==================== halfband_decim_mac_flat
### Met1 routing, halfband_decim_mac_flat

Scale: 2 px per um. Supply wires on this layer in gray. Cells faint in the background.
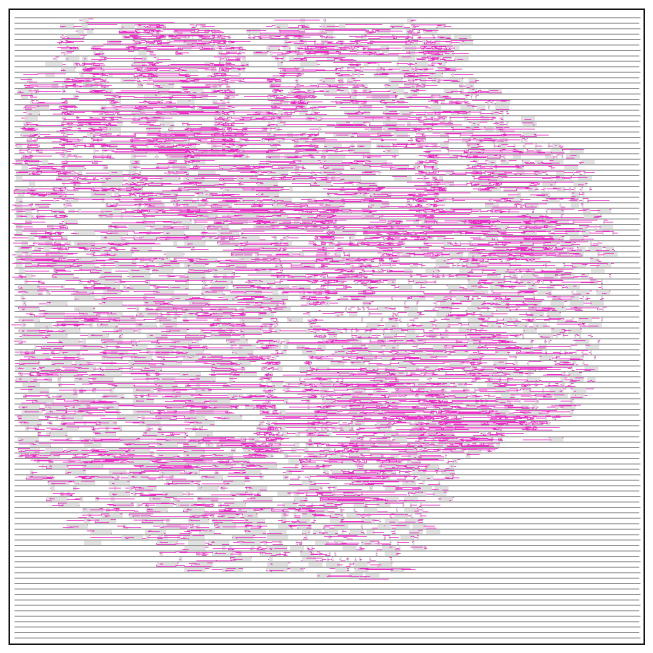

### src/rtl/halfband_decim_mac_pkg.sv
// Shared definitions for the halfband decimator: width helper, FSM state
// encoding and the default 15-tap coefficient set.
package hb_pkg;

    // Ceiling log2 for elaboration-time sizing (clog2(1) = 0).
    function automatic int clog2(input int value);
        int result;
        result = 0;
        for (int i = 0; i < 31; i++) begin
            if ((1 << i) < value) begin
                result = i + 1;
            end
        end
        return result;
    endfunction

    typedef enum logic [1:0] {
        ST_IDLE  = 2'd0,
        ST_MAC   = 2'd1,
        ST_DRAIN = 2'd2,
        ST_OUT   = 2'd3
    } state_e;

    localparam int DEF_WIDTH  = 18;
    localparam int DEF_LENGTH = 15;
    localparam int DEF_NPAIR  = (DEF_LENGTH + 1) / 4;

    // Non-zero outer taps h[0], h[2], h[4], h[6] in 0sWIDTH format. The centre
    // tap (0.5) is applied as a shift and the odd taps are structurally zero.
    localparam logic signed [DEF_WIDTH-1:0] COEF [DEF_NPAIR] = '{
        -18'sd322, 18'sd3144, -18'sd15695, 18'sd78408
    };

    // Flattened form, pair k occupies bits [k*WIDTH +: WIDTH].
    localparam logic [DEF_NPAIR*DEF_WIDTH-1:0] COEF_FLAT_DEFAULT =
        {COEF[3], COEF[2], COEF[1], COEF[0]};

endpackage

### src/rtl/halfband_decim_mac_if.sv
// Sample-in / sample-out bundle of the halfband decimator plus status flags.
interface halfband_decim_mac_if #(
    parameter int WIDTH = 18
);
    logic                    in_en;
    logic signed [WIDTH-1:0] x_in;
    logic                    byp;
    logic signed [WIDTH-1:0] y;
    logic                    y_valid;
    logic                    sat;
    logic                    overrun;
    logic                    busy;

    // Source of samples / consumer of results.
    modport master (
        output in_en, x_in, byp,
        input  y, y_valid, sat, overrun, busy
    );

    // The filter itself.
    modport slave (
        input  in_en, x_in, byp,
        output y, y_valid, sat, overrun, busy
    );
endinterface

### src/rtl/halfband_decim_mac_preadd_mult.sv
// Symmetric-pair pre-adder followed by a registered signed multiplier; maps
// onto a single DSP slice (pre-adder, multiplier, output register).
module hb_preadd_mult #(
    parameter int WIDTH = 18
) (
    input  logic                      clk,
    input  logic                      srst,
    input  logic signed [WIDTH-1:0]   a_i,
    input  logic signed [WIDTH-1:0]   b_i,
    input  logic signed [WIDTH-1:0]   coef_i,
    output logic signed [2*WIDTH:0]   prod_o
);

    localparam int PW = 2 * WIDTH + 1;

    logic signed [WIDTH:0]  sum_w;
    logic signed [PW-1:0]   prod_d;
    logic signed [PW-1:0]   prod_q;

    // Full-precision pre-add (one guard bit) and product, no pre-scaling.
    always_comb begin
        sum_w  = (WIDTH + 1)'(a_i) + (WIDTH + 1)'(b_i);
        prod_d = PW'(sum_w) * PW'(coef_i);
    end

    // Product register: free-running, the controller knows its one-cycle delay.
    always_ff @(posedge clk) begin
        if (srst) begin
            prod_q <= '0;
        end else begin
            prod_q <= prod_d;
        end
    end

    assign prod_o = prod_q;

endmodule

### src/rtl/halfband_decim_mac.sv
// Symmetric halfband decimate-by-2 FIR using one time-shared pre-add
// multiplier. One output is computed per two inputs; the centre tap is a
// shift, zero taps are skipped, results are rounded half-up and saturated.
module halfband_decim_mac
    import hb_pkg::*;
#(
    parameter int WIDTH     = 18,
    parameter int LENGTH    = 15,   // must be 4K-1, K >= 2
    parameter int OUT_PHASE = 1,
    parameter logic [((LENGTH + 1) / 4) * WIDTH - 1:0] COEF_FLAT = COEF_FLAT_DEFAULT
) (
    input  logic                 sys_clk,
    input  logic                 reset,
    halfband_decim_mac_if.slave  bus
);

    localparam int NPAIR  = (LENGTH + 1) / 4;
    localparam int CENTRE = (LENGTH - 1) / 2;
    localparam int PW     = 2 * WIDTH + 1;
    localparam int ACCW   = 2 * WIDTH + 1 + clog2(NPAIR + 1);
    localparam int OW     = ACCW - WIDTH;
    localparam int KW     = (clog2(NPAIR) < 1) ? 1 : clog2(NPAIR);
    localparam logic TRIG_PH = 1'(OUT_PHASE);

    localparam logic signed [ACCW-1:0]  HALF_LSB = ACCW'(1) << (WIDTH - 1);
    localparam logic signed [WIDTH-1:0] OUT_MAX  = {1'b0, {(WIDTH-1){1'b1}}};
    localparam logic signed [WIDTH-1:0] OUT_MIN  = {1'b1, {(WIDTH-1){1'b0}}};
    localparam logic signed [OW-1:0]    LIM_MAX  = OW'(OUT_MAX);
    localparam logic signed [OW-1:0]    LIM_MIN  = OW'(OUT_MIN);

    state_e                  state_q, state_d;
    logic [KW-1:0]           k_q, k_d;
    logic                    ph_q, ph_d;
    logic signed [WIDTH-1:0] x_q [LENGTH];
    logic signed [ACCW-1:0]  acc_q, acc_d;
    logic signed [WIDTH-1:0] y_q, y_d;
    logic                    sat_q, sat_d;
    logic                    y_valid_q, y_valid_d;
    logic                    overrun_q, overrun_d;

    logic signed [WIDTH-1:0] tap_lo   [NPAIR];
    logic signed [WIDTH-1:0] tap_hi   [NPAIR];
    logic signed [WIDTH-1:0] coef_tab [NPAIR];
    logic signed [PW-1:0]    prod_w;
    logic signed [ACCW-1:0]  centre_w;
    logic signed [ACCW-1:0]  rnd_w;
    logic signed [OW-1:0]    scaled_w;
    logic signed [WIDTH-1:0] y_sat_w;
    logic                    clip_w;
    logic                    busy_w;
    logic                    trigger_w;

    // Per-pair operand taps x[2k] / x[LENGTH-1-2k] and coefficient slices.
    for (genvar gi = 0; gi < NPAIR; gi++) begin : g_pair
        assign tap_lo[gi]   = x_q[2 * gi];
        assign tap_hi[gi]   = x_q[LENGTH - 1 - 2 * gi];
        assign coef_tab[gi] = COEF_FLAT[gi * WIDTH +: WIDTH];
    end

    assign busy_w    = (state_q != ST_IDLE);
    assign trigger_w = bus.in_en && !bus.byp && (ph_q == TRIG_PH);

    // Delay line shifts on every strobe regardless of mode or FSM state.
    always_ff @(posedge sys_clk) begin
        if (reset) begin
            for (int i = 0; i < LENGTH; i++) begin
                x_q[i] <= '0;
            end
        end else if (bus.in_en) begin
            x_q[0] <= bus.x_in;
            for (int i = 1; i < LENGTH; i++) begin
                x_q[i] <= x_q[i-1];
            end
        end
    end

    hb_preadd_mult #(.WIDTH(WIDTH)) u_mult (
        .clk    (sys_clk),
        .srst   (reset),
        .a_i    (tap_lo[k_q]),
        .b_i    (tap_hi[k_q]),
        .coef_i (coef_tab[k_q]),
        .prod_o (prod_w)
    );

    // Phase bit: held at 0 in bypass so decimation restarts on a known phase.
    always_comb begin
        ph_d = ph_q;
        if (bus.byp) begin
            ph_d = 1'b0;
        end else if (bus.in_en) begin
            ph_d = ~ph_q;
        end
    end

    // FSM next state: bypass and strobes override the normal MAC sequence;
    // a strobe during a computation aborts it, or restarts it if it triggers.
    always_comb begin
        state_d = state_q;
        k_d     = k_q;
        unique case (state_q)
            ST_IDLE: begin
                k_d = '0;
            end
            ST_MAC: begin
                if (k_q == KW'(NPAIR - 1)) begin
                    state_d = ST_DRAIN;
                    k_d     = '0;
                end else begin
                    k_d = k_q + 1'b1;
                end
            end
            ST_DRAIN: begin
                state_d = ST_OUT;
            end
            ST_OUT: begin
                state_d = ST_IDLE;
            end
            default: begin
                state_d = ST_IDLE;
                k_d     = '0;
            end
        endcase
        if (bus.byp) begin
            state_d = ST_IDLE;
            k_d     = '0;
        end else if (trigger_w) begin
            state_d = ST_MAC;
            k_d     = '0;
        end else if (bus.in_en && busy_w) begin
            state_d = ST_IDLE;
            k_d     = '0;
        end
    end

    // Accumulator: seeded with the 0.5 centre term, then sums the products
    // trailing one cycle behind the tap counter (last one lands in DRAIN).
    always_comb begin
        centre_w = ACCW'(x_q[CENTRE]) <<< (WIDTH - 1);
        acc_d    = acc_q;
        if (state_q == ST_MAC && k_q == '0) begin
            acc_d = centre_w;
        end else if (state_q == ST_MAC || state_q == ST_DRAIN) begin
            acc_d = acc_q + ACCW'(prod_w);
        end
    end

    // Round half-up to the output LSB, then clip to the signed output range.
    always_comb begin
        rnd_w    = acc_q + HALF_LSB;
        scaled_w = OW'(rnd_w >>> WIDTH);
        y_sat_w  = WIDTH'(scaled_w);
        clip_w   = 1'b0;
        if (scaled_w > LIM_MAX) begin
            y_sat_w = OUT_MAX;
            clip_w  = 1'b1;
        end else if (scaled_w < LIM_MIN) begin
            y_sat_w = OUT_MIN;
            clip_w  = 1'b1;
        end
    end

    // Output register and flags; a strobe landing in OUT suppresses the result.
    always_comb begin
        y_d       = y_q;
        sat_d     = sat_q;
        y_valid_d = 1'b0;
        overrun_d = overrun_q;
        if (bus.in_en && busy_w) begin
            overrun_d = 1'b1;
        end
        if (bus.byp) begin
            if (bus.in_en) begin
                y_d       = bus.x_in;
                sat_d     = 1'b0;
                y_valid_d = 1'b1;
            end
        end else if (state_q == ST_OUT && !bus.in_en) begin
            y_d       = y_sat_w;
            sat_d     = clip_w;
            y_valid_d = 1'b1;
        end
    end

    // State registers for control, datapath and outputs.
    always_ff @(posedge sys_clk) begin
        if (reset) begin
            state_q   <= ST_IDLE;
            k_q       <= '0;
            ph_q      <= 1'b0;
            acc_q     <= '0;
            y_q       <= '0;
            sat_q     <= 1'b0;
            y_valid_q <= 1'b0;
            overrun_q <= 1'b0;
        end else begin
            state_q   <= state_d;
            k_q       <= k_d;
            ph_q      <= ph_d;
            acc_q     <= acc_d;
            y_q       <= y_d;
            sat_q     <= sat_d;
            y_valid_q <= y_valid_d;
            overrun_q <= overrun_d;
        end
    end

    assign bus.y       = y_q;
    assign bus.y_valid = y_valid_q;
    assign bus.sat     = sat_q;
    assign bus.overrun = overrun_q;
    assign bus.busy    = busy_w;

endmodule
### src/flat_wrapper.sv
// flat-port wrapper written by rule: the top's interface ports become plain ports
module halfband_decim_mac_flat import hb_pkg::*;
#(
    parameter int WIDTH     = 18,
    parameter int LENGTH    = 15,                          
    parameter int OUT_PHASE = 1,
    parameter logic [((LENGTH + 1) / 4) * WIDTH - 1:0] COEF_FLAT = COEF_FLAT_DEFAULT
)
  (sys_clk, reset, bus_in_en, bus_x_in, bus_byp, bus_y, bus_y_valid, bus_sat, bus_overrun, bus_busy);
  halfband_decim_mac_if #(.WIDTH(WIDTH)) bus_i ();
  input  logic sys_clk;
  input  logic reset;
  input wire logic [$bits(bus_i.in_en)-1:0] bus_in_en;
  input wire logic [$bits(bus_i.x_in)-1:0] bus_x_in;
  input wire logic [$bits(bus_i.byp)-1:0] bus_byp;
  output wire logic [$bits(bus_i.y)-1:0] bus_y;
  output wire logic [$bits(bus_i.y_valid)-1:0] bus_y_valid;
  output wire logic [$bits(bus_i.sat)-1:0] bus_sat;
  output wire logic [$bits(bus_i.overrun)-1:0] bus_overrun;
  output wire logic [$bits(bus_i.busy)-1:0] bus_busy;
  assign bus_i.in_en = bus_in_en;
  assign bus_i.x_in = bus_x_in;
  assign bus_i.byp = bus_byp;
  assign bus_y = bus_i.y;
  assign bus_y_valid = bus_i.y_valid;
  assign bus_sat = bus_i.sat;
  assign bus_overrun = bus_i.overrun;
  assign bus_busy = bus_i.busy;
  halfband_decim_mac #(.WIDTH(WIDTH), .LENGTH(LENGTH), .OUT_PHASE(OUT_PHASE), .COEF_FLAT(COEF_FLAT)) u_core (.sys_clk(sys_clk), .reset(reset), .bus(bus_i));
endmodule
### config.mk
export PLATFORM = sky130hd
export DESIGN_NAME = halfband_decim_mac_flat
export DESIGN_NICKNAME = d
export VERILOG_FILES = /design/src/rtl/halfband_decim_mac_pkg.sv /design/src/rtl/halfband_decim_mac_if.sv /design/src/rtl/halfband_decim_mac_preadd_mult.sv /design/src/rtl/halfband_decim_mac.sv /design/src/flat_wrapper.sv
export SDC_FILE = /design/constraint.sdc
export NUM_CORES = 1
export LEC_CHECK = 0
export CELL_PAD_IN_SITES_DETAIL_PLACEMENT = 1
export CELL_PAD_IN_SITES_GLOBAL_PLACEMENT = 1
export CORE_MARGIN = 2
export CORE_UTILIZATION = 30
export CTS_CLUSTER_DIAMETER = 80
export DETAILED_ROUTE_END_ITERATION = 10
export HOLD_SLACK_MARGIN = 0.08
export PLACE_DENSITY = 0.55
export SLEW_MARGIN = 10
export SYNTH_ARGS = -nofsm -noshare
export SYNTH_HDL_FRONTEND = slang
export SYNTH_SLANG_ARGS = --single-unit
export TNS_END_PERCENT = 5
### constraint.sdc
create_clock -name sys_clk -period 12.25 [get_ports sys_clk]
set_input_delay 2.45 -clock sys_clk [delete_from_list [all_inputs] [get_ports sys_clk]]
set_output_delay 2.45 -clock sys_clk [all_outputs]
set_load 0.01 [all_outputs]
==================== conv_input_cache_flat
--- src/rtl/conv_pkg.sv ---
// Shared constants and FSM state encoding for the convolution input cache.
package conv_pkg;

    localparam int unsigned WIDTH       = 32;
    localparam int unsigned KERNEL_SIZE = 3;
    localparam int unsigned IMAGE_SIZE  = 8;
    localparam int unsigned ARRAY_SIZE  = IMAGE_SIZE - KERNEL_SIZE + 1;
    localparam int unsigned TAPS        = KERNEL_SIZE * KERNEL_SIZE;

    typedef enum logic [2:0] {
        StIdle,
        StLoadW,
        StFill,
        StEmit,
        StShift,
        StDone
    } state_e;

endpackage

--- src/rtl/conv_input_cache_if.sv ---
// Weight/pixel input handshake and lane-bus output of the convolution input cache.
interface conv_input_cache_if #(
    parameter int unsigned WIDTH      = conv_pkg::WIDTH,
    parameter int unsigned ARRAY_SIZE = conv_pkg::ARRAY_SIZE
);
    logic                        i_start;
    logic [WIDTH-1:0]            i_weight;
    logic                        i_weight_valid;
    logic [WIDTH-1:0]            i_pixel;
    logic                        i_pixel_valid;
    logic                        o_pixel_ready;
    logic [ARRAY_SIZE*WIDTH-1:0] o_pixel_bus;
    logic [WIDTH-1:0]            o_weight;
    logic                        o_valid;
    logic                        o_busy;
    logic                        o_done;

    modport slave (
        input  i_start, i_weight, i_weight_valid, i_pixel, i_pixel_valid,
        output o_pixel_ready, o_pixel_bus, o_weight, o_valid, o_busy, o_done
    );

    modport master (
        output i_start, i_weight, i_weight_valid, i_pixel, i_pixel_valid,
        input  o_pixel_ready, o_pixel_bus, o_weight, o_valid, o_busy, o_done
    );
endinterface

--- src/rtl/conv_line_buffer.sv ---
// Three image line rows plus a staging row; a shift retires the oldest row in one step.
module conv_line_buffer #(
    parameter int unsigned WIDTH       = 32,
    parameter int unsigned KERNEL_SIZE = 3,
    parameter int unsigned IMAGE_SIZE  = 8,
    parameter int unsigned ARRAY_SIZE  = 6,
    localparam int unsigned RowW       = $clog2(KERNEL_SIZE),
    localparam int unsigned ColW       = $clog2(IMAGE_SIZE)
) (
    input  logic                        clk,
    input  logic                        line_we,
    input  logic                        stage_we,
    input  logic                        shift_en,
    input  logic [RowW-1:0]             wr_row,
    input  logic [ColW-1:0]             wr_col,
    input  logic [WIDTH-1:0]            wr_data,
    input  logic [RowW-1:0]             rd_row,
    input  logic [RowW-1:0]             rd_col,
    output logic [ARRAY_SIZE*WIDTH-1:0] window
);
    logic [WIDTH-1:0] line_q  [KERNEL_SIZE][IMAGE_SIZE];
    logic [WIDTH-1:0] stage_q [IMAGE_SIZE];

    always_ff @(posedge clk) begin
        if (line_we) line_q[wr_row][wr_col] <= wr_data;
        if (stage_we) stage_q[wr_col] <= wr_data;
        if (shift_en) begin
            for (int r = 0; r < KERNEL_SIZE - 1; r++) line_q[r] <= line_q[r+1];
            // The final pixel of the row arrives on the shift cycle itself.
            for (int c = 0; c < IMAGE_SIZE; c++) begin
                line_q[KERNEL_SIZE-1][c] <= (ColW'(c) == wr_col) ? wr_data : stage_q[c];
            end
        end
    end

    always_comb begin
        window = '0;
        for (int j = 0; j < ARRAY_SIZE; j++) begin
            window[(ARRAY_SIZE-1-j)*WIDTH +: WIDTH] = line_q[rd_row][ColW'(j) + ColW'(rd_col)];
        end
    end
endmodule

--- src/rtl/conv_input_cache.sv ---
// Frame sequencer: loads kernel weights, streams image rows and emits one tap per cycle.
module conv_input_cache #(
    parameter int unsigned WIDTH       = conv_pkg::WIDTH,
    parameter int unsigned KERNEL_SIZE = conv_pkg::KERNEL_SIZE,
    parameter int unsigned IMAGE_SIZE  = conv_pkg::IMAGE_SIZE,
    parameter int unsigned ARRAY_SIZE  = conv_pkg::ARRAY_SIZE
) (
    input logic               clk,
    input logic               rst_n,
    conv_input_cache_if.slave bus
);
    import conv_pkg::*;

    localparam int unsigned Taps = KERNEL_SIZE * KERNEL_SIZE;
    localparam int unsigned RowW = $clog2(KERNEL_SIZE);
    localparam int unsigned ColW = $clog2(IMAGE_SIZE);
    localparam int unsigned OutW = $clog2(ARRAY_SIZE);
    localparam int unsigned TapW = $clog2(Taps);

    state_e                      state_q, state_d;
    logic [TapW-1:0]             wcnt_q, wcnt_d, tap_q, tap_d, ld_tap;
    logic [RowW-1:0]             lrow_q, lrow_d, rd_row, rd_col;
    logic [ColW-1:0]             col_q, col_d;
    logic [OutW-1:0]             orow_q, orow_d;
    logic [WIDTH-1:0]            w_q [Taps];
    logic                        ld_out, row_off, w_we, line_we, stage_we, shift_en, pix_acc;
    logic [ARRAY_SIZE*WIDTH-1:0] window;

    assign pix_acc = bus.i_pixel_valid && bus.o_pixel_ready;
    // On the SHIFT->EMIT step the rows have not moved yet, so tap 0 reads the future L0.
    assign rd_row  = RowW'(32'(ld_tap) / KERNEL_SIZE) + RowW'(row_off);
    assign rd_col  = RowW'(32'(ld_tap) % KERNEL_SIZE);

    always_comb begin
        state_d  = state_q;
        wcnt_d   = wcnt_q;
        tap_d    = tap_q;
        lrow_d   = lrow_q;
        col_d    = col_q;
        orow_d   = orow_q;
        ld_out   = 1'b0;
        ld_tap   = '0;
        row_off  = 1'b0;
        w_we     = 1'b0;
        line_we  = 1'b0;
        stage_we = 1'b0;
        shift_en = 1'b0;
        case (state_q)
            StIdle: if (bus.i_start) begin
                state_d = StLoadW;
                wcnt_d  = '0;
                tap_d   = '0;
                lrow_d  = '0;
                col_d   = '0;
                orow_d  = '0;
            end
            StLoadW: if (bus.i_weight_valid) begin
                w_we = 1'b1;
                if (wcnt_q == TapW'(Taps - 1)) begin
                    wcnt_d  = '0;
                    state_d = StFill;
                end else wcnt_d = wcnt_q + 1'b1;
            end
            StFill: if (pix_acc) begin
                line_we = 1'b1;
                if (col_q == ColW'(IMAGE_SIZE - 1)) begin
                    col_d = '0;
                    if (lrow_q == RowW'(KERNEL_SIZE - 1)) begin
                        lrow_d  = '0;
                        state_d = StEmit;
                        ld_out  = 1'b1;
                    end else lrow_d = lrow_q + 1'b1;
                end else col_d = col_q + 1'b1;
            end
            StEmit: if (tap_q == TapW'(Taps - 1)) begin
                tap_d   = '0;
                state_d = (orow_q == OutW'(ARRAY_SIZE - 1)) ? StDone : StShift;
            end else begin
                tap_d  = tap_q + 1'b1;
                ld_out = 1'b1;
                ld_tap = tap_d;
            end
            StShift: if (pix_acc) begin
                stage_we = 1'b1;
                if (col_q == ColW'(IMAGE_SIZE - 1)) begin
                    col_d    = '0;
                    shift_en = 1'b1;
                    orow_d   = orow_q + 1'b1;
                    state_d  = StEmit;
                    ld_out   = 1'b1;
                    row_off  = 1'b1;
                end else col_d = col_q + 1'b1;
            end
            StDone:  state_d = StIdle;
            default: state_d = StIdle;
        endcase
    end

    always_ff @(posedge clk or negedge rst_n) begin
        if (!rst_n) begin
            state_q <= StIdle;
            wcnt_q  <= '0;
            tap_q   <= '0;
            lrow_q  <= '0;
            col_q   <= '0;
            orow_q  <= '0;
        end else begin
            state_q <= state_d;
            wcnt_q  <= wcnt_d;
            tap_q   <= tap_d;
            lrow_q  <= lrow_d;
            col_q   <= col_d;
            orow_q  <= orow_d;
        end
    end

    always_ff @(posedge clk) begin
        if (w_we) w_q[wcnt_q] <= bus.i_weight;
    end

    always_ff @(posedge clk or negedge rst_n) begin
        if (!rst_n) begin
            bus.o_valid       <= 1'b0;
            bus.o_busy        <= 1'b0;
            bus.o_done        <= 1'b0;
            bus.o_pixel_ready <= 1'b0;
            bus.o_pixel_bus   <= '0;
            bus.o_weight      <= '0;
        end else begin
            bus.o_valid       <= ld_out;
            bus.o_busy        <= (state_d != StIdle);
            bus.o_done        <= (state_d == StDone);
            bus.o_pixel_ready <= (state_d == StFill) || (state_d == StShift);
            if (ld_out) begin
                bus.o_pixel_bus <= window;
                bus.o_weight    <= w_q[ld_tap];
            end
        end
    end

    conv_line_buffer #(
        .WIDTH      (WIDTH),
        .KERNEL_SIZE(KERNEL_SIZE),
        .IMAGE_SIZE (IMAGE_SIZE),
        .ARRAY_SIZE (ARRAY_SIZE)
    ) u_line_buffer (
        .clk     (clk),
        .line_we (line_we),
        .stage_we(stage_we),
        .shift_en(shift_en),
        .wr_row  (lrow_q),
        .wr_col  (col_q),
        .wr_data (bus.i_pixel),
        .rd_row  (rd_row),
        .rd_col  (rd_col),
        .window  (window)
    );
endmodule

--- src/flat_wrapper.sv ---
// flat-port wrapper written by rule: the top's interface ports become plain ports
module conv_input_cache_flat import conv_pkg::*;
#(
    parameter int unsigned WIDTH       = conv_pkg::WIDTH,
    parameter int unsigned KERNEL_SIZE = conv_pkg::KERNEL_SIZE,
    parameter int unsigned IMAGE_SIZE  = conv_pkg::IMAGE_SIZE,
    parameter int unsigned ARRAY_SIZE  = conv_pkg::ARRAY_SIZE
)
  (clk, rst_n, bus_i_start, bus_i_weight, bus_i_weight_valid, bus_i_pixel, bus_i_pixel_valid, bus_o_pixel_ready, bus_o_pixel_bus, bus_o_weight, bus_o_valid, bus_o_busy, bus_o_done);
  conv_input_cache_if #(.WIDTH(WIDTH), .ARRAY_SIZE(ARRAY_SIZE)) bus_i ();
  input logic clk;
  input logic rst_n;
  input wire logic [$bits(bus_i.i_start)-1:0] bus_i_start;
  input wire logic [$bits(bus_i.i_weight)-1:0] bus_i_weight;
  input wire logic [$bits(bus_i.i_weight_valid)-1:0] bus_i_weight_valid;
  input wire logic [$bits(bus_i.i_pixel)-1:0] bus_i_pixel;
  input wire logic [$bits(bus_i.i_pixel_valid)-1:0] bus_i_pixel_valid;
  output wire logic [$bits(bus_i.o_pixel_ready)-1:0] bus_o_pixel_ready;
  output wire logic [$bits(bus_i.o_pixel_bus)-1:0] bus_o_pixel_bus;
  output wire logic [$bits(bus_i.o_weight)-1:0] bus_o_weight;
  output wire logic [$bits(bus_i.o_valid)-1:0] bus_o_valid;
  output wire logic [$bits(bus_i.o_busy)-1:0] bus_o_busy;
  output wire logic [$bits(bus_i.o_done)-1:0] bus_o_done;
  assign bus_i.i_start = bus_i_start;
  assign bus_i.i_weight = bus_i_weight;
  assign bus_i.i_weight_valid = bus_i_weight_valid;
  assign bus_i.i_pixel = bus_i_pixel;
  assign bus_i.i_pixel_valid = bus_i_pixel_valid;
  assign bus_o_pixel_ready = bus_i.o_pixel_ready;
  assign bus_o_pixel_bus = bus_i.o_pixel_bus;
  assign bus_o_weight = bus_i.o_weight;
  assign bus_o_valid = bus_i.o_valid;
  assign bus_o_busy = bus_i.o_busy;
  assign bus_o_done = bus_i.o_done;
  conv_input_cache #(.WIDTH(WIDTH), .KERNEL_SIZE(KERNEL_SIZE), .IMAGE_SIZE(IMAGE_SIZE), .ARRAY_SIZE(ARRAY_SIZE)) u_core (.clk(clk), .rst_n(rst_n), .bus(bus_i));
endmodule
--- config.mk ---
export PLATFORM = sky130hd
export DESIGN_NAME = conv_input_cache_flat
export DESIGN_NICKNAME = d
export VERILOG_FILES = /design/src/rtl/conv_pkg.sv /design/src/rtl/conv_input_cache_if.sv /design/src/rtl/conv_line_buffer.sv /design/src/rtl/conv_input_cache.sv /design/src/flat_wrapper.sv
export SDC_FILE = /design/constraint.sdc
export NUM_CORES = 2
export LEC_CHECK = 0
export ABC_AREA = 1
export CAP_MARGIN = 40
export CORE_MARGIN = 1.5
export CORE_UTILIZATION = 30
export DETAILED_ROUTE_END_ITERATION = 8
export GPL_TIMING_DRIVEN = 0
export RECOVER_POWER = 50
export SYNTH_ARGS = -nofsm -noshare
export SYNTH_HDL_FRONTEND = slang
export SYNTH_SLANG_ARGS = --single-unit
--- constraint.sdc ---
create_clock -name clk -period 9 [get_ports clk]
set_clock_uncertainty 0.05 [all_clocks]
set_input_delay 1.8 -clock clk [delete_from_list [all_inputs] [get_ports clk]]
set_output_delay 1.8 -clock clk [all_outputs]
set_load 0.05 [all_outputs]
### Routed metal, one color a layer, conv_input_cache_flat

Scale: 1 px per um. Two of the layers only.
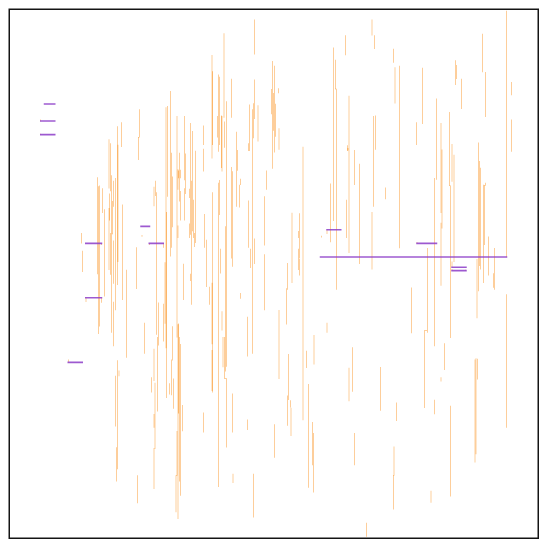
purple -> M5  # wire length 351 um
orange -> M4  # wire length 13900 um
total routed wirelength: 449000 um
average detailed-routed wire length per instance: 34.3 um
global-route usage over all layers: 0.313
detailed-route via count: 71500

==> run summary, conv_input_cache_flat <==
The synthesis and place-and-route flow finished, so here is a summary.

The run finished, with violations left. The checks that failed: DRC, capacitance limit, slew limit. The parity-gate share of the synthesized area counting xor and xnor cells came out at 0.000106. The detailed router reports a met2 wire length of 184000 um. The number of standard cells reported by yosys came out at 8564. The fraction of cell area in multi-input combinational cells is reported as 0.256. The number of cells produced by synthesis came out at 8564. The count of maximum capacitance violations came out at 4.

The slack of the worst reg-to-reg path came out at 0.06 ns. Setup slack on the worst path after placement came out at -0.627 ns. The total routed wire length on the met1 layer is 194000 um. The post-route clock period utilization came out at 0.993. The number of failing hold endpoints at the final stage is 0. Post-synth the commonest register cell is sky130_fd_sc_hd__edfxtp_1.

The initial antenna violation count came to 45. The final timing report counts setup violations totalling 0. The cell type that accounts for the most area after synthesis is sky130_fd_sc_hd__edfxtp_1.

The total clock buffers created by CTS came out at 194. The met1 layer usage reported by global route is 0.461. The worst slew slack as a fraction of its limit is -0.830.

The final core utilization came out at 0.362. The depth of the most critical reg-to-reg path came out at 26. The data arrival at the endpoint of the critical path is 9.66 ns. The worst setup path is launched from a flip-flop.

Leaving out fill and tap cells, the most frequent cells in the layout are sky130_fd_sc_hd__nand2_1 (2481), sky130_fd_sc_hd__edfxtp_1 (1536), sky130_fd_sc_hd__nand3_1 (1034), sky130_fd_sc_hd__inv_1 (686), sky130_fd_sc_hd__o21ai_0 (676). The fraction of synthesis flops using an asynchronous set or reset pin is 0.139. Per the layout report, the design carries 694 non-clock inverters. The non-filler instance count after layout is 13100. The kind of end point of the critical path is a flip-flop. The count of plain and timing-repair buffers in the layout came out at 1134. Max-slew check failures listed in the final report amount to 176. The register containing the most flip-flops in the final layout is u_core.u_line_buffer.line_q. The global route total overflow came out at 0. The total cell area reported by yosys after synthesis is 0.0825 mm2. From left edge to right edge, the die measures 528 um. The post-detailed-route DRC marker count is 1.
==> conv_input_cache_flat: what timing repair did <==
item,CTS,global route
hold buffers,0,0
endpoints found under the setup margin,2,0
setup buffers,0,0
gates resized,1,0
endpoints found under the hold margin,0,0
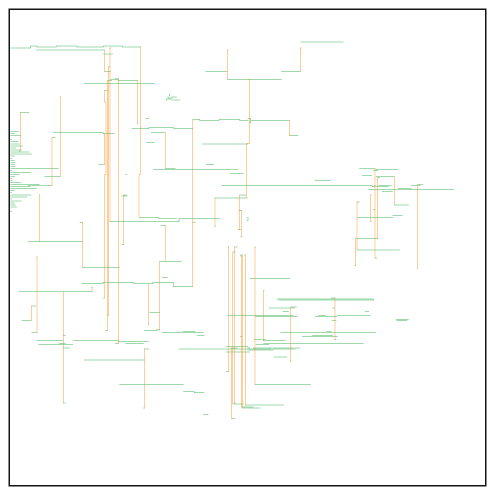
*Routed metal, one color a layer, halfband_decim_mac_flat*
Scale: 1.5 px per um. Two of the layers only.
green -> M3  # wire length 2690 um
orange -> M4  # wire length 2810 um
global-route usage over all layers: 0.170
average detailed-routed wire length per instance: 20.5 um
total routed wirelength: 82400 um

Notes on 'Met1 routing' of halfband_decim_mac_flat above:
main direction = horizontal
wire length on this layer = 37.2 mm
nets with wire on the layer = 3121
share of all routed wire = 45%
longest straight run = 91.5 um
detailed-route via count: 19300
met1 demand-to-capacity share in global routing: 0.225

==> run summary, halfband_decim_mac_flat <==
The synthesis and place-and-route flow finished, so here is a summary.

The end point of the worst hold path is u_core.bus.y[8]. The net total in the final layout came out at 3232. The maximum single-stage delay on the critical path is 0.90 ns.

The wire length on met3 is 2690 um. Among all flip-flop cells after synthesis, the most frequent one is sky130_fd_sc_hd__edfxtp_1. The later-pin clock latency in the skew report came out at 0.58 ns. The number of cells on the worst hold path is listed as 2.

The number of failing hold endpoints at the final stage is 0. The unique cell type count in the Yosys netlist came out at 91. The critical path ends at u_core.u_mult.prod_o[25]. The final count of pins violating max slew is 0. The buffer type at the clock tree root is sky130_fd_sc_hd__clkbuf_16. Per the layout area report, the combinational fraction of cell area is 0.530. The via count of the first global-routing pass is 21600. The met3 track demand over resource came out at 0.0239. The run finished with clean final reports. By area the synthesized netlist is led by sky130_fd_sc_hd__edfxtp_1 (28%), sky130_fd_sc_hd__fa_1 (21%), sky130_fd_sc_hd__ha_1 (8.2%). The classification of the worst setup path is flip-flop to flip-flop. The cell type that accounts for the most area after synthesis is sky130_fd_sc_hd__edfxtp_1.
==> halfband_decim_mac_flat: sequential cells by signal (all words and copies together) (netlist names) <==
| name | cells |
|---|---|
| u_core.bus.y | 18 |
| u_core.acc_q | 40 |
| u_core.u_mult.prod_o | 37 |
| u_core.bus.overrun | 1 |
| u_core.k_q | 2 |
| u_core.x_q | 270 |
| u_core.ph_q | 1 |
| u_core.bus.sat | 1 |
| u_core.bus.y_valid | 1 |
| u_core.state_q | 2 |

==================== lsu_ctrl
### Routing congestion map, lsu_ctrl

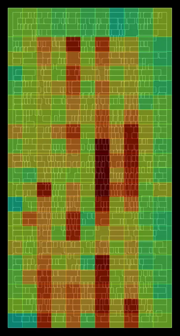

File: config.mk
export PLATFORM = sky130hd
export DESIGN_NAME = lsu_ctrl
export DESIGN_NICKNAME = d
export VERILOG_FILES = /design/src/rtl/lsu_ctrl.sv
export SDC_FILE = /design/constraint.sdc
export NUM_CORES = 1
export LEC_CHECK = 0
export ABC_AREA = 1
export CAP_MARGIN = 20
export CORE_ASPECT_RATIO = 2
export CORE_MARGIN = 2
export CORE_UTILIZATION = 47
export DETAILED_ROUTE_END_ITERATION = 6
export GPL_ROUTABILITY_DRIVEN = 0
export GPL_TIMING_DRIVEN = 0
export PLACE_DENSITY_LB_ADDON = 0.05
export SLEW_MARGIN = 0
export SYNTH_ARGS = -nofsm -noshare
export SYNTH_HDL_FRONTEND = slang
export SYNTH_SLANG_ARGS = --single-unit
export TNS_END_PERCENT = 100
File: constraint.sdc
create_clock -name clk -period 5 [get_ports clk]
set_input_delay 1.5 -clock clk [delete_from_list [all_inputs] [get_ports clk]]
set_output_delay 1.5 -clock clk [all_outputs]
set_load 0.03 [all_outputs]
File: src/rtl/lsu_ctrl.sv
// Load/store unit controller: turns one RV32I load/store into a word-aligned
// bus request with byte enables, stalls the pipeline, and extends load data.
module lsu_ctrl #(
  parameter int unsigned XLEN = 32
) (
  input  logic            clk,
  input  logic            rst_n,
  input  logic            req_valid,
  input  logic            req_we,
  input  logic [2:0]      req_funct3,
  input  logic [XLEN-1:0] req_addr,
  input  logic [XLEN-1:0] req_wdata,
  output logic            lsu_stall,
  output logic [XLEN-1:0] lsu_rdata,
  output logic            lsu_misalign,
  output logic            mem_req,
  output logic            mem_we,
  output logic [XLEN-1:0] mem_addr,
  output logic [3:0]      mem_be,
  output logic [XLEN-1:0] mem_wdata,
  input  logic            mem_gnt,
  input  logic            mem_rvalid,
  input  logic [XLEN-1:0] mem_rdata
);

  localparam int unsigned OFF_W = 2;

  typedef enum logic [1:0] {
    S_IDLE = 2'd0,
    S_REQ  = 2'd1,
    S_WAIT = 2'd2,
    S_DONE = 2'd3
  } state_t;

  state_t            r_state;
  state_t            w_state_nxt;

  logic              r_mem_req;
  logic              r_mem_we;
  logic [XLEN-1:0]   r_mem_addr;
  logic [3:0]        r_mem_be;
  logic [XLEN-1:0]   r_mem_wdata;
  logic [XLEN-1:0]   r_rdata;
  logic [2:0]        r_funct3;
  logic [OFF_W-1:0]  r_off;

  logic              w_misalign;
  logic              w_issue;
  logic              w_gnt;
  logic              w_capture;
  logic [3:0]        w_be;
  logic [XLEN-1:0]   w_wdata;
  logic [7:0]        w_byte;
  logic [15:0]       w_half;
  logic [XLEN-1:0]   w_ext;

  // funct3[1:0]: 00 byte, 01 halfword, 1x word (undefined encodings fall here)
  always_comb begin
    w_misalign = 1'b0;
    case (req_funct3[1:0])
      2'b00:   w_misalign = 1'b0;
      2'b01:   w_misalign = req_addr[0];
      default: w_misalign = (req_addr[1:0] != 2'b00);
    endcase
  end

  // State register
  always_ff @(posedge clk or negedge rst_n) begin
    if (!rst_n) begin
      r_state <= S_IDLE;
    end else begin
      r_state <= w_state_nxt;
    end
  end

  // Next-state logic
  always_comb begin
    w_state_nxt = r_state;
    case (r_state)
      S_IDLE: if (req_valid && !w_misalign) w_state_nxt = S_REQ;
      S_REQ:  if (mem_gnt) w_state_nxt = r_mem_we ? S_DONE : S_WAIT;
      S_WAIT: if (mem_rvalid) w_state_nxt = S_DONE;
      S_DONE: w_state_nxt = S_IDLE;
      default: w_state_nxt = S_IDLE;
    endcase
  end

  // Stall/misalign outputs and datapath strobes
  always_comb begin
    lsu_stall    = 1'b0;
    lsu_misalign = 1'b0;
    w_issue      = 1'b0;
    w_gnt        = 1'b0;
    w_capture    = 1'b0;
    case (r_state)
      S_IDLE: begin
        lsu_misalign = req_valid & w_misalign;
        lsu_stall    = req_valid & ~w_misalign;
        w_issue      = req_valid & ~w_misalign;
      end
      S_REQ: begin
        lsu_stall = 1'b1;
        w_gnt     = mem_gnt;
      end
      S_WAIT: begin
        lsu_stall = 1'b1;
        w_capture = mem_rvalid;
      end
      default: begin
        lsu_stall = 1'b0;
      end
    endcase
  end

  // Store lane steering; loads request the full word with no write data
  always_comb begin
    w_be    = 4'b1111;
    w_wdata = '0;
    if (req_we) begin
      case (req_funct3[1:0])
        2'b00: begin
          w_be    = 4'b0001 << req_addr[1:0];
          w_wdata = {4{req_wdata[7:0]}};
        end
        2'b01: begin
          w_be    = req_addr[1] ? 4'b1100 : 4'b0011;
          w_wdata = {2{req_wdata[15:0]}};
        end
        default: begin
          w_be    = 4'b1111;
          w_wdata = req_wdata;
        end
      endcase
    end
  end

  // Load lane extraction and extension
  always_comb begin
    w_byte = 8'h00;
    case (r_off)
      2'd0:    w_byte = mem_rdata[7:0];
      2'd1:    w_byte = mem_rdata[15:8];
      2'd2:    w_byte = mem_rdata[23:16];
      default: w_byte = mem_rdata[31:24];
    endcase
    w_half = r_off[1] ? mem_rdata[31:16] : mem_rdata[15:0];
    w_ext  = mem_rdata;
    case (r_funct3)
      3'b000:  w_ext = {{(XLEN-8){w_byte[7]}}, w_byte};
      3'b100:  w_ext = {{(XLEN-8){1'b0}}, w_byte};
      3'b001:  w_ext = {{(XLEN-16){w_half[15]}}, w_half};
      3'b101:  w_ext = {{(XLEN-16){1'b0}}, w_half};
      default: w_ext = mem_rdata;
    endcase
  end

  // Bus request registers, held from issue until grant
  always_ff @(posedge clk or negedge rst_n) begin
    if (!rst_n) begin
      r_mem_req   <= 1'b0;
      r_mem_we    <= 1'b0;
      r_mem_addr  <= '0;
      r_mem_be    <= 4'b0000;
      r_mem_wdata <= '0;
      r_funct3    <= 3'b000;
      r_off       <= '0;
    end else if (w_issue) begin
      r_mem_req   <= 1'b1;
      r_mem_we    <= req_we;
      r_mem_addr  <= {req_addr[XLEN-1:2], 2'b00};
      r_mem_be    <= w_be;
      r_mem_wdata <= w_wdata;
      r_funct3    <= req_funct3;
      r_off       <= req_addr[1:0];
    end else if (w_gnt) begin
      r_mem_req   <= 1'b0;
    end
  end

  // Load result only changes on a captured read response
  always_ff @(posedge clk or negedge rst_n) begin
    if (!rst_n) begin
      r_rdata <= '0;
    end else if (w_capture) begin
      r_rdata <= w_ext;
    end
  end

  assign mem_req   = r_mem_req;
  assign mem_we    = r_mem_we;
  assign mem_addr  = r_mem_addr;
  assign mem_be    = r_mem_be;
  assign mem_wdata = r_mem_wdata;
  assign lsu_rdata = r_rdata;

endmodule

==================== button_conditioner
### config.mk
export PLATFORM = sky130hd
export DESIGN_NAME = button_conditioner
export DESIGN_NICKNAME = d
export VERILOG_FILES = /design/src/rtl/button_conditioner_pkg.sv /design/src/rtl/button_conditioner_debounce_channel.sv /design/src/rtl/button_conditioner.sv
export SDC_FILE = /design/constraint.sdc
export NUM_CORES = 1
export LEC_CHECK = 0
export CAP_MARGIN = 20
export CORE_ASPECT_RATIO = 2
export CORE_UTILIZATION = 61
export DETAILED_ROUTE_END_ITERATION = 16
export HOLD_SLACK_MARGIN = 0.12
export PLACE_DENSITY = 0.79
export SKIP_CTS_REPAIR_TIMING = 1
export SLEW_MARGIN = 20
export SYNTH_ARGS = -nofsm -noshare
export SYNTH_HDL_FRONTEND = slang
export SYNTH_HIERARCHICAL = 1
export SYNTH_SLANG_ARGS = --single-unit
### constraint.sdc
create_clock -name clk -period 2.4 [get_ports clk]
set_input_delay 0.72 -clock clk [delete_from_list [all_inputs] [get_ports clk]]
set_output_delay 0.72 -clock clk [all_outputs]
set_load 0.02 [all_outputs]
### src/rtl/button_conditioner_pkg.sv
// Shared definitions for the pushbutton conditioning slice:
// debounce state encoding and the default debounce interval.
package button_conditioner_pkg;

  typedef enum logic [1:0] {
    RELEASED    = 2'd0,
    PRESS_CHK   = 2'd1,
    HELD        = 2'd2,
    RELEASE_CHK = 2'd3
  } db_state_t;

  // 20 ms at 50 MHz
  localparam int unsigned DEFAULT_DEBOUNCE_CYCLES = 1000000;

endpackage

### src/rtl/button_conditioner_debounce_channel.sv
// One pushbutton channel: two-flop synchronizer, debounce FSM with stability
// counter, registered debounced level and one-cycle press pulse.
module debounce_channel
  import button_conditioner_pkg::*;
#(
  parameter int unsigned DEBOUNCE_CYCLES = DEFAULT_DEBOUNCE_CYCLES,
  parameter int unsigned CNT_W           = 20
) (
  input  logic clk,
  input  logic rst,
  input  logic btn,
  output logic level,
  output logic pulse,
  output logic accept
);

  localparam logic [CNT_W-1:0] LAST = CNT_W'(DEBOUNCE_CYCLES - 1);

  logic             s1;
  logic             s2;
  db_state_t        state;
  logic [CNT_W-1:0] cnt;

  always_ff @(posedge clk or negedge rst) begin
    if (!rst) begin
      s1 <= 1'b0;
      s2 <= 1'b0;
    end else begin
      s1 <= btn;
      s2 <= s1;
    end
  end

  // Same-edge strobe so the parent can toggle in step with the registered pulse
  assign accept = (state == PRESS_CHK) && s2 && (cnt == LAST);

  always_ff @(posedge clk or negedge rst) begin
    if (!rst) begin
      state <= RELEASED;
      cnt   <= '0;
      level <= 1'b0;
      pulse <= 1'b0;
    end else begin
      pulse <= 1'b0;
      case (state)
        RELEASED: begin
          if (s2) begin
            state <= PRESS_CHK;
            cnt   <= '0;
          end
        end
        PRESS_CHK: begin
          if (!s2) begin
            state <= RELEASED;
          end else if (cnt == LAST) begin
            state <= HELD;
            level <= 1'b1;
            pulse <= 1'b1;
          end else begin
            cnt <= cnt + CNT_W'(1);
          end
        end
        HELD: begin
          if (!s2) begin
            state <= RELEASE_CHK;
            cnt   <= '0;
          end
        end
        RELEASE_CHK: begin
          if (s2) begin
            state <= HELD;
          end else if (cnt == LAST) begin
            state <= RELEASED;
            level <= 1'b0;
          end else begin
            cnt <= cnt + CNT_W'(1);
          end
        end
        default: state <= RELEASED;
      endcase
    end
  end

endmodule

### src/rtl/button_conditioner.sv
// Conditions the direction and speed pushbuttons into toggled mode levels
// (control, hz) for the up/down LED counter.
module button_conditioner
  import button_conditioner_pkg::*;
#(
  parameter int unsigned DEBOUNCE_CYCLES = DEFAULT_DEBOUNCE_CYCLES,
  parameter int unsigned CNT_W           = 20
) (
  input  logic clk,
  input  logic rst,
  input  logic btn_dir,
  input  logic btn_speed,
  output logic control,
  output logic hz,
  output logic dir_pulse,
  output logic speed_pulse,
  output logic dir_level,
  output logic speed_level
);

  logic dir_accept;
  logic speed_accept;

  debounce_channel #(
    .DEBOUNCE_CYCLES(DEBOUNCE_CYCLES),
    .CNT_W          (CNT_W)
  ) u_dir (
    .clk   (clk),
    .rst   (rst),
    .btn   (btn_dir),
    .level (dir_level),
    .pulse (dir_pulse),
    .accept(dir_accept)
  );

  debounce_channel #(
    .DEBOUNCE_CYCLES(DEBOUNCE_CYCLES),
    .CNT_W          (CNT_W)
  ) u_speed (
    .clk   (clk),
    .rst   (rst),
    .btn   (btn_speed),
    .level (speed_level),
    .pulse (speed_pulse),
    .accept(speed_accept)
  );

  always_ff @(posedge clk or negedge rst) begin
    if (!rst) begin
      control <= 1'b0;
      hz      <= 1'b0;
    end else begin
      if (dir_accept)   control <= ~control;
      if (speed_accept) hz      <= ~hz;
    end
  end

endmodule

==================== l2_mem_bridge_flat
### src/rtl/l2_mem_bridge_pkg.sv
// Shared types and default sizes for the L2 memory bridge and its write buffer.
package l2_bridge_pkg;

    localparam int unsigned L2_ADDR_W     = 32;
    localparam int unsigned L2_DATA_W     = 32;
    localparam int unsigned L2_WBUF_DEPTH = 4;
    localparam int unsigned L2_WADDR_W    = L2_ADDR_W - 2;

    typedef enum logic [1:0] {
        IDLE    = 2'd0,
        RD_WAIT = 2'd1,
        WR_WAIT = 2'd2,
        FWD     = 2'd3
    } state_t;

    typedef struct packed {
        logic [L2_WADDR_W-1:0] word_addr;
        logic [L2_DATA_W-1:0]  data;
    } wbuf_entry_t;

endpackage

### src/rtl/l2_mem_bridge_if.sv
// Cache-side request/response and memory-side req/ack signals of the L2 bridge.
interface l2_mem_bridge_if
    import l2_bridge_pkg::*;
#(
    parameter int unsigned ADDR_W = L2_ADDR_W,
    parameter int unsigned DATA_W = L2_DATA_W
);
    logic              l2_mem_en;
    logic              l2_mem_wr_en;
    logic [ADDR_W-1:0] l2_mem_access_addr;
    logic [DATA_W-1:0] l2_mem_wr_data;
    logic [DATA_W-1:0] l2_mem_rd_data;
    logic              l2_rd_valid;
    logic              l2_busy;
    logic              mem_req;
    logic              mem_we;
    logic [ADDR_W-1:0] mem_addr;
    logic [DATA_W-1:0] mem_wdata;
    logic              mem_ack;
    logic [DATA_W-1:0] mem_rdata;

    // The bridge: serves cache requests and masters the memory port
    modport slave (
        input  l2_mem_en, l2_mem_wr_en, l2_mem_access_addr, l2_mem_wr_data,
        input  mem_ack, mem_rdata,
        output l2_mem_rd_data, l2_rd_valid, l2_busy,
        output mem_req, mem_we, mem_addr, mem_wdata
    );

    // Cache plus memory environment around the bridge
    modport master (
        output l2_mem_en, l2_mem_wr_en, l2_mem_access_addr, l2_mem_wr_data,
        output mem_ack, mem_rdata,
        input  l2_mem_rd_data, l2_rd_valid, l2_busy,
        input  mem_req, mem_we, mem_addr, mem_wdata
    );
endinterface

### src/rtl/l2_mem_bridge_wbuf_fifo.sv
// Circular write buffer with a parallel youngest-match word-address search for read forwarding.
module l2_wbuf_fifo
    import l2_bridge_pkg::*;
#(
    parameter int unsigned DEPTH = L2_WBUF_DEPTH
) (
    input  logic                    clk,
    input  logic                    rst_n,
    input  logic                    push,
    input  wbuf_entry_t             push_entry,
    input  logic                    pop,
    input  logic [L2_WADDR_W-1:0]   lookup_addr,
    output logic                    full_c,
    output logic                    empty_c,
    output wbuf_entry_t             head_c,
    output logic                    hit_c,
    output logic [L2_DATA_W-1:0]    hit_data_c,
    output logic [$clog2(DEPTH):0]  count
);
    localparam int unsigned PTR_W = $clog2(DEPTH);
    localparam int unsigned CNT_W = PTR_W + 1;

    wbuf_entry_t      entry_q [DEPTH];
    logic [PTR_W-1:0] wr_ptr_q;
    logic [PTR_W-1:0] rd_ptr_q;
    logic [CNT_W-1:0] count_q;
    logic [PTR_W-1:0] idx;

    // Entry storage needs no reset; validity is tracked by count_q
    always_ff @(posedge clk) begin
        if (push) begin
            entry_q[wr_ptr_q] <= push_entry;
        end
    end

    // Pointers wrap naturally because DEPTH is a power of two
    always_ff @(posedge clk or negedge rst_n) begin
        if (!rst_n) begin
            wr_ptr_q <= '0;
            rd_ptr_q <= '0;
            count_q  <= '0;
        end else begin
            if (push) wr_ptr_q <= wr_ptr_q + PTR_W'(1);
            if (pop)  rd_ptr_q <= rd_ptr_q + PTR_W'(1);
            count_q <= count_q + CNT_W'(push) - CNT_W'(pop);
        end
    end

    // Walk oldest to youngest so the youngest matching entry overrides
    always_comb begin
        hit_c      = 1'b0;
        hit_data_c = '0;
        idx        = '0;
        for (int unsigned i = 0; i < DEPTH; i++) begin
            idx = rd_ptr_q + PTR_W'(i);
            if ((CNT_W'(i) < count_q) && (entry_q[idx].word_addr == lookup_addr)) begin
                hit_c      = 1'b1;
                hit_data_c = entry_q[idx].data;
            end
        end
    end

    assign head_c  = entry_q[rd_ptr_q];
    assign full_c  = (count_q == CNT_W'(DEPTH));
    assign empty_c = (count_q == '0);
    assign count   = count_q;

endmodule

### src/rtl/l2_mem_bridge.sv
// L2 bridge: posts cache writes into a buffer, forwards buffered read hits, and
// sequences miss reads and buffer drains onto a req/ack main-memory port.
module l2_mem_bridge
    import l2_bridge_pkg::*;
#(
    parameter int unsigned ADDR_W     = L2_ADDR_W,
    parameter int unsigned DATA_W     = L2_DATA_W,
    parameter int unsigned WBUF_DEPTH = L2_WBUF_DEPTH
) (
    input logic            clk,
    input logic            rst_n,
    l2_mem_bridge_if.slave bus
);
    localparam int unsigned CNT_W = $clog2(WBUF_DEPTH) + 1;

    state_t            state_q, state_d;
    logic              mem_req_q, mem_req_d;
    logic              mem_we_q, mem_we_d;
    logic [ADDR_W-1:0] mem_addr_q, mem_addr_d;
    logic [DATA_W-1:0] mem_wdata_q, mem_wdata_d;
    logic [DATA_W-1:0] rd_data_q, rd_data_d;
    logic              rd_valid_q, rd_valid_d;
    logic              busy_q, busy_d;
    logic              pend_q, pend_d;
    logic [ADDR_W-3:0] pend_addr_q, pend_addr_d;

    logic              accept_wr, accept_rd, fwd_hit, pop;
    wbuf_entry_t       push_entry, head, drain;
    logic              full, empty, hit;
    logic [DATA_W-1:0] hit_data;
    logic [CNT_W-1:0]  count;
    logic              unused_addr_bits;

    assign accept_wr        = bus.l2_mem_en &  bus.l2_mem_wr_en & ~busy_q;
    assign accept_rd        = bus.l2_mem_en & ~bus.l2_mem_wr_en & ~busy_q;
    assign fwd_hit          = accept_rd & hit;
    assign pop              = (state_q == WR_WAIT) & bus.mem_ack;
    assign unused_addr_bits = ^bus.l2_mem_access_addr[1:0];

    always_comb begin
        push_entry.word_addr = bus.l2_mem_access_addr[ADDR_W-1:2];
        push_entry.data      = bus.l2_mem_wr_data;
    end

    l2_wbuf_fifo #(.DEPTH(WBUF_DEPTH)) u_wbuf (
        .clk        (clk),
        .rst_n      (rst_n),
        .push       (accept_wr),
        .push_entry (push_entry),
        .pop        (pop),
        .lookup_addr(bus.l2_mem_access_addr[ADDR_W-1:2]),
        .full_c     (full),
        .empty_c    (empty),
        .head_c     (head),
        .hit_c      (hit),
        .hit_data_c (hit_data),
        .count      (count)
    );

    always_ff @(posedge clk or negedge rst_n) begin
        if (!rst_n) begin
            state_q     <= IDLE;
            mem_req_q   <= 1'b0;
            mem_we_q    <= 1'b0;
            mem_addr_q  <= '0;
            mem_wdata_q <= '0;
            rd_data_q   <= '0;
            rd_valid_q  <= 1'b0;
            busy_q      <= 1'b0;
            pend_q      <= 1'b0;
            pend_addr_q <= '0;
        end else begin
            state_q     <= state_d;
            mem_req_q   <= mem_req_d;
            mem_we_q    <= mem_we_d;
            mem_addr_q  <= mem_addr_d;
            mem_wdata_q <= mem_wdata_d;
            rd_data_q   <= rd_data_d;
            rd_valid_q  <= rd_valid_d;
            busy_q      <= busy_d;
            pend_q      <= pend_d;
            pend_addr_q <= pend_addr_d;
        end
    end

    // Next state and next registered outputs
    always_comb begin
        state_d     = state_q;
        mem_req_d   = mem_req_q;
        mem_we_d    = mem_we_q;
        mem_addr_d  = mem_addr_q;
        mem_wdata_d = mem_wdata_q;
        rd_data_d   = rd_data_q;
        rd_valid_d  = 1'b0;
        pend_d      = pend_q;
        pend_addr_d = pend_addr_q;
        // An empty buffer drains the write being accepted this cycle directly
        drain       = empty ? push_entry : head;

        // Buffer hits answer the cache without touching memory, even mid-drain
        if (fwd_hit) begin
            rd_data_d  = hit_data;
            rd_valid_d = 1'b1;
        end

        unique case (state_q)
            IDLE: begin
                if (pend_q || (accept_rd && !hit)) begin
                    state_d    = RD_WAIT;
                    mem_req_d  = 1'b1;
                    mem_we_d   = 1'b0;
                    mem_addr_d = pend_q ? {pend_addr_q, 2'b00}
                                        : {bus.l2_mem_access_addr[ADDR_W-1:2], 2'b00};
                    pend_d     = 1'b0;
                end else if (fwd_hit) begin
                    state_d = FWD;
                end else if (!empty || accept_wr) begin
                    state_d     = WR_WAIT;
                    mem_req_d   = 1'b1;
                    mem_we_d    = 1'b1;
                    mem_addr_d  = {drain.word_addr, 2'b00};
                    mem_wdata_d = drain.data;
                end
            end
            RD_WAIT: begin
                if (bus.mem_ack) begin
                    state_d    = IDLE;
                    mem_req_d  = 1'b0;
                    mem_we_d   = 1'b0;
                    rd_data_d  = bus.mem_rdata;
                    rd_valid_d = 1'b1;
                end
            end
            WR_WAIT: begin
                // A missing read parks here and issues ahead of the next drain
                if (accept_rd && !hit) begin
                    pend_d      = 1'b1;
                    pend_addr_d = bus.l2_mem_access_addr[ADDR_W-1:2];
                end
                if (bus.mem_ack) begin
                    state_d   = IDLE;
                    mem_req_d = 1'b0;
                    mem_we_d  = 1'b0;
                end
            end
            FWD: begin
                state_d = IDLE;
            end
            default: begin
                state_d = IDLE;
            end
        endcase

        // A same-cycle pop only frees a slot on the following cycle
        busy_d = (full && !pop)
               || (accept_wr && !pop && (count == CNT_W'(WBUF_DEPTH - 1)))
               || rd_valid_d || pend_d
               || (state_d == RD_WAIT) || (state_d == FWD);
    end

    assign bus.mem_req        = mem_req_q;
    assign bus.mem_we         = mem_we_q;
    assign bus.mem_addr       = mem_addr_q;
    assign bus.mem_wdata      = mem_wdata_q;
    assign bus.l2_mem_rd_data = rd_data_q;
    assign bus.l2_rd_valid    = rd_valid_q;
    assign bus.l2_busy        = busy_q;

endmodule

### src/flat_wrapper.sv
// flat-port wrapper written by rule: the top's interface ports become plain ports
module l2_mem_bridge_flat import l2_bridge_pkg::*;
#(
    parameter int unsigned ADDR_W     = L2_ADDR_W,
    parameter int unsigned DATA_W     = L2_DATA_W,
    parameter int unsigned WBUF_DEPTH = L2_WBUF_DEPTH
)
  (clk, rst_n, bus_l2_mem_en, bus_l2_mem_wr_en, bus_l2_mem_access_addr, bus_l2_mem_wr_data, bus_mem_ack, bus_mem_rdata, bus_l2_mem_rd_data, bus_l2_rd_valid, bus_l2_busy, bus_mem_req, bus_mem_we, bus_mem_addr, bus_mem_wdata);
  l2_mem_bridge_if #(.ADDR_W(ADDR_W), .DATA_W(DATA_W)) bus_i ();
  input logic clk;
  input logic rst_n;
  input wire logic [$bits(bus_i.l2_mem_en)-1:0] bus_l2_mem_en;
  input wire logic [$bits(bus_i.l2_mem_wr_en)-1:0] bus_l2_mem_wr_en;
  input wire logic [$bits(bus_i.l2_mem_access_addr)-1:0] bus_l2_mem_access_addr;
  input wire logic [$bits(bus_i.l2_mem_wr_data)-1:0] bus_l2_mem_wr_data;
  input wire logic [$bits(bus_i.mem_ack)-1:0] bus_mem_ack;
  input wire logic [$bits(bus_i.mem_rdata)-1:0] bus_mem_rdata;
  output wire logic [$bits(bus_i.l2_mem_rd_data)-1:0] bus_l2_mem_rd_data;
  output wire logic [$bits(bus_i.l2_rd_valid)-1:0] bus_l2_rd_valid;
  output wire logic [$bits(bus_i.l2_busy)-1:0] bus_l2_busy;
  output wire logic [$bits(bus_i.mem_req)-1:0] bus_mem_req;
  output wire logic [$bits(bus_i.mem_we)-1:0] bus_mem_we;
  output wire logic [$bits(bus_i.mem_addr)-1:0] bus_mem_addr;
  output wire logic [$bits(bus_i.mem_wdata)-1:0] bus_mem_wdata;
  assign bus_i.l2_mem_en = bus_l2_mem_en;
  assign bus_i.l2_mem_wr_en = bus_l2_mem_wr_en;
  assign bus_i.l2_mem_access_addr = bus_l2_mem_access_addr;
  assign bus_i.l2_mem_wr_data = bus_l2_mem_wr_data;
  assign bus_i.mem_ack = bus_mem_ack;
  assign bus_i.mem_rdata = bus_mem_rdata;
  assign bus_l2_mem_rd_data = bus_i.l2_mem_rd_data;
  assign bus_l2_rd_valid = bus_i.l2_rd_valid;
  assign bus_l2_busy = bus_i.l2_busy;
  assign bus_mem_req = bus_i.mem_req;
  assign bus_mem_we = bus_i.mem_we;
  assign bus_mem_addr = bus_i.mem_addr;
  assign bus_mem_wdata = bus_i.mem_wdata;
  l2_mem_bridge #(.ADDR_W(ADDR_W), .DATA_W(DATA_W), .WBUF_DEPTH(WBUF_DEPTH)) u_core (.clk(clk), .rst_n(rst_n), .bus(bus_i));
endmodule
### config.mk
export PLATFORM = sky130hd
export DESIGN_NAME = l2_mem_bridge_flat
export DESIGN_NICKNAME = d
export VERILOG_FILES = /design/src/rtl/l2_mem_bridge_pkg.sv /design/src/rtl/l2_mem_bridge_if.sv /design/src/rtl/l2_mem_bridge_wbuf_fifo.sv /design/src/rtl/l2_mem_bridge.sv /design/src/flat_wrapper.sv
export SDC_FILE = /design/constraint.sdc
export NUM_CORES = 1
export LEC_CHECK = 0
export CAP_MARGIN = 5
export CORE_ASPECT_RATIO = 1.25
export CORE_MARGIN = 3
export CORE_UTILIZATION = 45
export DETAILED_ROUTE_END_ITERATION = 8
export PLACE_DENSITY = 0.67
export SETUP_SLACK_MARGIN = 0.2
export SYNTH_ARGS = -nofsm -noshare
export SYNTH_HDL_FRONTEND = slang
export SYNTH_SLANG_ARGS = --single-unit
### constraint.sdc
create_clock -name clk -period 3.7 [get_ports clk]
set_clock_uncertainty 0.15 [all_clocks]
set_input_delay 0.74 -clock clk [delete_from_list [all_inputs] [get_ports clk]]
set_output_delay 0.74 -clock clk [all_outputs]
set_load 0.02 [all_outputs]

==> gallery <==
Signal wires on met4.
Plate I
Scale: 2 px per um. Supply wires on this layer in gray.
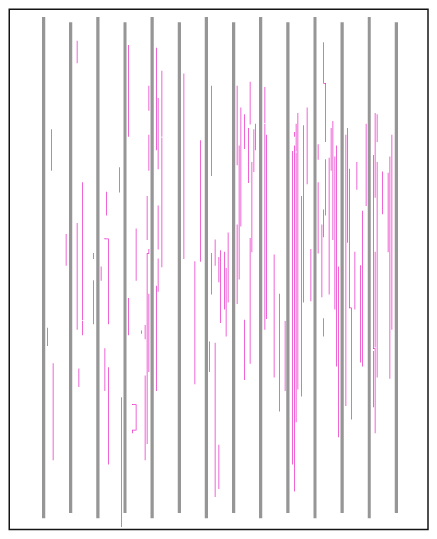
Plate II
Scale: 6 px per um. Supply wires on this layer in gray.
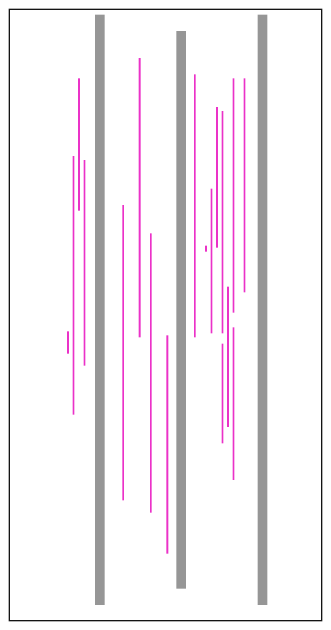
Plate III
Scale: 4 px per um. Supply wires on this layer in gray.
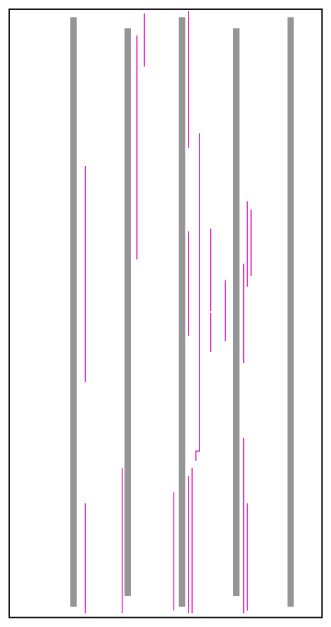
l2_mem_bridge_flat -> Plate I
lsu_ctrl -> Plate III
button_conditioner -> Plate II

Key to Plate III:
longest straight run = 79.3 um
main direction = vertical
share of all routed wire = 3.9%
nets with wire on the layer = 19

### Met1 routing, button_conditioner

Scale: 8 px per um. Supply wires on this layer in gray. Cells faint in the background.
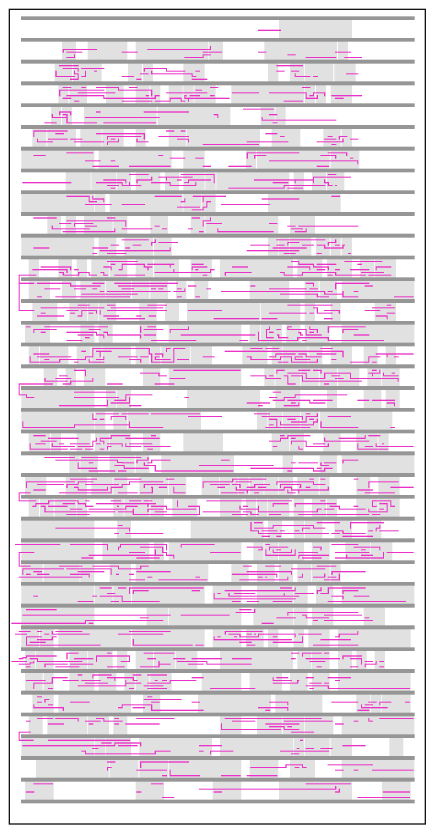
share of all routed wire = 34%
main direction = horizontal
longest straight run = 18.4 um
detailed-route via count: 2784
met1 demand-to-capacity share in global routing: 0.321
total routed wirelength: 7560 um

==> run summary, button_conditioner <==
The synthesis and place-and-route flow finished, so here is a summary.

The count of plain and timing-repair buffers in the layout came out at 21. The simple-gate share of the synthesized area came out at 0.266. The number of logic gates is 253.

The number of nets at floorplan came out at 345. The sequential portion of the cell area came out at 0.408. The run finished with clean final reports. The global routing met2 resource utilization is 0.572. The worst setup path is of the flip-flop to output pin kind. The number of warnings printed during yosys synthesis is 6. The worst setup path is launched from a flip-flop.

Yosys mapped the design onto 48 distinct sky130hd cell types. Final hold analysis gives a worst-case slack of 0.313 ns. The post-synth register bit count is 54.

For this run, global-route usage on met3 was measured as 0.0646. Per STA, the startpoint of the critical path is control. Per the cell usage report, the commonest logic cell in the layout is sky130_fd_sc_hd__dfrtp_1.

For this design, the slowest cell found on the critical path is sky130_fd_sc_hd__clkdlybuf4s50_1. The cell type with the largest total area after synthesis is sky130_fd_sc_hd__dfrtp_1. According to the Yosys statistics, the synthesized design has a chip area of 0.00303 mm2.

The logic share of the area came out at 0.472.
## button_conditioner: stage by stage
step                      utilization  area, um2  std cells  setup slack, ns
after global placement          0.665       3200        397            0.468
final                           0.687       3310        405            0.343
after CTS                       0.687       3310        405            0.329
after detailed placement        0.665       3200        397            0.395
after floorplan                     -       3030        339            0.511
after global routing            0.687       3310        405            0.224
## button_conditioner: where the power goes
| group | leakage, nW | internal, W | switching, W |
|---|---|---|---|
| clock | 0.0544 | 0.000265 | 0.000298 |
| combinational | 0.542 | 0.0000351 | 0.0000745 |
| sequential | 0.736 | 0.000925 | 0.0000222 |
| total | 1.33 | 0.00123 | 0.000395 |
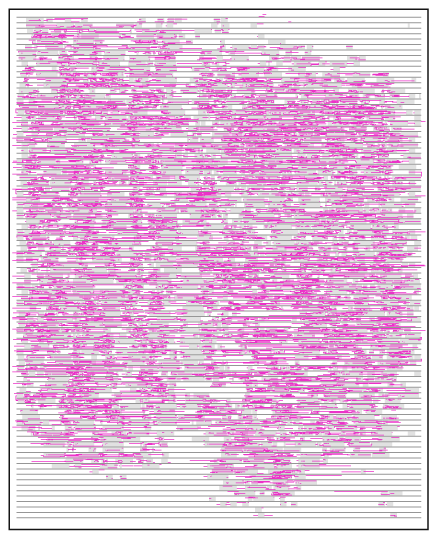
*Met1 routing, l2_mem_bridge_flat*
Scale: 2 px per um. Supply wires on this layer in gray. Cells faint in the background.
wire length on this layer = 29.0 mm
longest straight run = 56.6 um
share of all routed wire = 37%
detailed-route via count: 19600
total routed wirelength: 78200 um
met1 demand-to-capacity share in global routing: 0.332

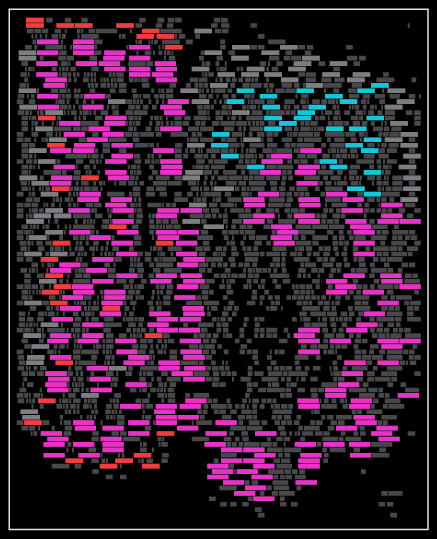
*Register map, names as in the netlist, l2_mem_bridge_flat*
Scale: 2 px per um. Other sequential cells in the stronger gray, the rest of the logic in the fainter gray.
cyan -> u_core.pend_addr_q  # placed flops 30
red -> u_core.bus.mem_wdata  # placed flops 32
magenta -> u_core.u_wbuf.entry_q  # placed flops 248, where all over the die
not colored = 76
Final Core Density: 0.599
sequential power: 0.00629 W

==> run summary, l2_mem_bridge_flat <==
The synthesis and place-and-route flow finished, so here is a summary.

The count of plain and timing-repair buffers in the layout came out at 569. The run finished, with violations left. The ratio of total power to cell area is 797 mW/mm2. Endpoints with negative setup slack in the final report add up to 95.

The average size of a mapped cell is 11.5 um2. The share of total power dissipated in the clock network is 0.181. The non-filler instance count after layout is 3137.

The most common cell type on the critical path is sky130_fd_sc_hd__buf_6. The final reports fail on setup timing. After layout, the worst setup slack is -0.330 ns. The net switching power came out at 0.00950 W. The average wire length per cell after detail routing came out at 24.9 um. The via count of the first global-routing pass came out at 20000. The most common cell in the synthesized netlist is sky130_fd_sc_hd__edfxtp_1. The total of cells resized after clock tree synthesis came out at 104. The number of standard cells reported by yosys is 2009. The number of fillers in the final layout is 4161.

The met3 track demand over resource came out at 0.0528. The number of warnings printed during yosys synthesis is 0.
[l2_mem_bridge_flat: cells by family after synthesis]
| logic type | after synthesis |
|---|---|
| fa+ha+maj | 13 |
| buf+inv | 208 |
| compound gates | 474 |
| mux | 357 |
| xor+xnor | 99 |
| flops | 386 |
| simple gates | 471 |
| other cells | 1 |
[l2_mem_bridge_flat: worst max-delay path, delay by kind of cell (launching register included)]
kind	cells	cell delay (ns)
buffers and inverters	7	1.01
AND-OR/OR-AND	5	1.11
flip-flops	1	0.53
XOR/XNOR	1	0.22
multiplexers	1	0.44
AND/OR/NAND/NOR	2	0.44
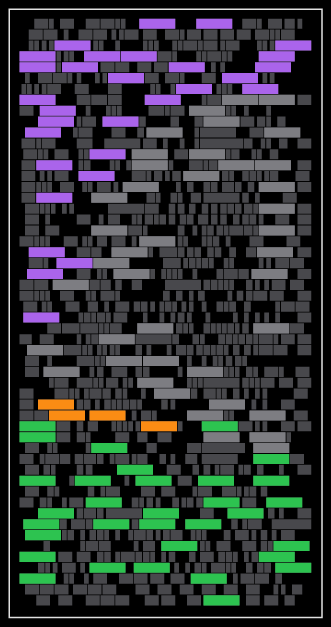
*Register map, names as in the netlist, lsu_ctrl*
Scale: 4 px per um. Other sequential cells in the stronger gray, the rest of the logic in the fainter gray.
purple -> mem_addr  # placed flops 30
orange -> mem_be  # placed flops 4
green -> mem_wdata  # placed flops 32, where a band across the bottom
not colored = 41
Final Core Density: 0.718
sequential power: 0.00150 W

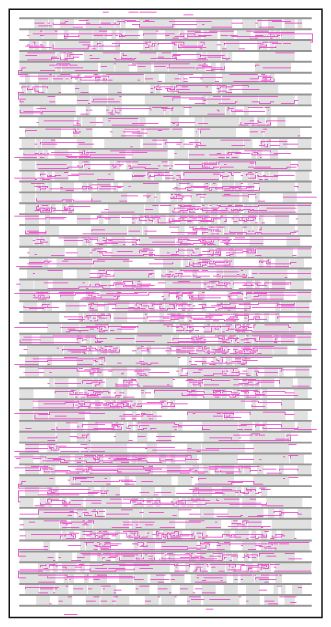
*Met1 routing, lsu_ctrl*
Scale: 4 px per um. Supply wires on this layer in gray. Cells faint in the background.
main direction = horizontal
nets with wire on the layer = 851
wire length on this layer = 6150 um
longest straight run = 29.0 um
detailed-route via count: 5151
total routed wirelength: 15400 um
met1 demand-to-capacity share in global routing: 0.347

About 'Routing congestion map' of lsu_ctrl:
global routing usage on met2: 0.422
busiest layer in global routing: met2
global-route usage over all layers: 0.265

==> run summary, lsu_ctrl <==
The synthesis and place-and-route flow finished, so here is a summary.

The flow ran to the end, and the final reports show no timing, DRC or antenna violations. The average size of a mapped cell came out at 8.00 um2. The row count is 54. The minimum clock period is 4.84 ns.

The number of failing hold endpoints at the final stage is 0. No sink is reached through more buffers than the 2 on the longest clock path. The average wire length per cell after detail routing is 15.4 um. Hold analysis lists the worst path endpoint as lsu_rdata[6].

The die is 152 um tall. Leaving out fill and tap cells, the most frequent cells in the layout are sky130_fd_sc_hd__nand2_1 (252), sky130_fd_sc_hd__clkdlybuf4s50_1 (204), sky130_fd_sc_hd__dfrtp_1 (107), sky130_fd_sc_hd__inv_1 (49), sky130_fd_sc_hd__a21oi_1 (37). Per STA, the startpoint of the critical path is req_funct3[1]. After layout, the worst setup slack is 0.165 ns. The kind of end point of the critical path is an output pin. The count of hold-fix buffers inserted at cts is 0. Timing would allow up to 207 MHz. Summed over all instances, the cell type with the most area after synthesis is sky130_fd_sc_hd__dfrtp_1.

The multi-input combinational cells in the finished layout cover a total of 0.00204 mm2. The worst reg2reg path endpoint is lsu_rdata[20]. The setup TNS after final layout is 0 ns. Per the layout area report, the register area comes to 0.00268 mm2. The antenna diode instance count is 0. The number of antenna-violating nets in the routed design is 0.
==> lsu_ctrl: logic make-up (layout without fill, tap and decap cells) <==
group,after synthesis,count (layout),synth area share
other,1,2,0.000732
flip-flops,107,107,0.522
adder cells (fa/ha/maj),4,4,0.00977
AND-OR/OR-AND,120,120,0.128
buffers and inverters,88,310,0.0801
AND/OR/NAND/NOR,321,321,0.259
==> lsu_ctrl: where the power goes <==
group / leakage, nW / switching, W / total [W] / internal (W)
logic: 2.24 / 0.00170 / 0.00283 / 0.00114
registers: 1.33 / 0.000229 / 0.00150 / 0.00127
clock network: 0.157 / 0.000326 / 0.000769 / 0.000443

==================== scroll_scheduler
### Routing congestion map, scroll_scheduler

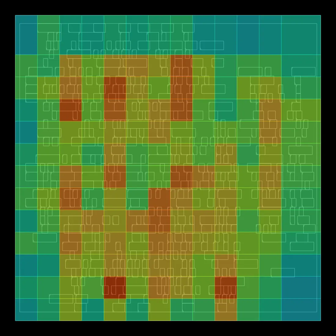

$ cat src/rtl/scroll_scheduler.sv
// scroll_scheduler: run/crash sequencer driving ground scroll, speed ramp and score per video frame
module scroll_scheduler #(
  parameter int GROUND_PERIOD     = 160,
  parameter int INIT_SPEED        = 1,
  parameter int MAX_SPEED         = 8,
  parameter int SPEED_STEP_FRAMES = 600,
  parameter int SCORE_DIV         = 6,
  parameter int CRASH_HOLD_FRAMES = 60
) (
  input  logic        clk,
  input  logic        rst,
  input  logic        frame_tick,
  input  logic        start_btn,
  input  logic        collision,
  output logic        game_status,
  output logic        crashed,
  output logic [9:0]  ground_position,
  output logic [3:0]  speed,
  output logic [15:0] score,
  output logic        frame_update
);
  localparam int SW = SPEED_STEP_FRAMES > 1 ? $clog2(SPEED_STEP_FRAMES) : 1;
  localparam int DW = SCORE_DIV > 1 ? $clog2(SCORE_DIV) : 1;
  localparam int HW = $clog2(CRASH_HOLD_FRAMES + 1);
  localparam logic [SW-1:0] STEP_LAST = SW'(SPEED_STEP_FRAMES - 1);
  localparam logic [DW-1:0] DIV_LAST  = DW'(SCORE_DIV - 1);
  localparam logic [HW-1:0] HOLD_MAX  = HW'(CRASH_HOLD_FRAMES);
  localparam logic [10:0]   PERIOD    = 11'(GROUND_PERIOD);
  typedef enum logic [1:0] {IDLE, RUNNING, CRASHED} state_t;
  state_t state, state_nxt;
  logic start_q, start_pressed, go, crash, advance;
  logic [SW-1:0] step_cnt;
  logic [DW-1:0] div_cnt;
  logic [HW-1:0] hold_cnt;
  logic [10:0] sum;
  always_comb begin
    start_pressed = start_btn & ~start_q;
    go = start_pressed & ((state == IDLE) | ((state == CRASHED) & (hold_cnt == HOLD_MAX)));
    crash = (state == RUNNING) & collision;
    advance = (state == RUNNING) & ~collision & frame_tick;
    state_nxt = go ? RUNNING : crash ? CRASHED : state;
    sum = 11'(ground_position) + 11'(speed);
  end
  always_ff @(posedge clk) begin
    if (rst) begin
      state <= IDLE;
      start_q <= 1'b0;
      game_status <= 1'b0;
      crashed <= 1'b0;
      frame_update <= 1'b0;
      ground_position <= '0;
      speed <= 4'(INIT_SPEED);
      score <= '0;
      step_cnt <= '0;
      div_cnt <= '0;
      hold_cnt <= '0;
    end else begin
      state <= state_nxt;
      start_q <= start_btn;
      game_status <= state_nxt == RUNNING;
      crashed <= state_nxt == CRASHED;
      frame_update <= advance;
      if (go) begin
        ground_position <= '0;
        speed <= 4'(INIT_SPEED);
        score <= '0;
        step_cnt <= '0;
        div_cnt <= '0;
        hold_cnt <= '0;
      end else if (crash) begin
        hold_cnt <= '0;
      end else if (advance) begin
        ground_position <= sum >= PERIOD ? 10'(sum - PERIOD) : sum[9:0];
        step_cnt <= step_cnt == STEP_LAST ? '0 : step_cnt + 1'b1;
        div_cnt <= div_cnt == DIV_LAST ? '0 : div_cnt + 1'b1;
        if (step_cnt == STEP_LAST && speed < 4'(MAX_SPEED))
          speed <= speed + 1'b1;
        if (div_cnt == DIV_LAST && score != 16'hFFFF)
          score <= score + 1'b1;
      end else if (state == CRASHED && frame_tick && hold_cnt != HOLD_MAX) begin
        hold_cnt <= hold_cnt + 1'b1;
      end
    end
  end
endmodule

$ cat config.mk
export PLATFORM = sky130hd
export DESIGN_NAME = scroll_scheduler
export DESIGN_NICKNAME = d
export VERILOG_FILES = /design/src/rtl/scroll_scheduler.sv
export SDC_FILE = /design/constraint.sdc
export NUM_CORES = 1
export LEC_CHECK = 0
export ABC_AREA = 1
export CAP_MARGIN = 5
export CELL_PAD_IN_SITES_DETAIL_PLACEMENT = 1
export CELL_PAD_IN_SITES_GLOBAL_PLACEMENT = 2
export CORE_MARGIN = 1
export CORE_UTILIZATION = 33
export DETAILED_ROUTE_END_ITERATION = 10
export MAX_ROUTING_LAYER = met4
export PLACE_DENSITY = 0.95
export SLEW_MARGIN = 20
export SYNTH_ARGS = -nofsm -noshare
export SYNTH_HDL_FRONTEND = slang
export SYNTH_SLANG_ARGS = --single-unit
$ cat constraint.sdc
create_clock -name clk -period 5.4 [get_ports clk]
set_input_delay 1.08 -clock clk [delete_from_list [all_inputs] [get_ports clk]]
set_output_delay 1.08 -clock clk [all_outputs]
set_load 0.05 [all_outputs]
==================== accum_bcd_convert
===== config.mk =====
export PLATFORM = sky130hd
export DESIGN_NAME = accum_bcd_convert
export DESIGN_NICKNAME = d
export VERILOG_FILES = /design/src/rtl/accum_bcd_convert.sv
export SDC_FILE = /design/constraint.sdc
export NUM_CORES = 1
export LEC_CHECK = 0
export ABC_CLOCK_PERIOD_IN_PS = 6100
export CELL_PAD_IN_SITES_DETAIL_PLACEMENT = 1
export CELL_PAD_IN_SITES_GLOBAL_PLACEMENT = 2
export CORE_UTILIZATION = 42
export DETAILED_ROUTE_END_ITERATION = 8
export DONT_BUFFER_PORTS = 1
export HOLD_SLACK_MARGIN = 0.08
export PLACE_DENSITY = 0.78
export RECOVER_POWER = 25
export SYNTH_ARGS = -nofsm -noshare
export SYNTH_HDL_FRONTEND = slang
export SYNTH_SLANG_ARGS = --single-unit

===== constraint.sdc =====
create_clock -name clk -period 6.1 [get_ports clk]
set_input_delay 1.525 -clock clk [delete_from_list [all_inputs] [get_ports clk]]
set_output_delay 1.525 -clock clk [all_outputs]
set_load 0.01 [all_outputs]

===== src/rtl/accum_bcd_convert.sv =====
// Converts the calculator accumulator to packed BCD, using a sequential double-dabble engine.
// Define ACCUM_BCD_SIGNED_EN to treat accum as two's complement and report sign plus magnitude.
module accum_bcd_convert #(
  parameter int BITS   = 32,
  parameter int DIGITS = 10
) (
  input  logic                clk,
  input  logic                reset,
  input  logic [BITS-1:0]     accum,
  output logic [4*DIGITS-1:0] bcd_out,
  output logic                bcd_valid,
  output logic                busy,
  output logic                sign
);

  localparam int CW = $clog2(BITS + 1);
  localparam int BW = 4 * DIGITS;

  typedef enum logic [1:0] {IDLE, SHIFT, DONE} state_t;

  state_t          state, state_next;
  logic [BITS-1:0] last_conv;
  logic [BITS-1:0] shift_reg;
  logic [BITS-1:0] magnitude;
  logic [BW-1:0]   work;
  logic [BW-1:0]   work_adj;
  logic [BW-1:0]   work_shifted;
  logic [CW-1:0]   count;
  logic            start;
  logic            last_shift;

`ifdef ACCUM_BCD_SIGNED_EN
  logic sign_cap;

  // Negating the most-negative value wraps to itself, which is the correct unsigned magnitude.
  assign magnitude = accum[BITS-1] ? (~accum + 1'b1) : accum;

  always_ff @(posedge clk or posedge reset) begin
    if (reset) begin
      sign_cap <= 1'b0;
      sign     <= 1'b0;
    end else begin
      if (start)
        sign_cap <= accum[BITS-1];
      if (last_shift)
        sign <= sign_cap;
    end
  end
`else
  assign magnitude = accum;
  assign sign      = 1'b0;
`endif

  always_comb begin
    work_adj = work;
    for (int d = 0; d < DIGITS; d++) begin
      if (work[4*d +: 4] >= 4'd5)
        work_adj[4*d +: 4] = work[4*d +: 4] + 4'd3;
    end
  end

  assign work_shifted = {work_adj[BW-2:0], shift_reg[BITS-1]};

  always_ff @(posedge clk or posedge reset) begin
    if (reset)
      state <= IDLE;
    else
      state <= state_next;
  end

  always_comb begin
    state_next = state;
    start      = 1'b0;
    last_shift = 1'b0;
    busy       = 1'b0;
    bcd_valid  = 1'b0;
    case (state)
      IDLE: begin
        if (accum != last_conv) begin
          start      = 1'b1;
          state_next = SHIFT;
        end
      end
      SHIFT: begin
        busy = 1'b1;
        if (count == CW'(1)) begin
          last_shift = 1'b1;
          state_next = DONE;
        end
      end
      DONE: begin
        bcd_valid  = 1'b1;
        state_next = IDLE;
      end
      default: state_next = IDLE;
    endcase
  end

  // The final shift result is latched straight into bcd_out so that partial results never show.
  always_ff @(posedge clk or posedge reset) begin
    if (reset) begin
      last_conv <= '0;
      shift_reg <= '0;
      work      <= '0;
      count     <= '0;
      bcd_out   <= '0;
    end else if (start) begin
      last_conv <= accum;
      shift_reg <= magnitude;
      work      <= '0;
      count     <= CW'(BITS);
    end else if (busy) begin
      work      <= work_shifted;
      shift_reg <= {shift_reg[BITS-2:0], 1'b0};
      count     <= count - 1'b1;
      if (last_shift)
        bcd_out <= work_shifted;
    end
  end

endmodule


==================== rpc_tx_flow_steering
--- config.mk ---
export PLATFORM = sky130hd
export DESIGN_NAME = rpc_tx_flow_steering
export DESIGN_NICKNAME = d
export VERILOG_FILES = /design/src/rtl/nic_defs.sv /design/src/rtl/rpc_steer_fifo.sv /design/src/rtl/rpc_tx_flow_steering.sv
export SDC_FILE = /design/constraint.sdc
export NUM_CORES = 1
export LEC_CHECK = 0
export CAP_MARGIN = 20
export CORE_ASPECT_RATIO = 1.25
export CORE_MARGIN = 5
export CORE_UTILIZATION = 35
export DETAILED_ROUTE_END_ITERATION = 10
export PLACE_DENSITY_LB_ADDON = 0.1
export SYNTH_ARGS = -nofsm -noshare
export SYNTH_HDL_FRONTEND = slang
export SYNTH_SLANG_ARGS = --single-unit
--- constraint.sdc ---
create_clock -name clk -period 9.7 [get_ports clk]
set_input_delay 2.425 -clock clk [delete_from_list [all_inputs] [get_ports clk]]
set_output_delay 2.425 -clock clk [all_outputs]
set_load 0.01 [all_outputs]
--- src/rtl/nic_defs.sv ---
// Shared NIC definitions: RPC header/packet types and the connection-steering
// table entry format used by the TX flow steering front end.
package nic_defs;

    // Number of CCI-P lines per batch (log2).
    localparam int LMAX_CCIP_BATCH = 2;

    // Default widths of the connection id and the NIC flow id.
    localparam int CONN_ID_WIDTH = 4;
    localparam int FLOW_ID_WIDTH = 1;

    // RPC header as exchanged between the RPC side and the transmitter.
    typedef struct packed {
        logic [15:0] rpc_id;
        logic [7:0]  n_of_frames;
        logic [7:0]  fn_id;
        logic [31:0] argl;
        logic [31:0] argr;
    } RpcIf;

    // RPC together with its position inside a CCI-P batch.
    typedef struct packed {
        RpcIf                       rpc;
        logic [LMAX_CCIP_BATCH-1:0] batch_idx;
    } RpcPckt;

    // Connection id and the connection table entry it selects.
    typedef logic [CONN_ID_WIDTH-1:0] ConnId;

    typedef struct packed {
        logic                     valid;
        logic [FLOW_ID_WIDTH-1:0] flow;
    } FlowSteerEntry;

endpackage

--- src/rtl/rpc_steer_fifo.sv ---
// Synchronous single-clock FIFO with occupancy counter, full/empty flags and
// simultaneous push/pop. A push into a full FIFO is accepted only when a pop
// happens in the same cycle; otherwise it is discarded.
module rpc_steer_fifo #(
    parameter int DATA_WIDTH = 8,
    parameter int LDEPTH     = 3
) (
    input  logic                  clk,
    input  logic                  reset,
    input  logic                  push,
    input  logic                  pop,
    input  logic [DATA_WIDTH-1:0] wr_data,
    output logic [DATA_WIDTH-1:0] rd_data,
    output logic                  full,
    output logic                  empty
);

    localparam int DEPTH = 1 << LDEPTH;
    localparam logic [LDEPTH:0] DEPTH_CNT = (LDEPTH + 1)'(DEPTH);

    logic [DATA_WIDTH-1:0] mem [DEPTH];
    logic [LDEPTH-1:0]     wr_ptr;
    logic [LDEPTH-1:0]     rd_ptr;
    logic [LDEPTH:0]       count;
    logic [LDEPTH:0]       count_next;
    logic                  do_push;
    logic                  do_pop;

    assign full    = (count == DEPTH_CNT);
    assign do_pop  = pop && !empty;
    assign do_push = push && (!full || do_pop);
    assign rd_data = mem[rd_ptr];

    // Next occupancy from the accepted push/pop pair.
    // NOTE: always_comb assigns a default first so no path leaves count_next unassigned (no latch).
    always_comb begin
        count_next = count;
        case ({do_push, do_pop})
            2'b10:   count_next = count + 1'b1;
            2'b01:   count_next = count - 1'b1;
            default: count_next = count;
        endcase
    end

    // Pointer, counter and registered empty flag update.
    // NOTE: sequential state uses non-blocking assignments so all flops update together.
    always_ff @(posedge clk) begin
        if (reset) begin
            wr_ptr <= '0;
            rd_ptr <= '0;
            count  <= '0;
            empty  <= 1'b1;
        end else begin
            if (do_push) wr_ptr <= wr_ptr + 1'b1;
            if (do_pop)  rd_ptr <= rd_ptr + 1'b1;
            count <= count_next;
            empty <= (count_next == '0);
        end
    end

    // Storage write port.
    // NOTE: the data array is not reset; the pointers and counter define which words are valid.
    always_ff @(posedge clk) begin
        if (do_push) mem[wr_ptr] <= wr_data;
    end

endmodule

--- src/rtl/rpc_tx_flow_steering.sv ---
// RPC TX flow steering: resolves each outgoing RPC's connection id to a NIC TX
// flow id via a CSR-programmed connection table, buffers {RPC, flow} in an
// ingress FIFO and feeds the CCI-P transmitter while it reports ready.
// Optional statistics counters are enabled with `define RPC_TX_STEER_STATS_EN.
module rpc_tx_flow_steering
    import nic_defs::*;
#(
    parameter int LMAX_NUM_OF_FLOWS = FLOW_ID_WIDTH,
    parameter int LCONN_TABLE_SIZE  = CONN_ID_WIDTH,
    parameter int LFIFO_DEPTH       = 3,
    parameter int NIC_ID            = 0
) (
    input  logic                         clk,
    input  logic                         reset,
    input  logic                         start,
    input  logic [LMAX_NUM_OF_FLOWS-1:0] number_of_flows,
    input  logic [$bits(RpcIf)-1:0]      rpc_in,
    input  logic                         rpc_in_valid,
    input  logic [LCONN_TABLE_SIZE-1:0]  conn_id_in,
    input  logic                         tbl_wr_en,
    input  logic [LCONN_TABLE_SIZE-1:0]  tbl_wr_addr,
    input  logic [LMAX_NUM_OF_FLOWS-1:0] tbl_wr_flow,
    input  logic                         ccip_tx_ready,
    output logic [$bits(RpcIf)-1:0]      rpc_out,
    output logic                         rpc_out_valid,
    output logic [LMAX_NUM_OF_FLOWS-1:0] rpc_flow_id_out,
    output logic                         fifo_empty,
    output logic                         pdrop_out
`ifdef RPC_TX_STEER_STATS_EN
    ,
    output logic [31:0]                  drop_cnt_out,
    output logic [31:0]                  fwd_cnt_out
`endif
);

    localparam int TBL_SIZE = 1 << LCONN_TABLE_SIZE;
    localparam int RPC_W    = $bits(RpcIf);
    localparam int FIFO_W   = RPC_W + LMAX_NUM_OF_FLOWS;

    // Table entry sized by this instance's parameters (same layout as FlowSteerEntry).
    typedef struct packed {
        logic                         valid;
        logic [LMAX_NUM_OF_FLOWS-1:0] flow;
    } steer_entry_t;

    steer_entry_t                 conn_table [TBL_SIZE];

    logic                         s1_valid;
    logic [RPC_W-1:0]             s1_rpc;
    logic [LMAX_NUM_OF_FLOWS-1:0] s1_conn_lsb;
    steer_entry_t                 s1_entry;

    logic [LMAX_NUM_OF_FLOWS-1:0] s2_cand;
    logic [LMAX_NUM_OF_FLOWS-1:0] s2_flow;

    logic                         fifo_push;
    logic                         fifo_pop;
    logic                         fifo_full;
    logic [FIFO_W-1:0]            fifo_rd_data;

    // Connection table: CSR writes set the entry and its valid bit. The table
    // is cleared on reset so unprogrammed connections fall back to conn-id routing.
    always_ff @(posedge clk) begin
        if (reset) begin
            for (int i = 0; i < TBL_SIZE; i++) conn_table[i] <= '0;
        end else if (tbl_wr_en) begin
            conn_table[tbl_wr_addr] <= '{valid: 1'b1, flow: tbl_wr_flow};
        end
    end

    // Stage 1: capture the RPC and the table entry; a same-cycle write returns the old entry.
    always_ff @(posedge clk) begin
        if (reset) begin
            s1_valid    <= 1'b0;
            s1_rpc      <= '0;
            s1_conn_lsb <= '0;
            s1_entry    <= '0;
        end else begin
            s1_valid    <= rpc_in_valid && start;
            s1_rpc      <= rpc_in;
            s1_conn_lsb <= conn_id_in[LMAX_NUM_OF_FLOWS-1:0];
            s1_entry    <= conn_table[conn_id_in];
        end
    end

    // Stage 2: pick stored flow or conn-id fallback, then clamp to the active flow range.
    always_comb begin
        s2_cand = s1_entry.valid ? s1_entry.flow : s1_conn_lsb;
        s2_flow = (s2_cand > number_of_flows) ? '0 : s2_cand;
    end

    assign fifo_push = s1_valid && start;
    assign fifo_pop  = !fifo_empty && ccip_tx_ready && start;

    rpc_steer_fifo #(
        .DATA_WIDTH (FIFO_W),
        .LDEPTH     (LFIFO_DEPTH)
    ) u_fifo (
        .clk     (clk),
        .reset   (reset),
        .push    (fifo_push),
        .pop     (fifo_pop),
        .wr_data ({s1_rpc, s2_flow}),
        .rd_data (fifo_rd_data),
        .full    (fifo_full),
        .empty   (fifo_empty)
    );

    // Registered transmitter interface and drop pulse; a same-cycle pop makes room for the push.
    always_ff @(posedge clk) begin
        if (reset) begin
            rpc_out         <= '0;
            rpc_flow_id_out <= '0;
            rpc_out_valid   <= 1'b0;
            pdrop_out       <= 1'b0;
        end else begin
            rpc_out_valid <= fifo_pop;
            pdrop_out     <= fifo_push && fifo_full && !fifo_pop;
            if (fifo_pop) begin
                rpc_out         <= fifo_rd_data[FIFO_W-1 -: RPC_W];
                rpc_flow_id_out <= fifo_rd_data[LMAX_NUM_OF_FLOWS-1:0];
            end
        end
    end

`ifdef RPC_TX_STEER_STATS_EN
    // Statistics: saturating drop counter and wrapping forward counter.
    always_ff @(posedge clk) begin
        if (reset) begin
            drop_cnt_out <= '0;
            fwd_cnt_out  <= '0;
        end else begin
            if (pdrop_out && (drop_cnt_out != '1)) drop_cnt_out <= drop_cnt_out + 1'b1;
            if (rpc_out_valid)                     fwd_cnt_out  <= fwd_cnt_out + 1'b1;
        end
    end
`endif

endmodule

==================== regfile_write_port
===== config.mk =====
export PLATFORM = sky130hd
export DESIGN_NAME = regfile_write_port
export DESIGN_NICKNAME = d
export VERILOG_FILES = /design/src/rtl/regfile_pkg.sv /design/src/rtl/regfile_write_port_dff.sv /design/src/rtl/regfile_write_port.sv
export SDC_FILE = /design/constraint.sdc
export NUM_CORES = 1
export LEC_CHECK = 0
export ABC_AREA = 1
export ABC_CLOCK_PERIOD_IN_PS = 2520
export CAP_MARGIN = 20
export CORE_MARGIN = 2
export CORE_UTILIZATION = 40
export DETAILED_ROUTE_END_ITERATION = 7
export PLACE_DENSITY = 0.66
export SETUP_SLACK_MARGIN = 0.15
export SYNTH_ARGS = -nofsm -noshare
export SYNTH_HDL_FRONTEND = slang
export SYNTH_HIERARCHICAL = 1
export SYNTH_SLANG_ARGS = --single-unit
export TNS_END_PERCENT = 5

===== constraint.sdc =====
create_clock -name clk -period 2.52 [get_ports clk]
set_input_delay 0.378 -clock clk [delete_from_list [all_inputs] [get_ports clk]]
set_output_delay 0.378 -clock clk [all_outputs]
set_load 0.02 [all_outputs]

===== src/rtl/regfile_pkg.sv =====
// ---------------------------------------------------------------------------
// regfile_pkg
// Shared types and constants for the 8-entry register file write side.
//   WIDTH      : default data width of every architectural register
//   NUM_REGS   : number of architectural registers (reg0..reg7)
//   regidx_t   : 3-bit register index
//   wr_entry_t : one queued write request {num, data}
//   onehot()   : decode of a register index into an 8-bit mask
// ---------------------------------------------------------------------------
package regfile_pkg;

   localparam int WIDTH    = 16;
   localparam int NUM_REGS = 8;

   typedef logic [2:0] regidx_t;

   typedef struct packed {
      regidx_t            num;
      logic [WIDTH-1:0]   data;
   } wr_entry_t;

   function automatic logic [NUM_REGS-1:0] onehot(input regidx_t idx);
      logic [NUM_REGS-1:0] mask;
      mask      = '0;
      mask[idx] = 1'b1;
      return mask;
   endfunction

endpackage


===== src/rtl/regfile_write_port_dff.sv =====
// ---------------------------------------------------------------------------
// DFlipFlopAllow
// Enabled D register with asynchronous active-low clear; one instance holds
// one architectural register.
//   clk   : clock
//   rst_n : asynchronous active-low clear to zero
//   allow : load enable; q takes d on the rising edge while high
//   d     : data to load
//   q     : registered contents
// ---------------------------------------------------------------------------
module DFlipFlopAllow #(
   parameter int WIDTH = 16
) (
   input  logic             clk,
   input  logic             rst_n,
   input  logic             allow,
   input  logic [WIDTH-1:0] d,
   output logic [WIDTH-1:0] q
);

   // NOTE: state is written with non-blocking assignments so every flop
   // samples the pre-edge value of its inputs, independent of block order.
   always_ff @(posedge clk or negedge rst_n) begin
      if (!rst_n) begin
         q <= '0;
      end else if (allow) begin
         q <= d;
      end
   end

endmodule


===== src/rtl/regfile_write_port.sv =====
// ---------------------------------------------------------------------------
// regfile_write_port
// Write side of the 8 x WIDTH register file. Write requests arrive over a
// valid/ready handshake, are buffered in a 2-entry in-order queue, and at
// most one queued entry commits per cycle into reg0..reg7. A pending mask
// flags registers with queued, uncommitted writes for hazard detection.
//   clk, rst_n     : clock, asynchronous active-low reset
//   write_valid    : write request present
//   write_ready    : queue can accept a request this cycle
//   writenum       : destination register index
//   data_in        : write data
//   hold           : read side busy, blocks commits while high
//   commit_valid   : head entry is written at the end of this cycle
//   commit_num     : index being committed (valid with commit_valid)
//   pending        : bit i set while any queued entry targets register i
//   reg0..reg7     : architectural register contents
// ---------------------------------------------------------------------------
module regfile_write_port #(
   parameter int WIDTH = regfile_pkg::WIDTH,
   parameter int DEPTH = 2
) (
   input  logic             clk,
   input  logic             rst_n,
   input  logic             write_valid,
   output logic             write_ready,
   input  logic [2:0]       writenum,
   input  logic [WIDTH-1:0] data_in,
   input  logic             hold,
   output logic             commit_valid,
   output logic [2:0]       commit_num,
   output logic [7:0]       pending,
   output logic [WIDTH-1:0] reg0,
   output logic [WIDTH-1:0] reg1,
   output logic [WIDTH-1:0] reg2,
   output logic [WIDTH-1:0] reg3,
   output logic [WIDTH-1:0] reg4,
   output logic [WIDTH-1:0] reg5,
   output logic [WIDTH-1:0] reg6,
   output logic [WIDTH-1:0] reg7
);

   import regfile_pkg::*;

   // Queue state: 1-bit pointers suffice for the 2-entry queue.
   logic [1:0]       count;
   logic             head;
   logic             tail;
   regidx_t          q_num  [2];
   logic [WIDTH-1:0] q_data [2];

   logic             accept;
   logic [WIDTH-1:0] regs [NUM_REGS];

   // Ready depends only on registered state and reset, never on hold.
   assign write_ready  = (count < 2'(DEPTH)) && rst_n;
   assign accept       = write_valid && write_ready;
   assign commit_valid = (count != 2'd0) && !hold;
   assign commit_num   = q_num[head];

   // Head entry is valid with one or more queued; the other slot only when full.
   always_comb begin
      pending = '0;
      if (count != 2'd0) pending = pending | onehot(q_num[head]);
      if (count == 2'd2) pending = pending | onehot(q_num[~head]);
   end

   // NOTE: the queue payload has no reset; count gates every use of it,
   // so clearing the storage would only cost reset fan-out.
   always_ff @(posedge clk) begin
      if (accept) begin
         q_num[tail]  <= writenum;
         q_data[tail] <= data_in;
      end
   end

   always_ff @(posedge clk or negedge rst_n) begin
      if (!rst_n) begin
         count <= 2'd0;
         head  <= 1'b0;
         tail  <= 1'b0;
      end else begin
         if (accept)       tail <= ~tail;
         if (commit_valid) head <= ~head;
         // Simultaneous accept and commit leaves the count unchanged.
         case ({accept, commit_valid})
            2'b10:   count <= count + 2'd1;
            2'b01:   count <= count - 2'd1;
            default: count <= count;
         endcase
      end
   end

   for (genvar i = 0; i < NUM_REGS; i++) begin : g_reg
      DFlipFlopAllow #(
         .WIDTH (WIDTH)
      ) u_reg (
         .clk   (clk),
         .rst_n (rst_n),
         .allow (commit_valid && (commit_num == regidx_t'(i))),
         .d     (q_data[head]),
         .q     (regs[i])
      );
   end

   assign reg0 = regs[0];
   assign reg1 = regs[1];
   assign reg2 = regs[2];
   assign reg3 = regs[3];
   assign reg4 = regs[4];
   assign reg5 = regs[5];
   assign reg6 = regs[6];
   assign reg7 = regs[7];

endmodule


### Met1 routing, regfile_write_port

Scale: 4 px per um. Supply wires on this layer in gray. Cells faint in the background.
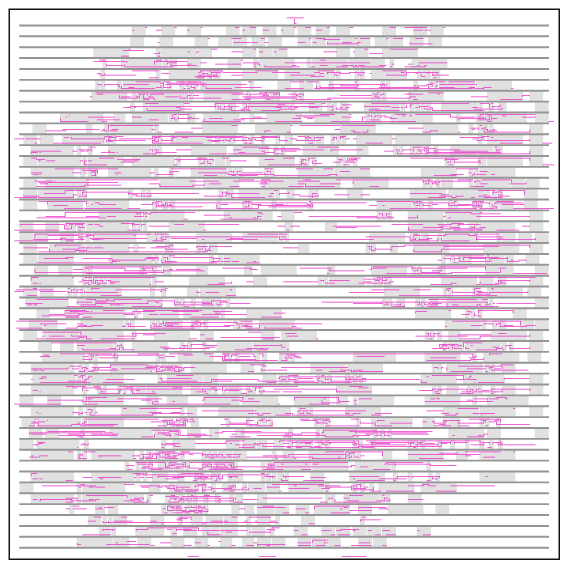
share of all routed wire = 45%
longest straight run = 48.3 um
nets with wire on the layer = 814
detailed-route via count: 5282
met1 demand-to-capacity share in global routing: 0.258
total routed wirelength: 17400 um

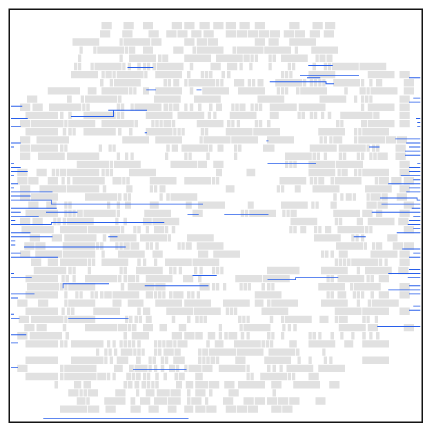
*M3 wires, regfile_write_port*
Scale: 3 px per um. Cells faint in the background.
wire length on this layer = 799 um
main direction = horizontal
longest straight run = 50.4 um
nets with wire on the layer = 88
GR Layer Usage met3: 0.0537

==> run summary, regfile_write_port <==
The synthesis and place-and-route flow finished, so here is a summary.

The run finished with clean final reports. The final setup slack of the worst path came out at 0.250 ns. Detailed-route iteration 0 reported a violation count of 315.

Clock skew on the completed layout was measured at 0.0133 ns. The initial antenna violation count came out at 0. Entering global routing, the biggest net connects 133 pins. The number of sequential cells is 170. The final core utilization is 0.544. The average size of a mapped cell came out at 9.62 um2. The number of buffers between clock root and the deepest sink is 2. The post-CTS setup buffer count is 0. The flip-flop count of the largest register after layout came out at 128.

The most common cell in the synthesized netlist is sky130_fd_sc_hd__nand2_1. The number of failing hold endpoints at the final stage is 0. The later-pin clock latency in the skew report is 0.44 ns.

The synthesis report lists the most area-consuming cells as sky130_fd_sc_hd__dfrtp_1 (47%), sky130_fd_sc_hd__nand2_1 (23%), sky130_fd_sc_hd__edfxtp_1 (16%). The synthesized netlist occupies a cell area of 0.00709 mm2. The count of plain and timing-repair buffers in the layout is 178.

After routing, the total negative slack on setup checks comes to 0 ns. Of the synthesized area, sequential elements account for 0.627. The number of fillers in the final layout came out at 1593. In this run the remaining antenna-violating nets after routing total 0.

Together, buffers and inverters on the worst path number 2. Compared with the post-synthesis result, the final layout area differs by 32.6%. The routability congestion estimate from global placement came out at 0.859. Per the post-CTS timing run, clock transition at the registers of the reported paths is 0.07 ns.

The gate family responsible for the most delay along the worst path is simple AND/OR/NAND/NOR gates. The cell count along the critical path came out at 7. According to the floorplan report, the total die area is 0.0188 mm2. The adder-cell share of the synthesized area is 0.00176. The count of pins on the block boundary came out at 164. The static leakage came out at 4.63 nW. Leaving out fill and tap cells, the most frequent cell in the layout is sky130_fd_sc_hd__nand2_1. The post-route clock period utilization is 0.901. The via count of the first global-routing pass is 4996. STA classifies the critical path startpoint as a flip-flop. After detailed placement, the total cell area comes to 0.00877 mm2. Input and output buffers added on the ports amount to 163. The final number of setup-violating endpoints came out at 0. The fmax came out at 440 MHz. The kind of end point of the critical path is an output pin.

The first-pass GRT wire length is 27500 um. Counting every net in the synthesized netlist gives 761. The average wire length per cell after detail routing came out at 15.2 um.
-- regfile_write_port: layer usage --
metal	vias up	wire (um)	part of all wire	global-route usage
met5	-	0	0	0
li1	2596	-	-	-
met1	2557	7780	0.45	0.258
met3	10	799	0.046	0.0537
met4	0	179	0.010	0.0619
met2	119	8650	0.50	0.313
-- regfile_write_port: where the power goes --
group | switching (W) | internal [W] | total [W] | leakage, nW
registers | 0.000689 | 0.00381 | 0.00449 | 2.02
logic | 0.00331 | 0.00235 | 0.00566 | 2.31
clock network | 0.00113 | 0.00158 | 0.00271 | 0.301
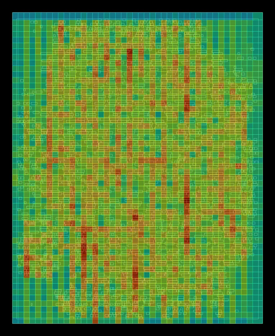
*Routing congestion map, rpc_tx_flow_steering*
Final Core Density: 0.418
met1 demand-to-capacity share in global routing: 0.181
busiest layer in global routing: met2
global-route usage over all layers: 0.144
GR Layer Usage met3: 0.0224

==> run summary, rpc_tx_flow_steering <==
The synthesis and place-and-route flow finished, so here is a summary.

The routed wirelength on the met1 layer is recorded as 34000 um. The share of cells above drive strength 1 is 0.173. The number of fillers in the final layout is 9410. The run finished with clean final reports. The pin slew with the least headroom to its limit is 1.01 ns.

The total cell area reported by yosys after synthesis is 0.0372 mm2. Post-route period utilization is reported as 0.568. The smallest clock period supported by the final layout is computed as 5.51 ns. The average wire length per cell after detail routing is 22.5 um.

Entering global routing, the biggest net connects 111 pins. The post-CTS setup buffer count came out at 0. The end-of-flow timing check tallies setup violations at 0. The most common cell in the synthesized netlist is sky130_fd_sc_hd__edfxtp_1.

In the synthesized netlist, the cells that appear most often are sky130_fd_sc_hd__edfxtp_1 (792), sky130_fd_sc_hd__dfxtp_1 (226), sky130_fd_sc_hd__mux4_2 (181). The final layout reports a setup TNS of 0 ns. The count of plain and timing-repair buffers in the layout came out at 238. The final setup slack of the worst path came out at 4.19 ns. The kind of launch point of the worst setup path is an input port. The number of nets at floorplan came out at 1994.

The combinational gate power is 0.000301 W. The net total in the final layout came out at 2230. The worst register-to-register path begins at u_fifo.empty. The clock tree has to reach 1018 sinks. The post-detailed-route DRC marker count came out at 0. For this design the ratio of total power to cell area is 205 mW/mm2.

The total of cells resized after clock tree synthesis is 0. The number of flip-flops and latches in the synthesized netlist is 1018. The combinational share of power is 0.033.

The iteration count recorded for the first detailed-route pass is 4.
==> rpc_tx_flow_steering: cells by family (layout without fill, tap and decap cells) <==
| group | after synthesis | after routing | synth area share |
|---|---|---|---|
| AOI/OAI and AO/OA | 127 | 127 | 0.0244 |
| buffers and inverters | 124 | 449 | 0.0218 |
| other | 0 | 1 | 0 |
| muxes | 304 | 304 | 0.152 |
| xor gates and xnor gates | 7 | 7 | 0.00165 |
| DFF | 1018 | 1018 | 0.760 |
| adders and majority gates | 3 | 3 | 0.00101 |
| and+or+nand+nor | 296 | 296 | 0.0395 |
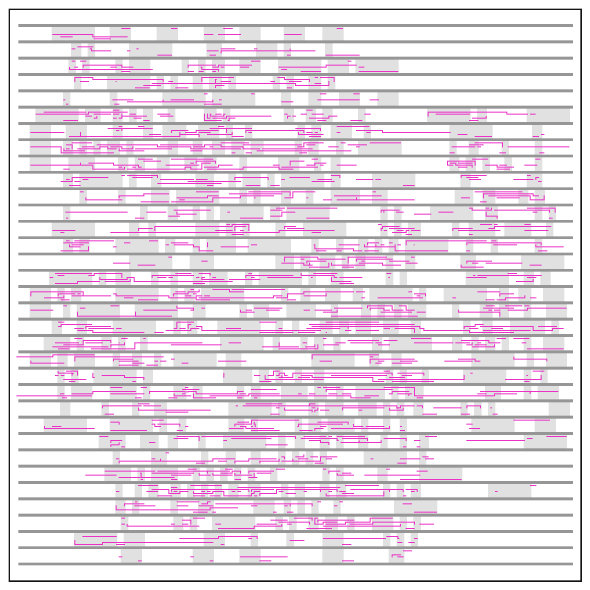
*Met1 routing, scroll_scheduler*
Scale: 6 px per um. Supply wires on this layer in gray. Cells faint in the background.
share of all routed wire = 47%
wire length on this layer = 3330 um
total routed wirelength: 7120 um
detailed-route via count: 2732

Notes on 'Routing congestion map' of scroll_scheduler above:
average detailed-routed wire length per instance: 13.0 um
busiest layer in global routing: met2

==> run summary, scroll_scheduler <==
The synthesis and place-and-route flow finished, so here is a summary.

The final antenna diode tally reported by the flow is 0. The first global-routing pass estimated 12000 um of wire. The total routed wire length on the met1 layer came out at 3330 um. The detailed router used layers up to and including met4. The worst register-to-register path has a setup slack of 2.61 ns. The number of standard cells reported by yosys came out at 404. In this run the power density over the cells is 201 mW/mm2. The non-clock inverter count in the final layout is 64.

The fraction of synthesized area in multiplexers came out at 0. The worst hold path belongs to the class flip-flop to flip-flop. The total sequential power came out at 0.000412 W.

The combinational gate power came out at 0.0000443 W. The row count came out at 33. Per the synthesis report, the simple-gate share of the synthesized area is 0.324. In the routed layout, each cell is associated on average with a via count of 4.98. The largest registers in the layout are score (16), ground_position (10), step_cnt (10).

The flow ran to the end, and the final reports show no timing, DRC or antenna violations. Of the available clock period, the critical path in the final layout requires 0.597. The share of total power dissipated in sequential elements is 0.597. The number of synthesized flops with an enable pin came out at 0. The number of cells on the worst hold path is 2. The number of antenna-violating nets in the routed design came out at 0.
## scroll_scheduler: placed cells by master (no fill, tap or decap), drive strengths merged
cell	n
nand2	86
nor4	5
and3	2
nor3	14
inv	64
nand4	11
o21bai	1
a211oi	3
o21ai	21
nand3b	2
buf	1
clkbuf	5
a21oi	33
dfxtp	55
clkinv	1
fa	1
xnor2	2
nor3b	6
a31oi	3
xor2	8
a22oi	1
ha	10
nand3	29
nor2	38
clkinvlp	2
or2	2
clkdlybuf4s50	37
o21a	1
## scroll_scheduler: critical path, delay by kind of cell
kind	cells	cell delay, ns
buf+inv	3	0.68
simple gates	8	1.63
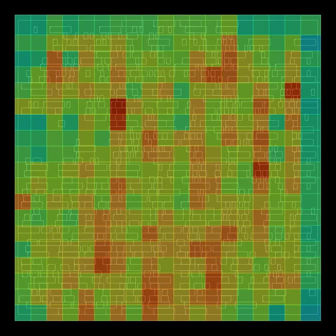
*Routing congestion map, accum_bcd_convert*
global-route usage over all layers: 0.199
GR Layer Usage met3: 0.0414
met1 demand-to-capacity share in global routing: 0.255
Final Core Density: 0.478

==> run summary, accum_bcd_convert <==
The synthesis and place-and-route flow finished, so here is a summary.

The top cell types in the final layout, fill and taps aside, are sky130_fd_sc_hd__dfrtp_1 (152), sky130_fd_sc_hd__nand2_1 (83), sky130_fd_sc_hd__o21ai_0 (60), sky130_fd_sc_hd__mux2_2 (43), sky130_fd_sc_hd__xor2_1 (35). The worst setup path is launched from an input port. The run finished, with violations left.

The synthesized design contains 152 register bits. The pin slew with the least headroom to its limit is 2.46 ns. The number of synthesized flops with an enable pin came out at 0. The buffer share of cell area came out at 0.00566. The worst reg2reg path endpoint is bcd_out[38]. In the hold timing report, the worst path depth is 1. For this run, the leading register cell type out of synthesis is sky130_fd_sc_hd__dfrtp_1. Setup repair after global routing left no endpoint under its margin. The final count of pins violating max slew is 116. The setup TNS after final layout is 0 ns. The simple-gate share of the synthesized area came out at 0.127.

The number of standard cells reported by yosys came out at 672. The internal power of the cells totals 0.00159 W. The timing report gives the clock slew at the launch and capture registers of the worst setup and hold paths as 0.07 ns.

The final report lists the setup-violating endpoint count as 0. The start point of the critical path is accum[23]. Per the detail_route report, vias per standard cell equal 5.54. The number of sequential cells is 152.

The maximum net fanout on the critical path came out at 56. The count of maximum capacitance violations is 1. According to the floorplan report, the die width is 133 um. The post-CTS setup buffer count is 0. The smallest clock period supported by the final layout is computed as 3.53 ns.

The stage-log warning count came out at 39. The routability congestion estimate from global placement came out at 0.727. Of all flip-flops after synthesis, the portion carrying an async set or reset was 1.00. The required time at the endpoint of the critical path is 6.41 ns. The final routed wirelength across all metal layers came out at 16300 um. The adder-cell share of the synthesized area came out at 0.0383. The library cell used most frequently in the layout, excluding fill and tap cells, is sky130_fd_sc_hd__dfrtp_1. The final reports fail on capacitance limit, slew limit. The summed area of non-filler cells in the final layout is 0.00795 mm2.
==> accum_bcd_convert: per-layer routing <==
| layer | share of wire | vias up |
|---|---|---|
| met2 | 0.50 | 66 |
| met4 | 0.013 | 0 |
| li1 | - | 2342 |
| met1 | 0.45 | 2520 |
| met3 | 0.032 | 15 |
| met5 | 0 | - |

==> gallery <==
Routed metal, one color a layer.
(a)
Scale: 4 px per um. Two of the layers only.
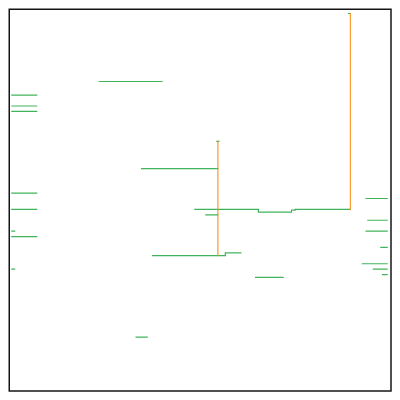
(b)
Scale: 3 px per um. Two of the layers only.
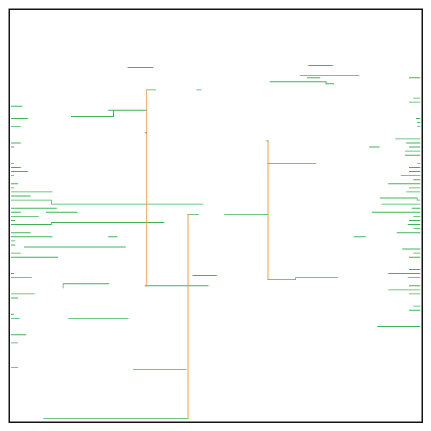
(c)
Scale: 1 px per um. Two of the layers only.
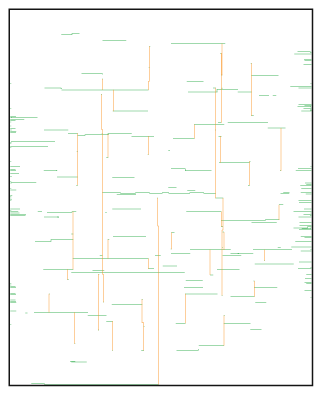
(d)
Scale: 4 px per um. Two of the layers only.
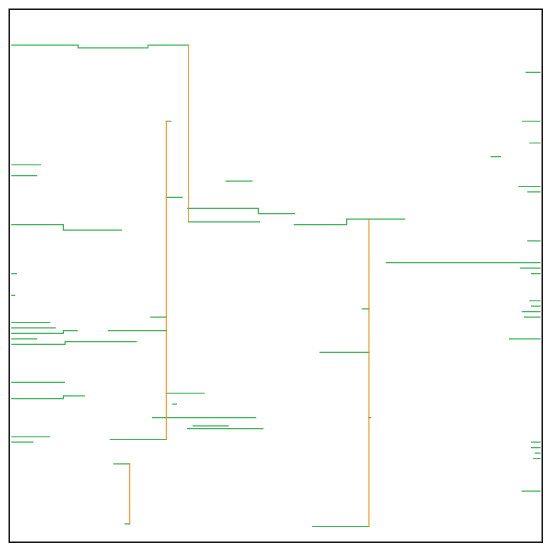
| from | picture |
|---|---|
| scroll_scheduler | (a) |
| rpc_tx_flow_steering | (c) |
| accum_bcd_convert | (d) |
| regfile_write_port | (b) |

Key to (b):
green -> M3  # wire length 799 um
orange -> M4  # wire length 180 um


==================== timer_reload_scheduler
### Register map, names as in the netlist, timer_reload_scheduler

Scale: 4 px per um. Other sequential cells in the stronger gray, the rest of the logic in the fainter gray.
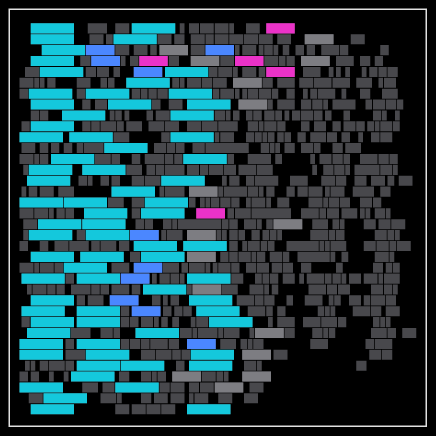
### Routing congestion map, timer_reload_scheduler

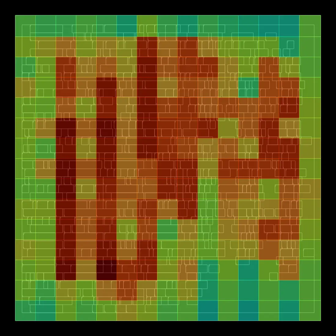
**config.mk**
```make
export PLATFORM = sky130hd
export DESIGN_NAME = timer_reload_scheduler
export DESIGN_NICKNAME = d
export VERILOG_FILES = /design/src/rtl/timer_reload_scheduler.sv
export SDC_FILE = /design/constraint.sdc
export NUM_CORES = 1
export LEC_CHECK = 0
export CORE_MARGIN = 2
export CORE_UTILIZATION = 63
export CTS_CLUSTER_DIAMETER = 100
export DETAILED_ROUTE_END_ITERATION = 6
export PLACE_DENSITY = 0.92
export SYNTH_ARGS = -nofsm -noshare
export SYNTH_HDL_FRONTEND = slang
export SYNTH_SLANG_ARGS = --single-unit
```
**constraint.sdc**
```tcl
create_clock -name clk -period 15.1 [get_ports clk]
set_input_delay 3.02 -clock clk [delete_from_list [all_inputs] [get_ports clk]]
set_output_delay 3.02 -clock clk [all_outputs]
set_load 0.02 [all_outputs]
```
**src/rtl/timer_reload_scheduler.sv**
```systemverilog
// Round-robin reload scheduler: per-timer expiry pulses become pending requests, granted one per transfer.
// Optional starvation monitor enabled by defining TRS_STARVE_MON_EN.
module timer_reload_scheduler #(
  parameter int TIMER_NUM = 5,
  parameter int VAL_W = 10,
  parameter logic [VAL_W-1:0] RST_LOAD = VAL_W'(10'h3FF),
  localparam int IDX_W = (TIMER_NUM > 1) ? $clog2(TIMER_NUM) : 1
) (
  input  logic                 clk,
  input  logic                 rst,
  input  logic [TIMER_NUM-1:0] time_out,
  input  logic                 cfg_we,
  input  logic [IDX_W-1:0]     cfg_idx,
  input  logic [VAL_W-1:0]     cfg_data,
  input  logic [TIMER_NUM-1:0] auto_en,
  input  logic                 ovf_clr,
  output logic                 load_valid,
  input  logic                 load_ready,
  output logic [IDX_W-1:0]     load_idx,
  output logic [VAL_W-1:0]     load_value,
  output logic [TIMER_NUM-1:0] load_en,
  output logic [TIMER_NUM-1:0] pending,
`ifdef TRS_STARVE_MON_EN
  output logic [TIMER_NUM-1:0] starve_flag,
`endif
  output logic [TIMER_NUM-1:0] overflow
);

  typedef enum logic {IDLE, OFFER} state_t;

  state_t               state;
  logic [IDX_W-1:0]     rr;
  logic [IDX_W-1:0]     arb_idx;
  logic                 arb_found;
  logic                 transfer;
  logic                 do_grant;
  logic [TIMER_NUM-1:0] capture;
  logic [TIMER_NUM-1:0] grant_vec;
  logic [TIMER_NUM-1:0] ovf_set;
  logic [VAL_W-1:0]     reload_regs [TIMER_NUM];

  assign transfer = load_valid & load_ready;
  assign capture  = time_out & auto_en;
  assign do_grant = arb_found && ((state == IDLE) || transfer);
  assign ovf_set  = capture & pending & ~grant_vec;

  // First pending timer after the last grant, wrapping around.
  always_comb begin
    arb_found = 1'b0;
    arb_idx   = rr;
    for (int k = 1; k <= TIMER_NUM; k++) begin
      int cand;
      cand = (int'(rr) + k) % TIMER_NUM;
      if (!arb_found && pending[cand]) begin
        arb_found = 1'b1;
        arb_idx   = IDX_W'(cand);
      end
    end
  end

  always_comb begin
    grant_vec = '0;
    if (do_grant) grant_vec[arb_idx] = 1'b1;
  end

  always_ff @(posedge clk) begin
    if (rst) begin
      state      <= IDLE;
      rr         <= IDX_W'(TIMER_NUM - 1);
      pending    <= '0;
      overflow   <= '0;
      load_valid <= 1'b0;
      load_idx   <= '0;
      load_value <= '0;
      load_en    <= '0;
      for (int i = 0; i < TIMER_NUM; i++) reload_regs[i] <= RST_LOAD;
    end else begin
      // A request granted on this edge frees its slot for a simultaneous new pulse.
      pending  <= (pending & ~grant_vec) | capture;
      overflow <= (overflow & ~{TIMER_NUM{ovf_clr}}) | ovf_set;
      if (cfg_we && (int'(cfg_idx) < TIMER_NUM)) reload_regs[cfg_idx] <= cfg_data;

      case (state)
        IDLE: begin
          if (do_grant) begin
            load_valid <= 1'b1;
            load_idx   <= arb_idx;
            load_value <= reload_regs[arb_idx];
            load_en    <= grant_vec;
            rr         <= arb_idx;
            state      <= OFFER;
          end
        end
        OFFER: begin
          if (do_grant) begin
            load_idx   <= arb_idx;
            load_value <= reload_regs[arb_idx];
            load_en    <= grant_vec;
            rr         <= arb_idx;
          end else if (transfer) begin
            load_valid <= 1'b0;
            load_en    <= '0;
            state      <= IDLE;
          end
        end
        default: state <= IDLE;
      endcase
    end
  end

`ifdef TRS_STARVE_MON_EN
  logic [7:0] wait_cnt [TIMER_NUM];

  always_ff @(posedge clk) begin
    if (rst) begin
      starve_flag <= '0;
      for (int i = 0; i < TIMER_NUM; i++) wait_cnt[i] <= '0;
    end else begin
      for (int i = 0; i < TIMER_NUM; i++) begin
        if (grant_vec[i]) wait_cnt[i] <= '0;
        else if (pending[i] && (wait_cnt[i] != 8'hFF)) wait_cnt[i] <= wait_cnt[i] + 8'd1;
        starve_flag[i] <= (starve_flag[i] & ~ovf_clr) | (wait_cnt[i] == 8'hFF);
      end
    end
  end
`endif

endmodule
```
==> run summary <==
The synthesis and place-and-route flow finished, so here is a summary.

After synthesis, the cell types taking the most area are sky130_fd_sc_hd__edfxtp_1 (34%), sky130_fd_sc_hd__dfxtp_1 (9.9%), sky130_fd_sc_hd__or2_2 (4.4%). Per the layout report, the design carries 19 non-clock inverters. The post-CTS setup buffer count is 0. Looking at the gate-level netlist, the highest instance count belongs to sky130_fd_sc_hd__edfxtp_1. The number of failing hold endpoints at the final stage is 0. The first global-routing pass estimated 26700 um of wire. The height of the die came out at 104 um. The area of the core is 0.00973 mm2.

The depth of the most critical reg-to-reg path is 20. The chip occupies 0.0108 mm2. The area of the multi-input gates came out at 0.00330 mm2. The number of I/O port buffers came out at 56. The pin slew with the least headroom to its limit is 0.871 ns.

The row count is 36. Routing resource usage on met2 recorded by global route was 0.564. In this design, the critical path's most frequently occurring cell is sky130_fd_sc_hd__ha_1. The net total in the final layout is 706. The run finished with clean final reports. The worst setup path is captured at a flip-flop. The top cell types in the final layout, fill and taps aside, are sky130_fd_sc_hd__edfxtp_1 (72), sky130_fd_sc_hd__clkdlybuf4s50_1 (56), sky130_fd_sc_hd__or2_2 (44), sky130_fd_sc_hd__nand2_1 (40), sky130_fd_sc_hd__a21oi_1 (38).
Notes on 'Register map, names as in the netlist' of timer_reload_scheduler above:
magenta -> pending  # placed flops 5, where top middle
cyan -> reload_regs  # placed flops 72
blue -> load_value  # placed flops 10
not colored = 16
flip-flop and latch share of the layout cell area: 0.390
Final Core Density: 0.734
total area of sequential cells: 0.00278 mm2

Notes on 'Routing congestion map' of timer_reload_scheduler above:
average detailed-routed wire length per instance: 21.3 um
met1 demand-to-capacity share in global routing: 0.360
GR Layer Usage met3: 0.0432

-- registers in the layout, summed over array words and instances, names as in the netlist --
register,count
load_value,10
load_valid,1
load_idx,3
load_en,5
reload_regs,72
pending,5
state,1
rr,1
overflow,5
-- metal layers --
metal / share of wire / vias to the layer above
li1: - / 2366
met1: 0.37 / 2529
met2: 0.51 / 290
met3: 0.073 / 73
met4: 0.047 / 0
met5: 0 / -
-- per-stage QoR --
stage               area, um2
floorplan                6360
global placement         6910
detailed placement       6910
CTS                      7140
global route             7140
finish                   7140


==> notes/layouts.md <==
Pictures saved along the way, in no particular order.

Register map, names as in the netlist.
panel A
Scale: 4 px per um. Other sequential cells in the stronger gray, the rest of the logic in the fainter gray.
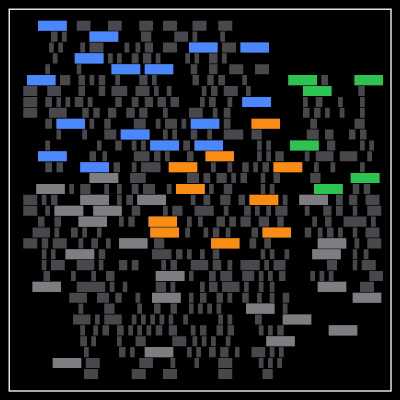
panel B
Scale: 1 px per um. Other sequential cells in the stronger gray, the rest of the logic in the fainter gray.
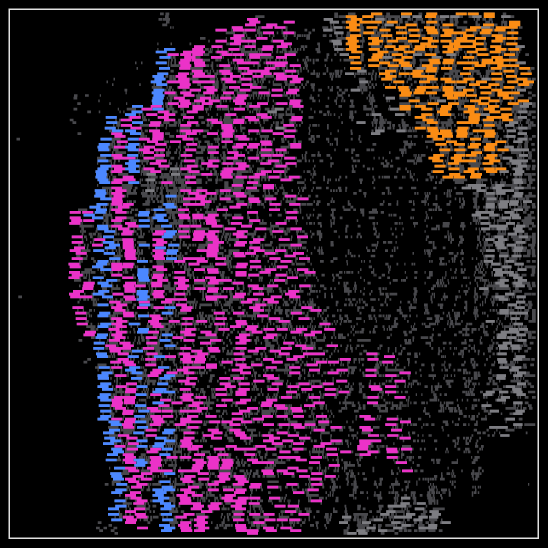
panel C
Scale: 1 px per um. Other sequential cells in the stronger gray, the rest of the logic in the fainter gray.
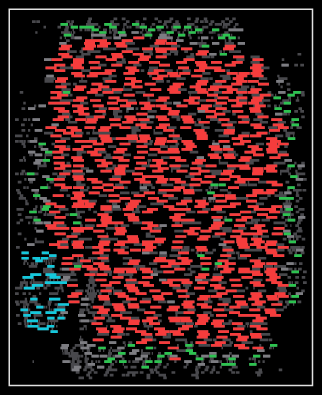
panel D
Scale: 3 px per um. Other sequential cells in the stronger gray, the rest of the logic in the fainter gray.
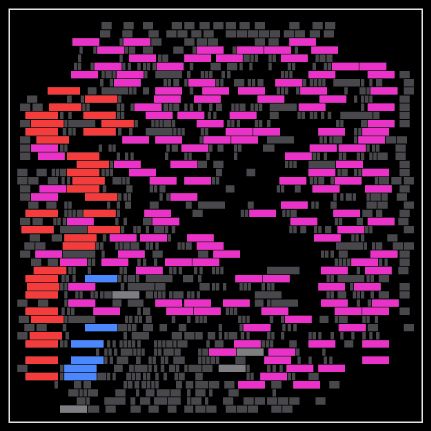
panel E
Scale: 1.5 px per um. Other sequential cells in the stronger gray, the rest of the logic in the fainter gray.
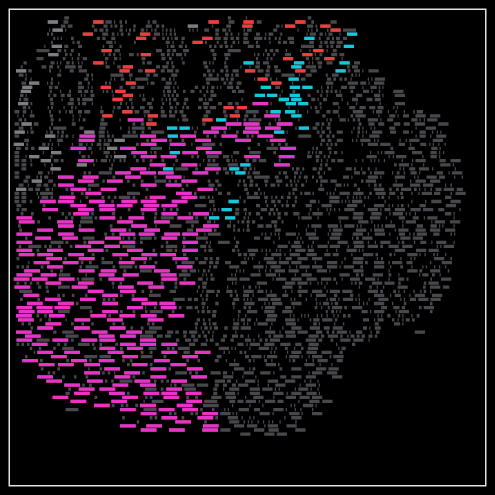
panel F
Scale: 4 px per um. Other sequential cells in the stronger gray, the rest of the logic in the fainter gray.
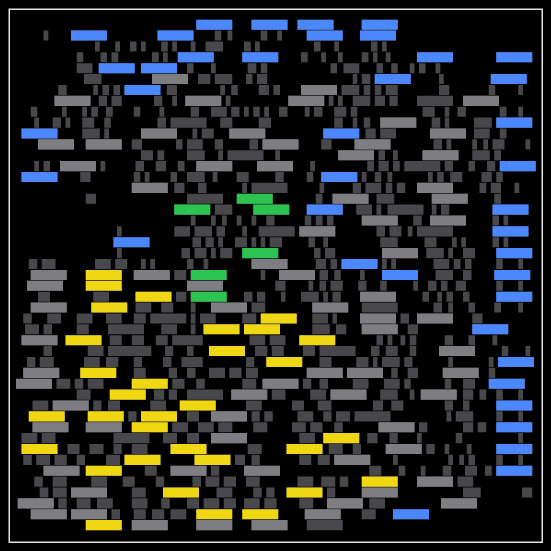
The one with the most cells is panel B.
The one with the fewest sequential cells is panel A.
Panel E comes from halfband_decim_mac_flat.
Panel D comes from regfile_write_port.
Panel B comes from conv_input_cache_flat.
Panel A comes from scroll_scheduler.
Panel F comes from accum_bcd_convert.
Panel C comes from rpc_tx_flow_steering.


==> screenshots <==
Routing congestion map.
image #1
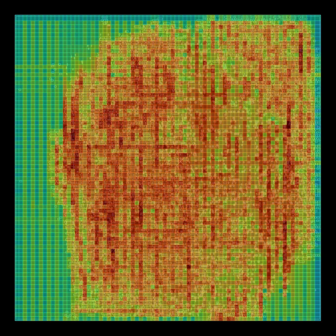
image #2
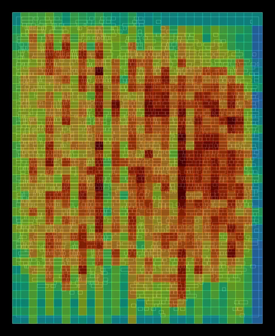
image #3
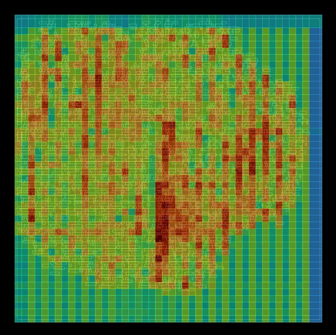
image #4
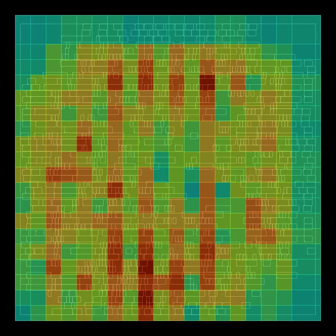
halfband_decim_mac_flat: image #3
regfile_write_port: image #4
l2_mem_bridge_flat: image #2
conv_input_cache_flat: image #1

Power is estimated from default activity; no workload was simulated.
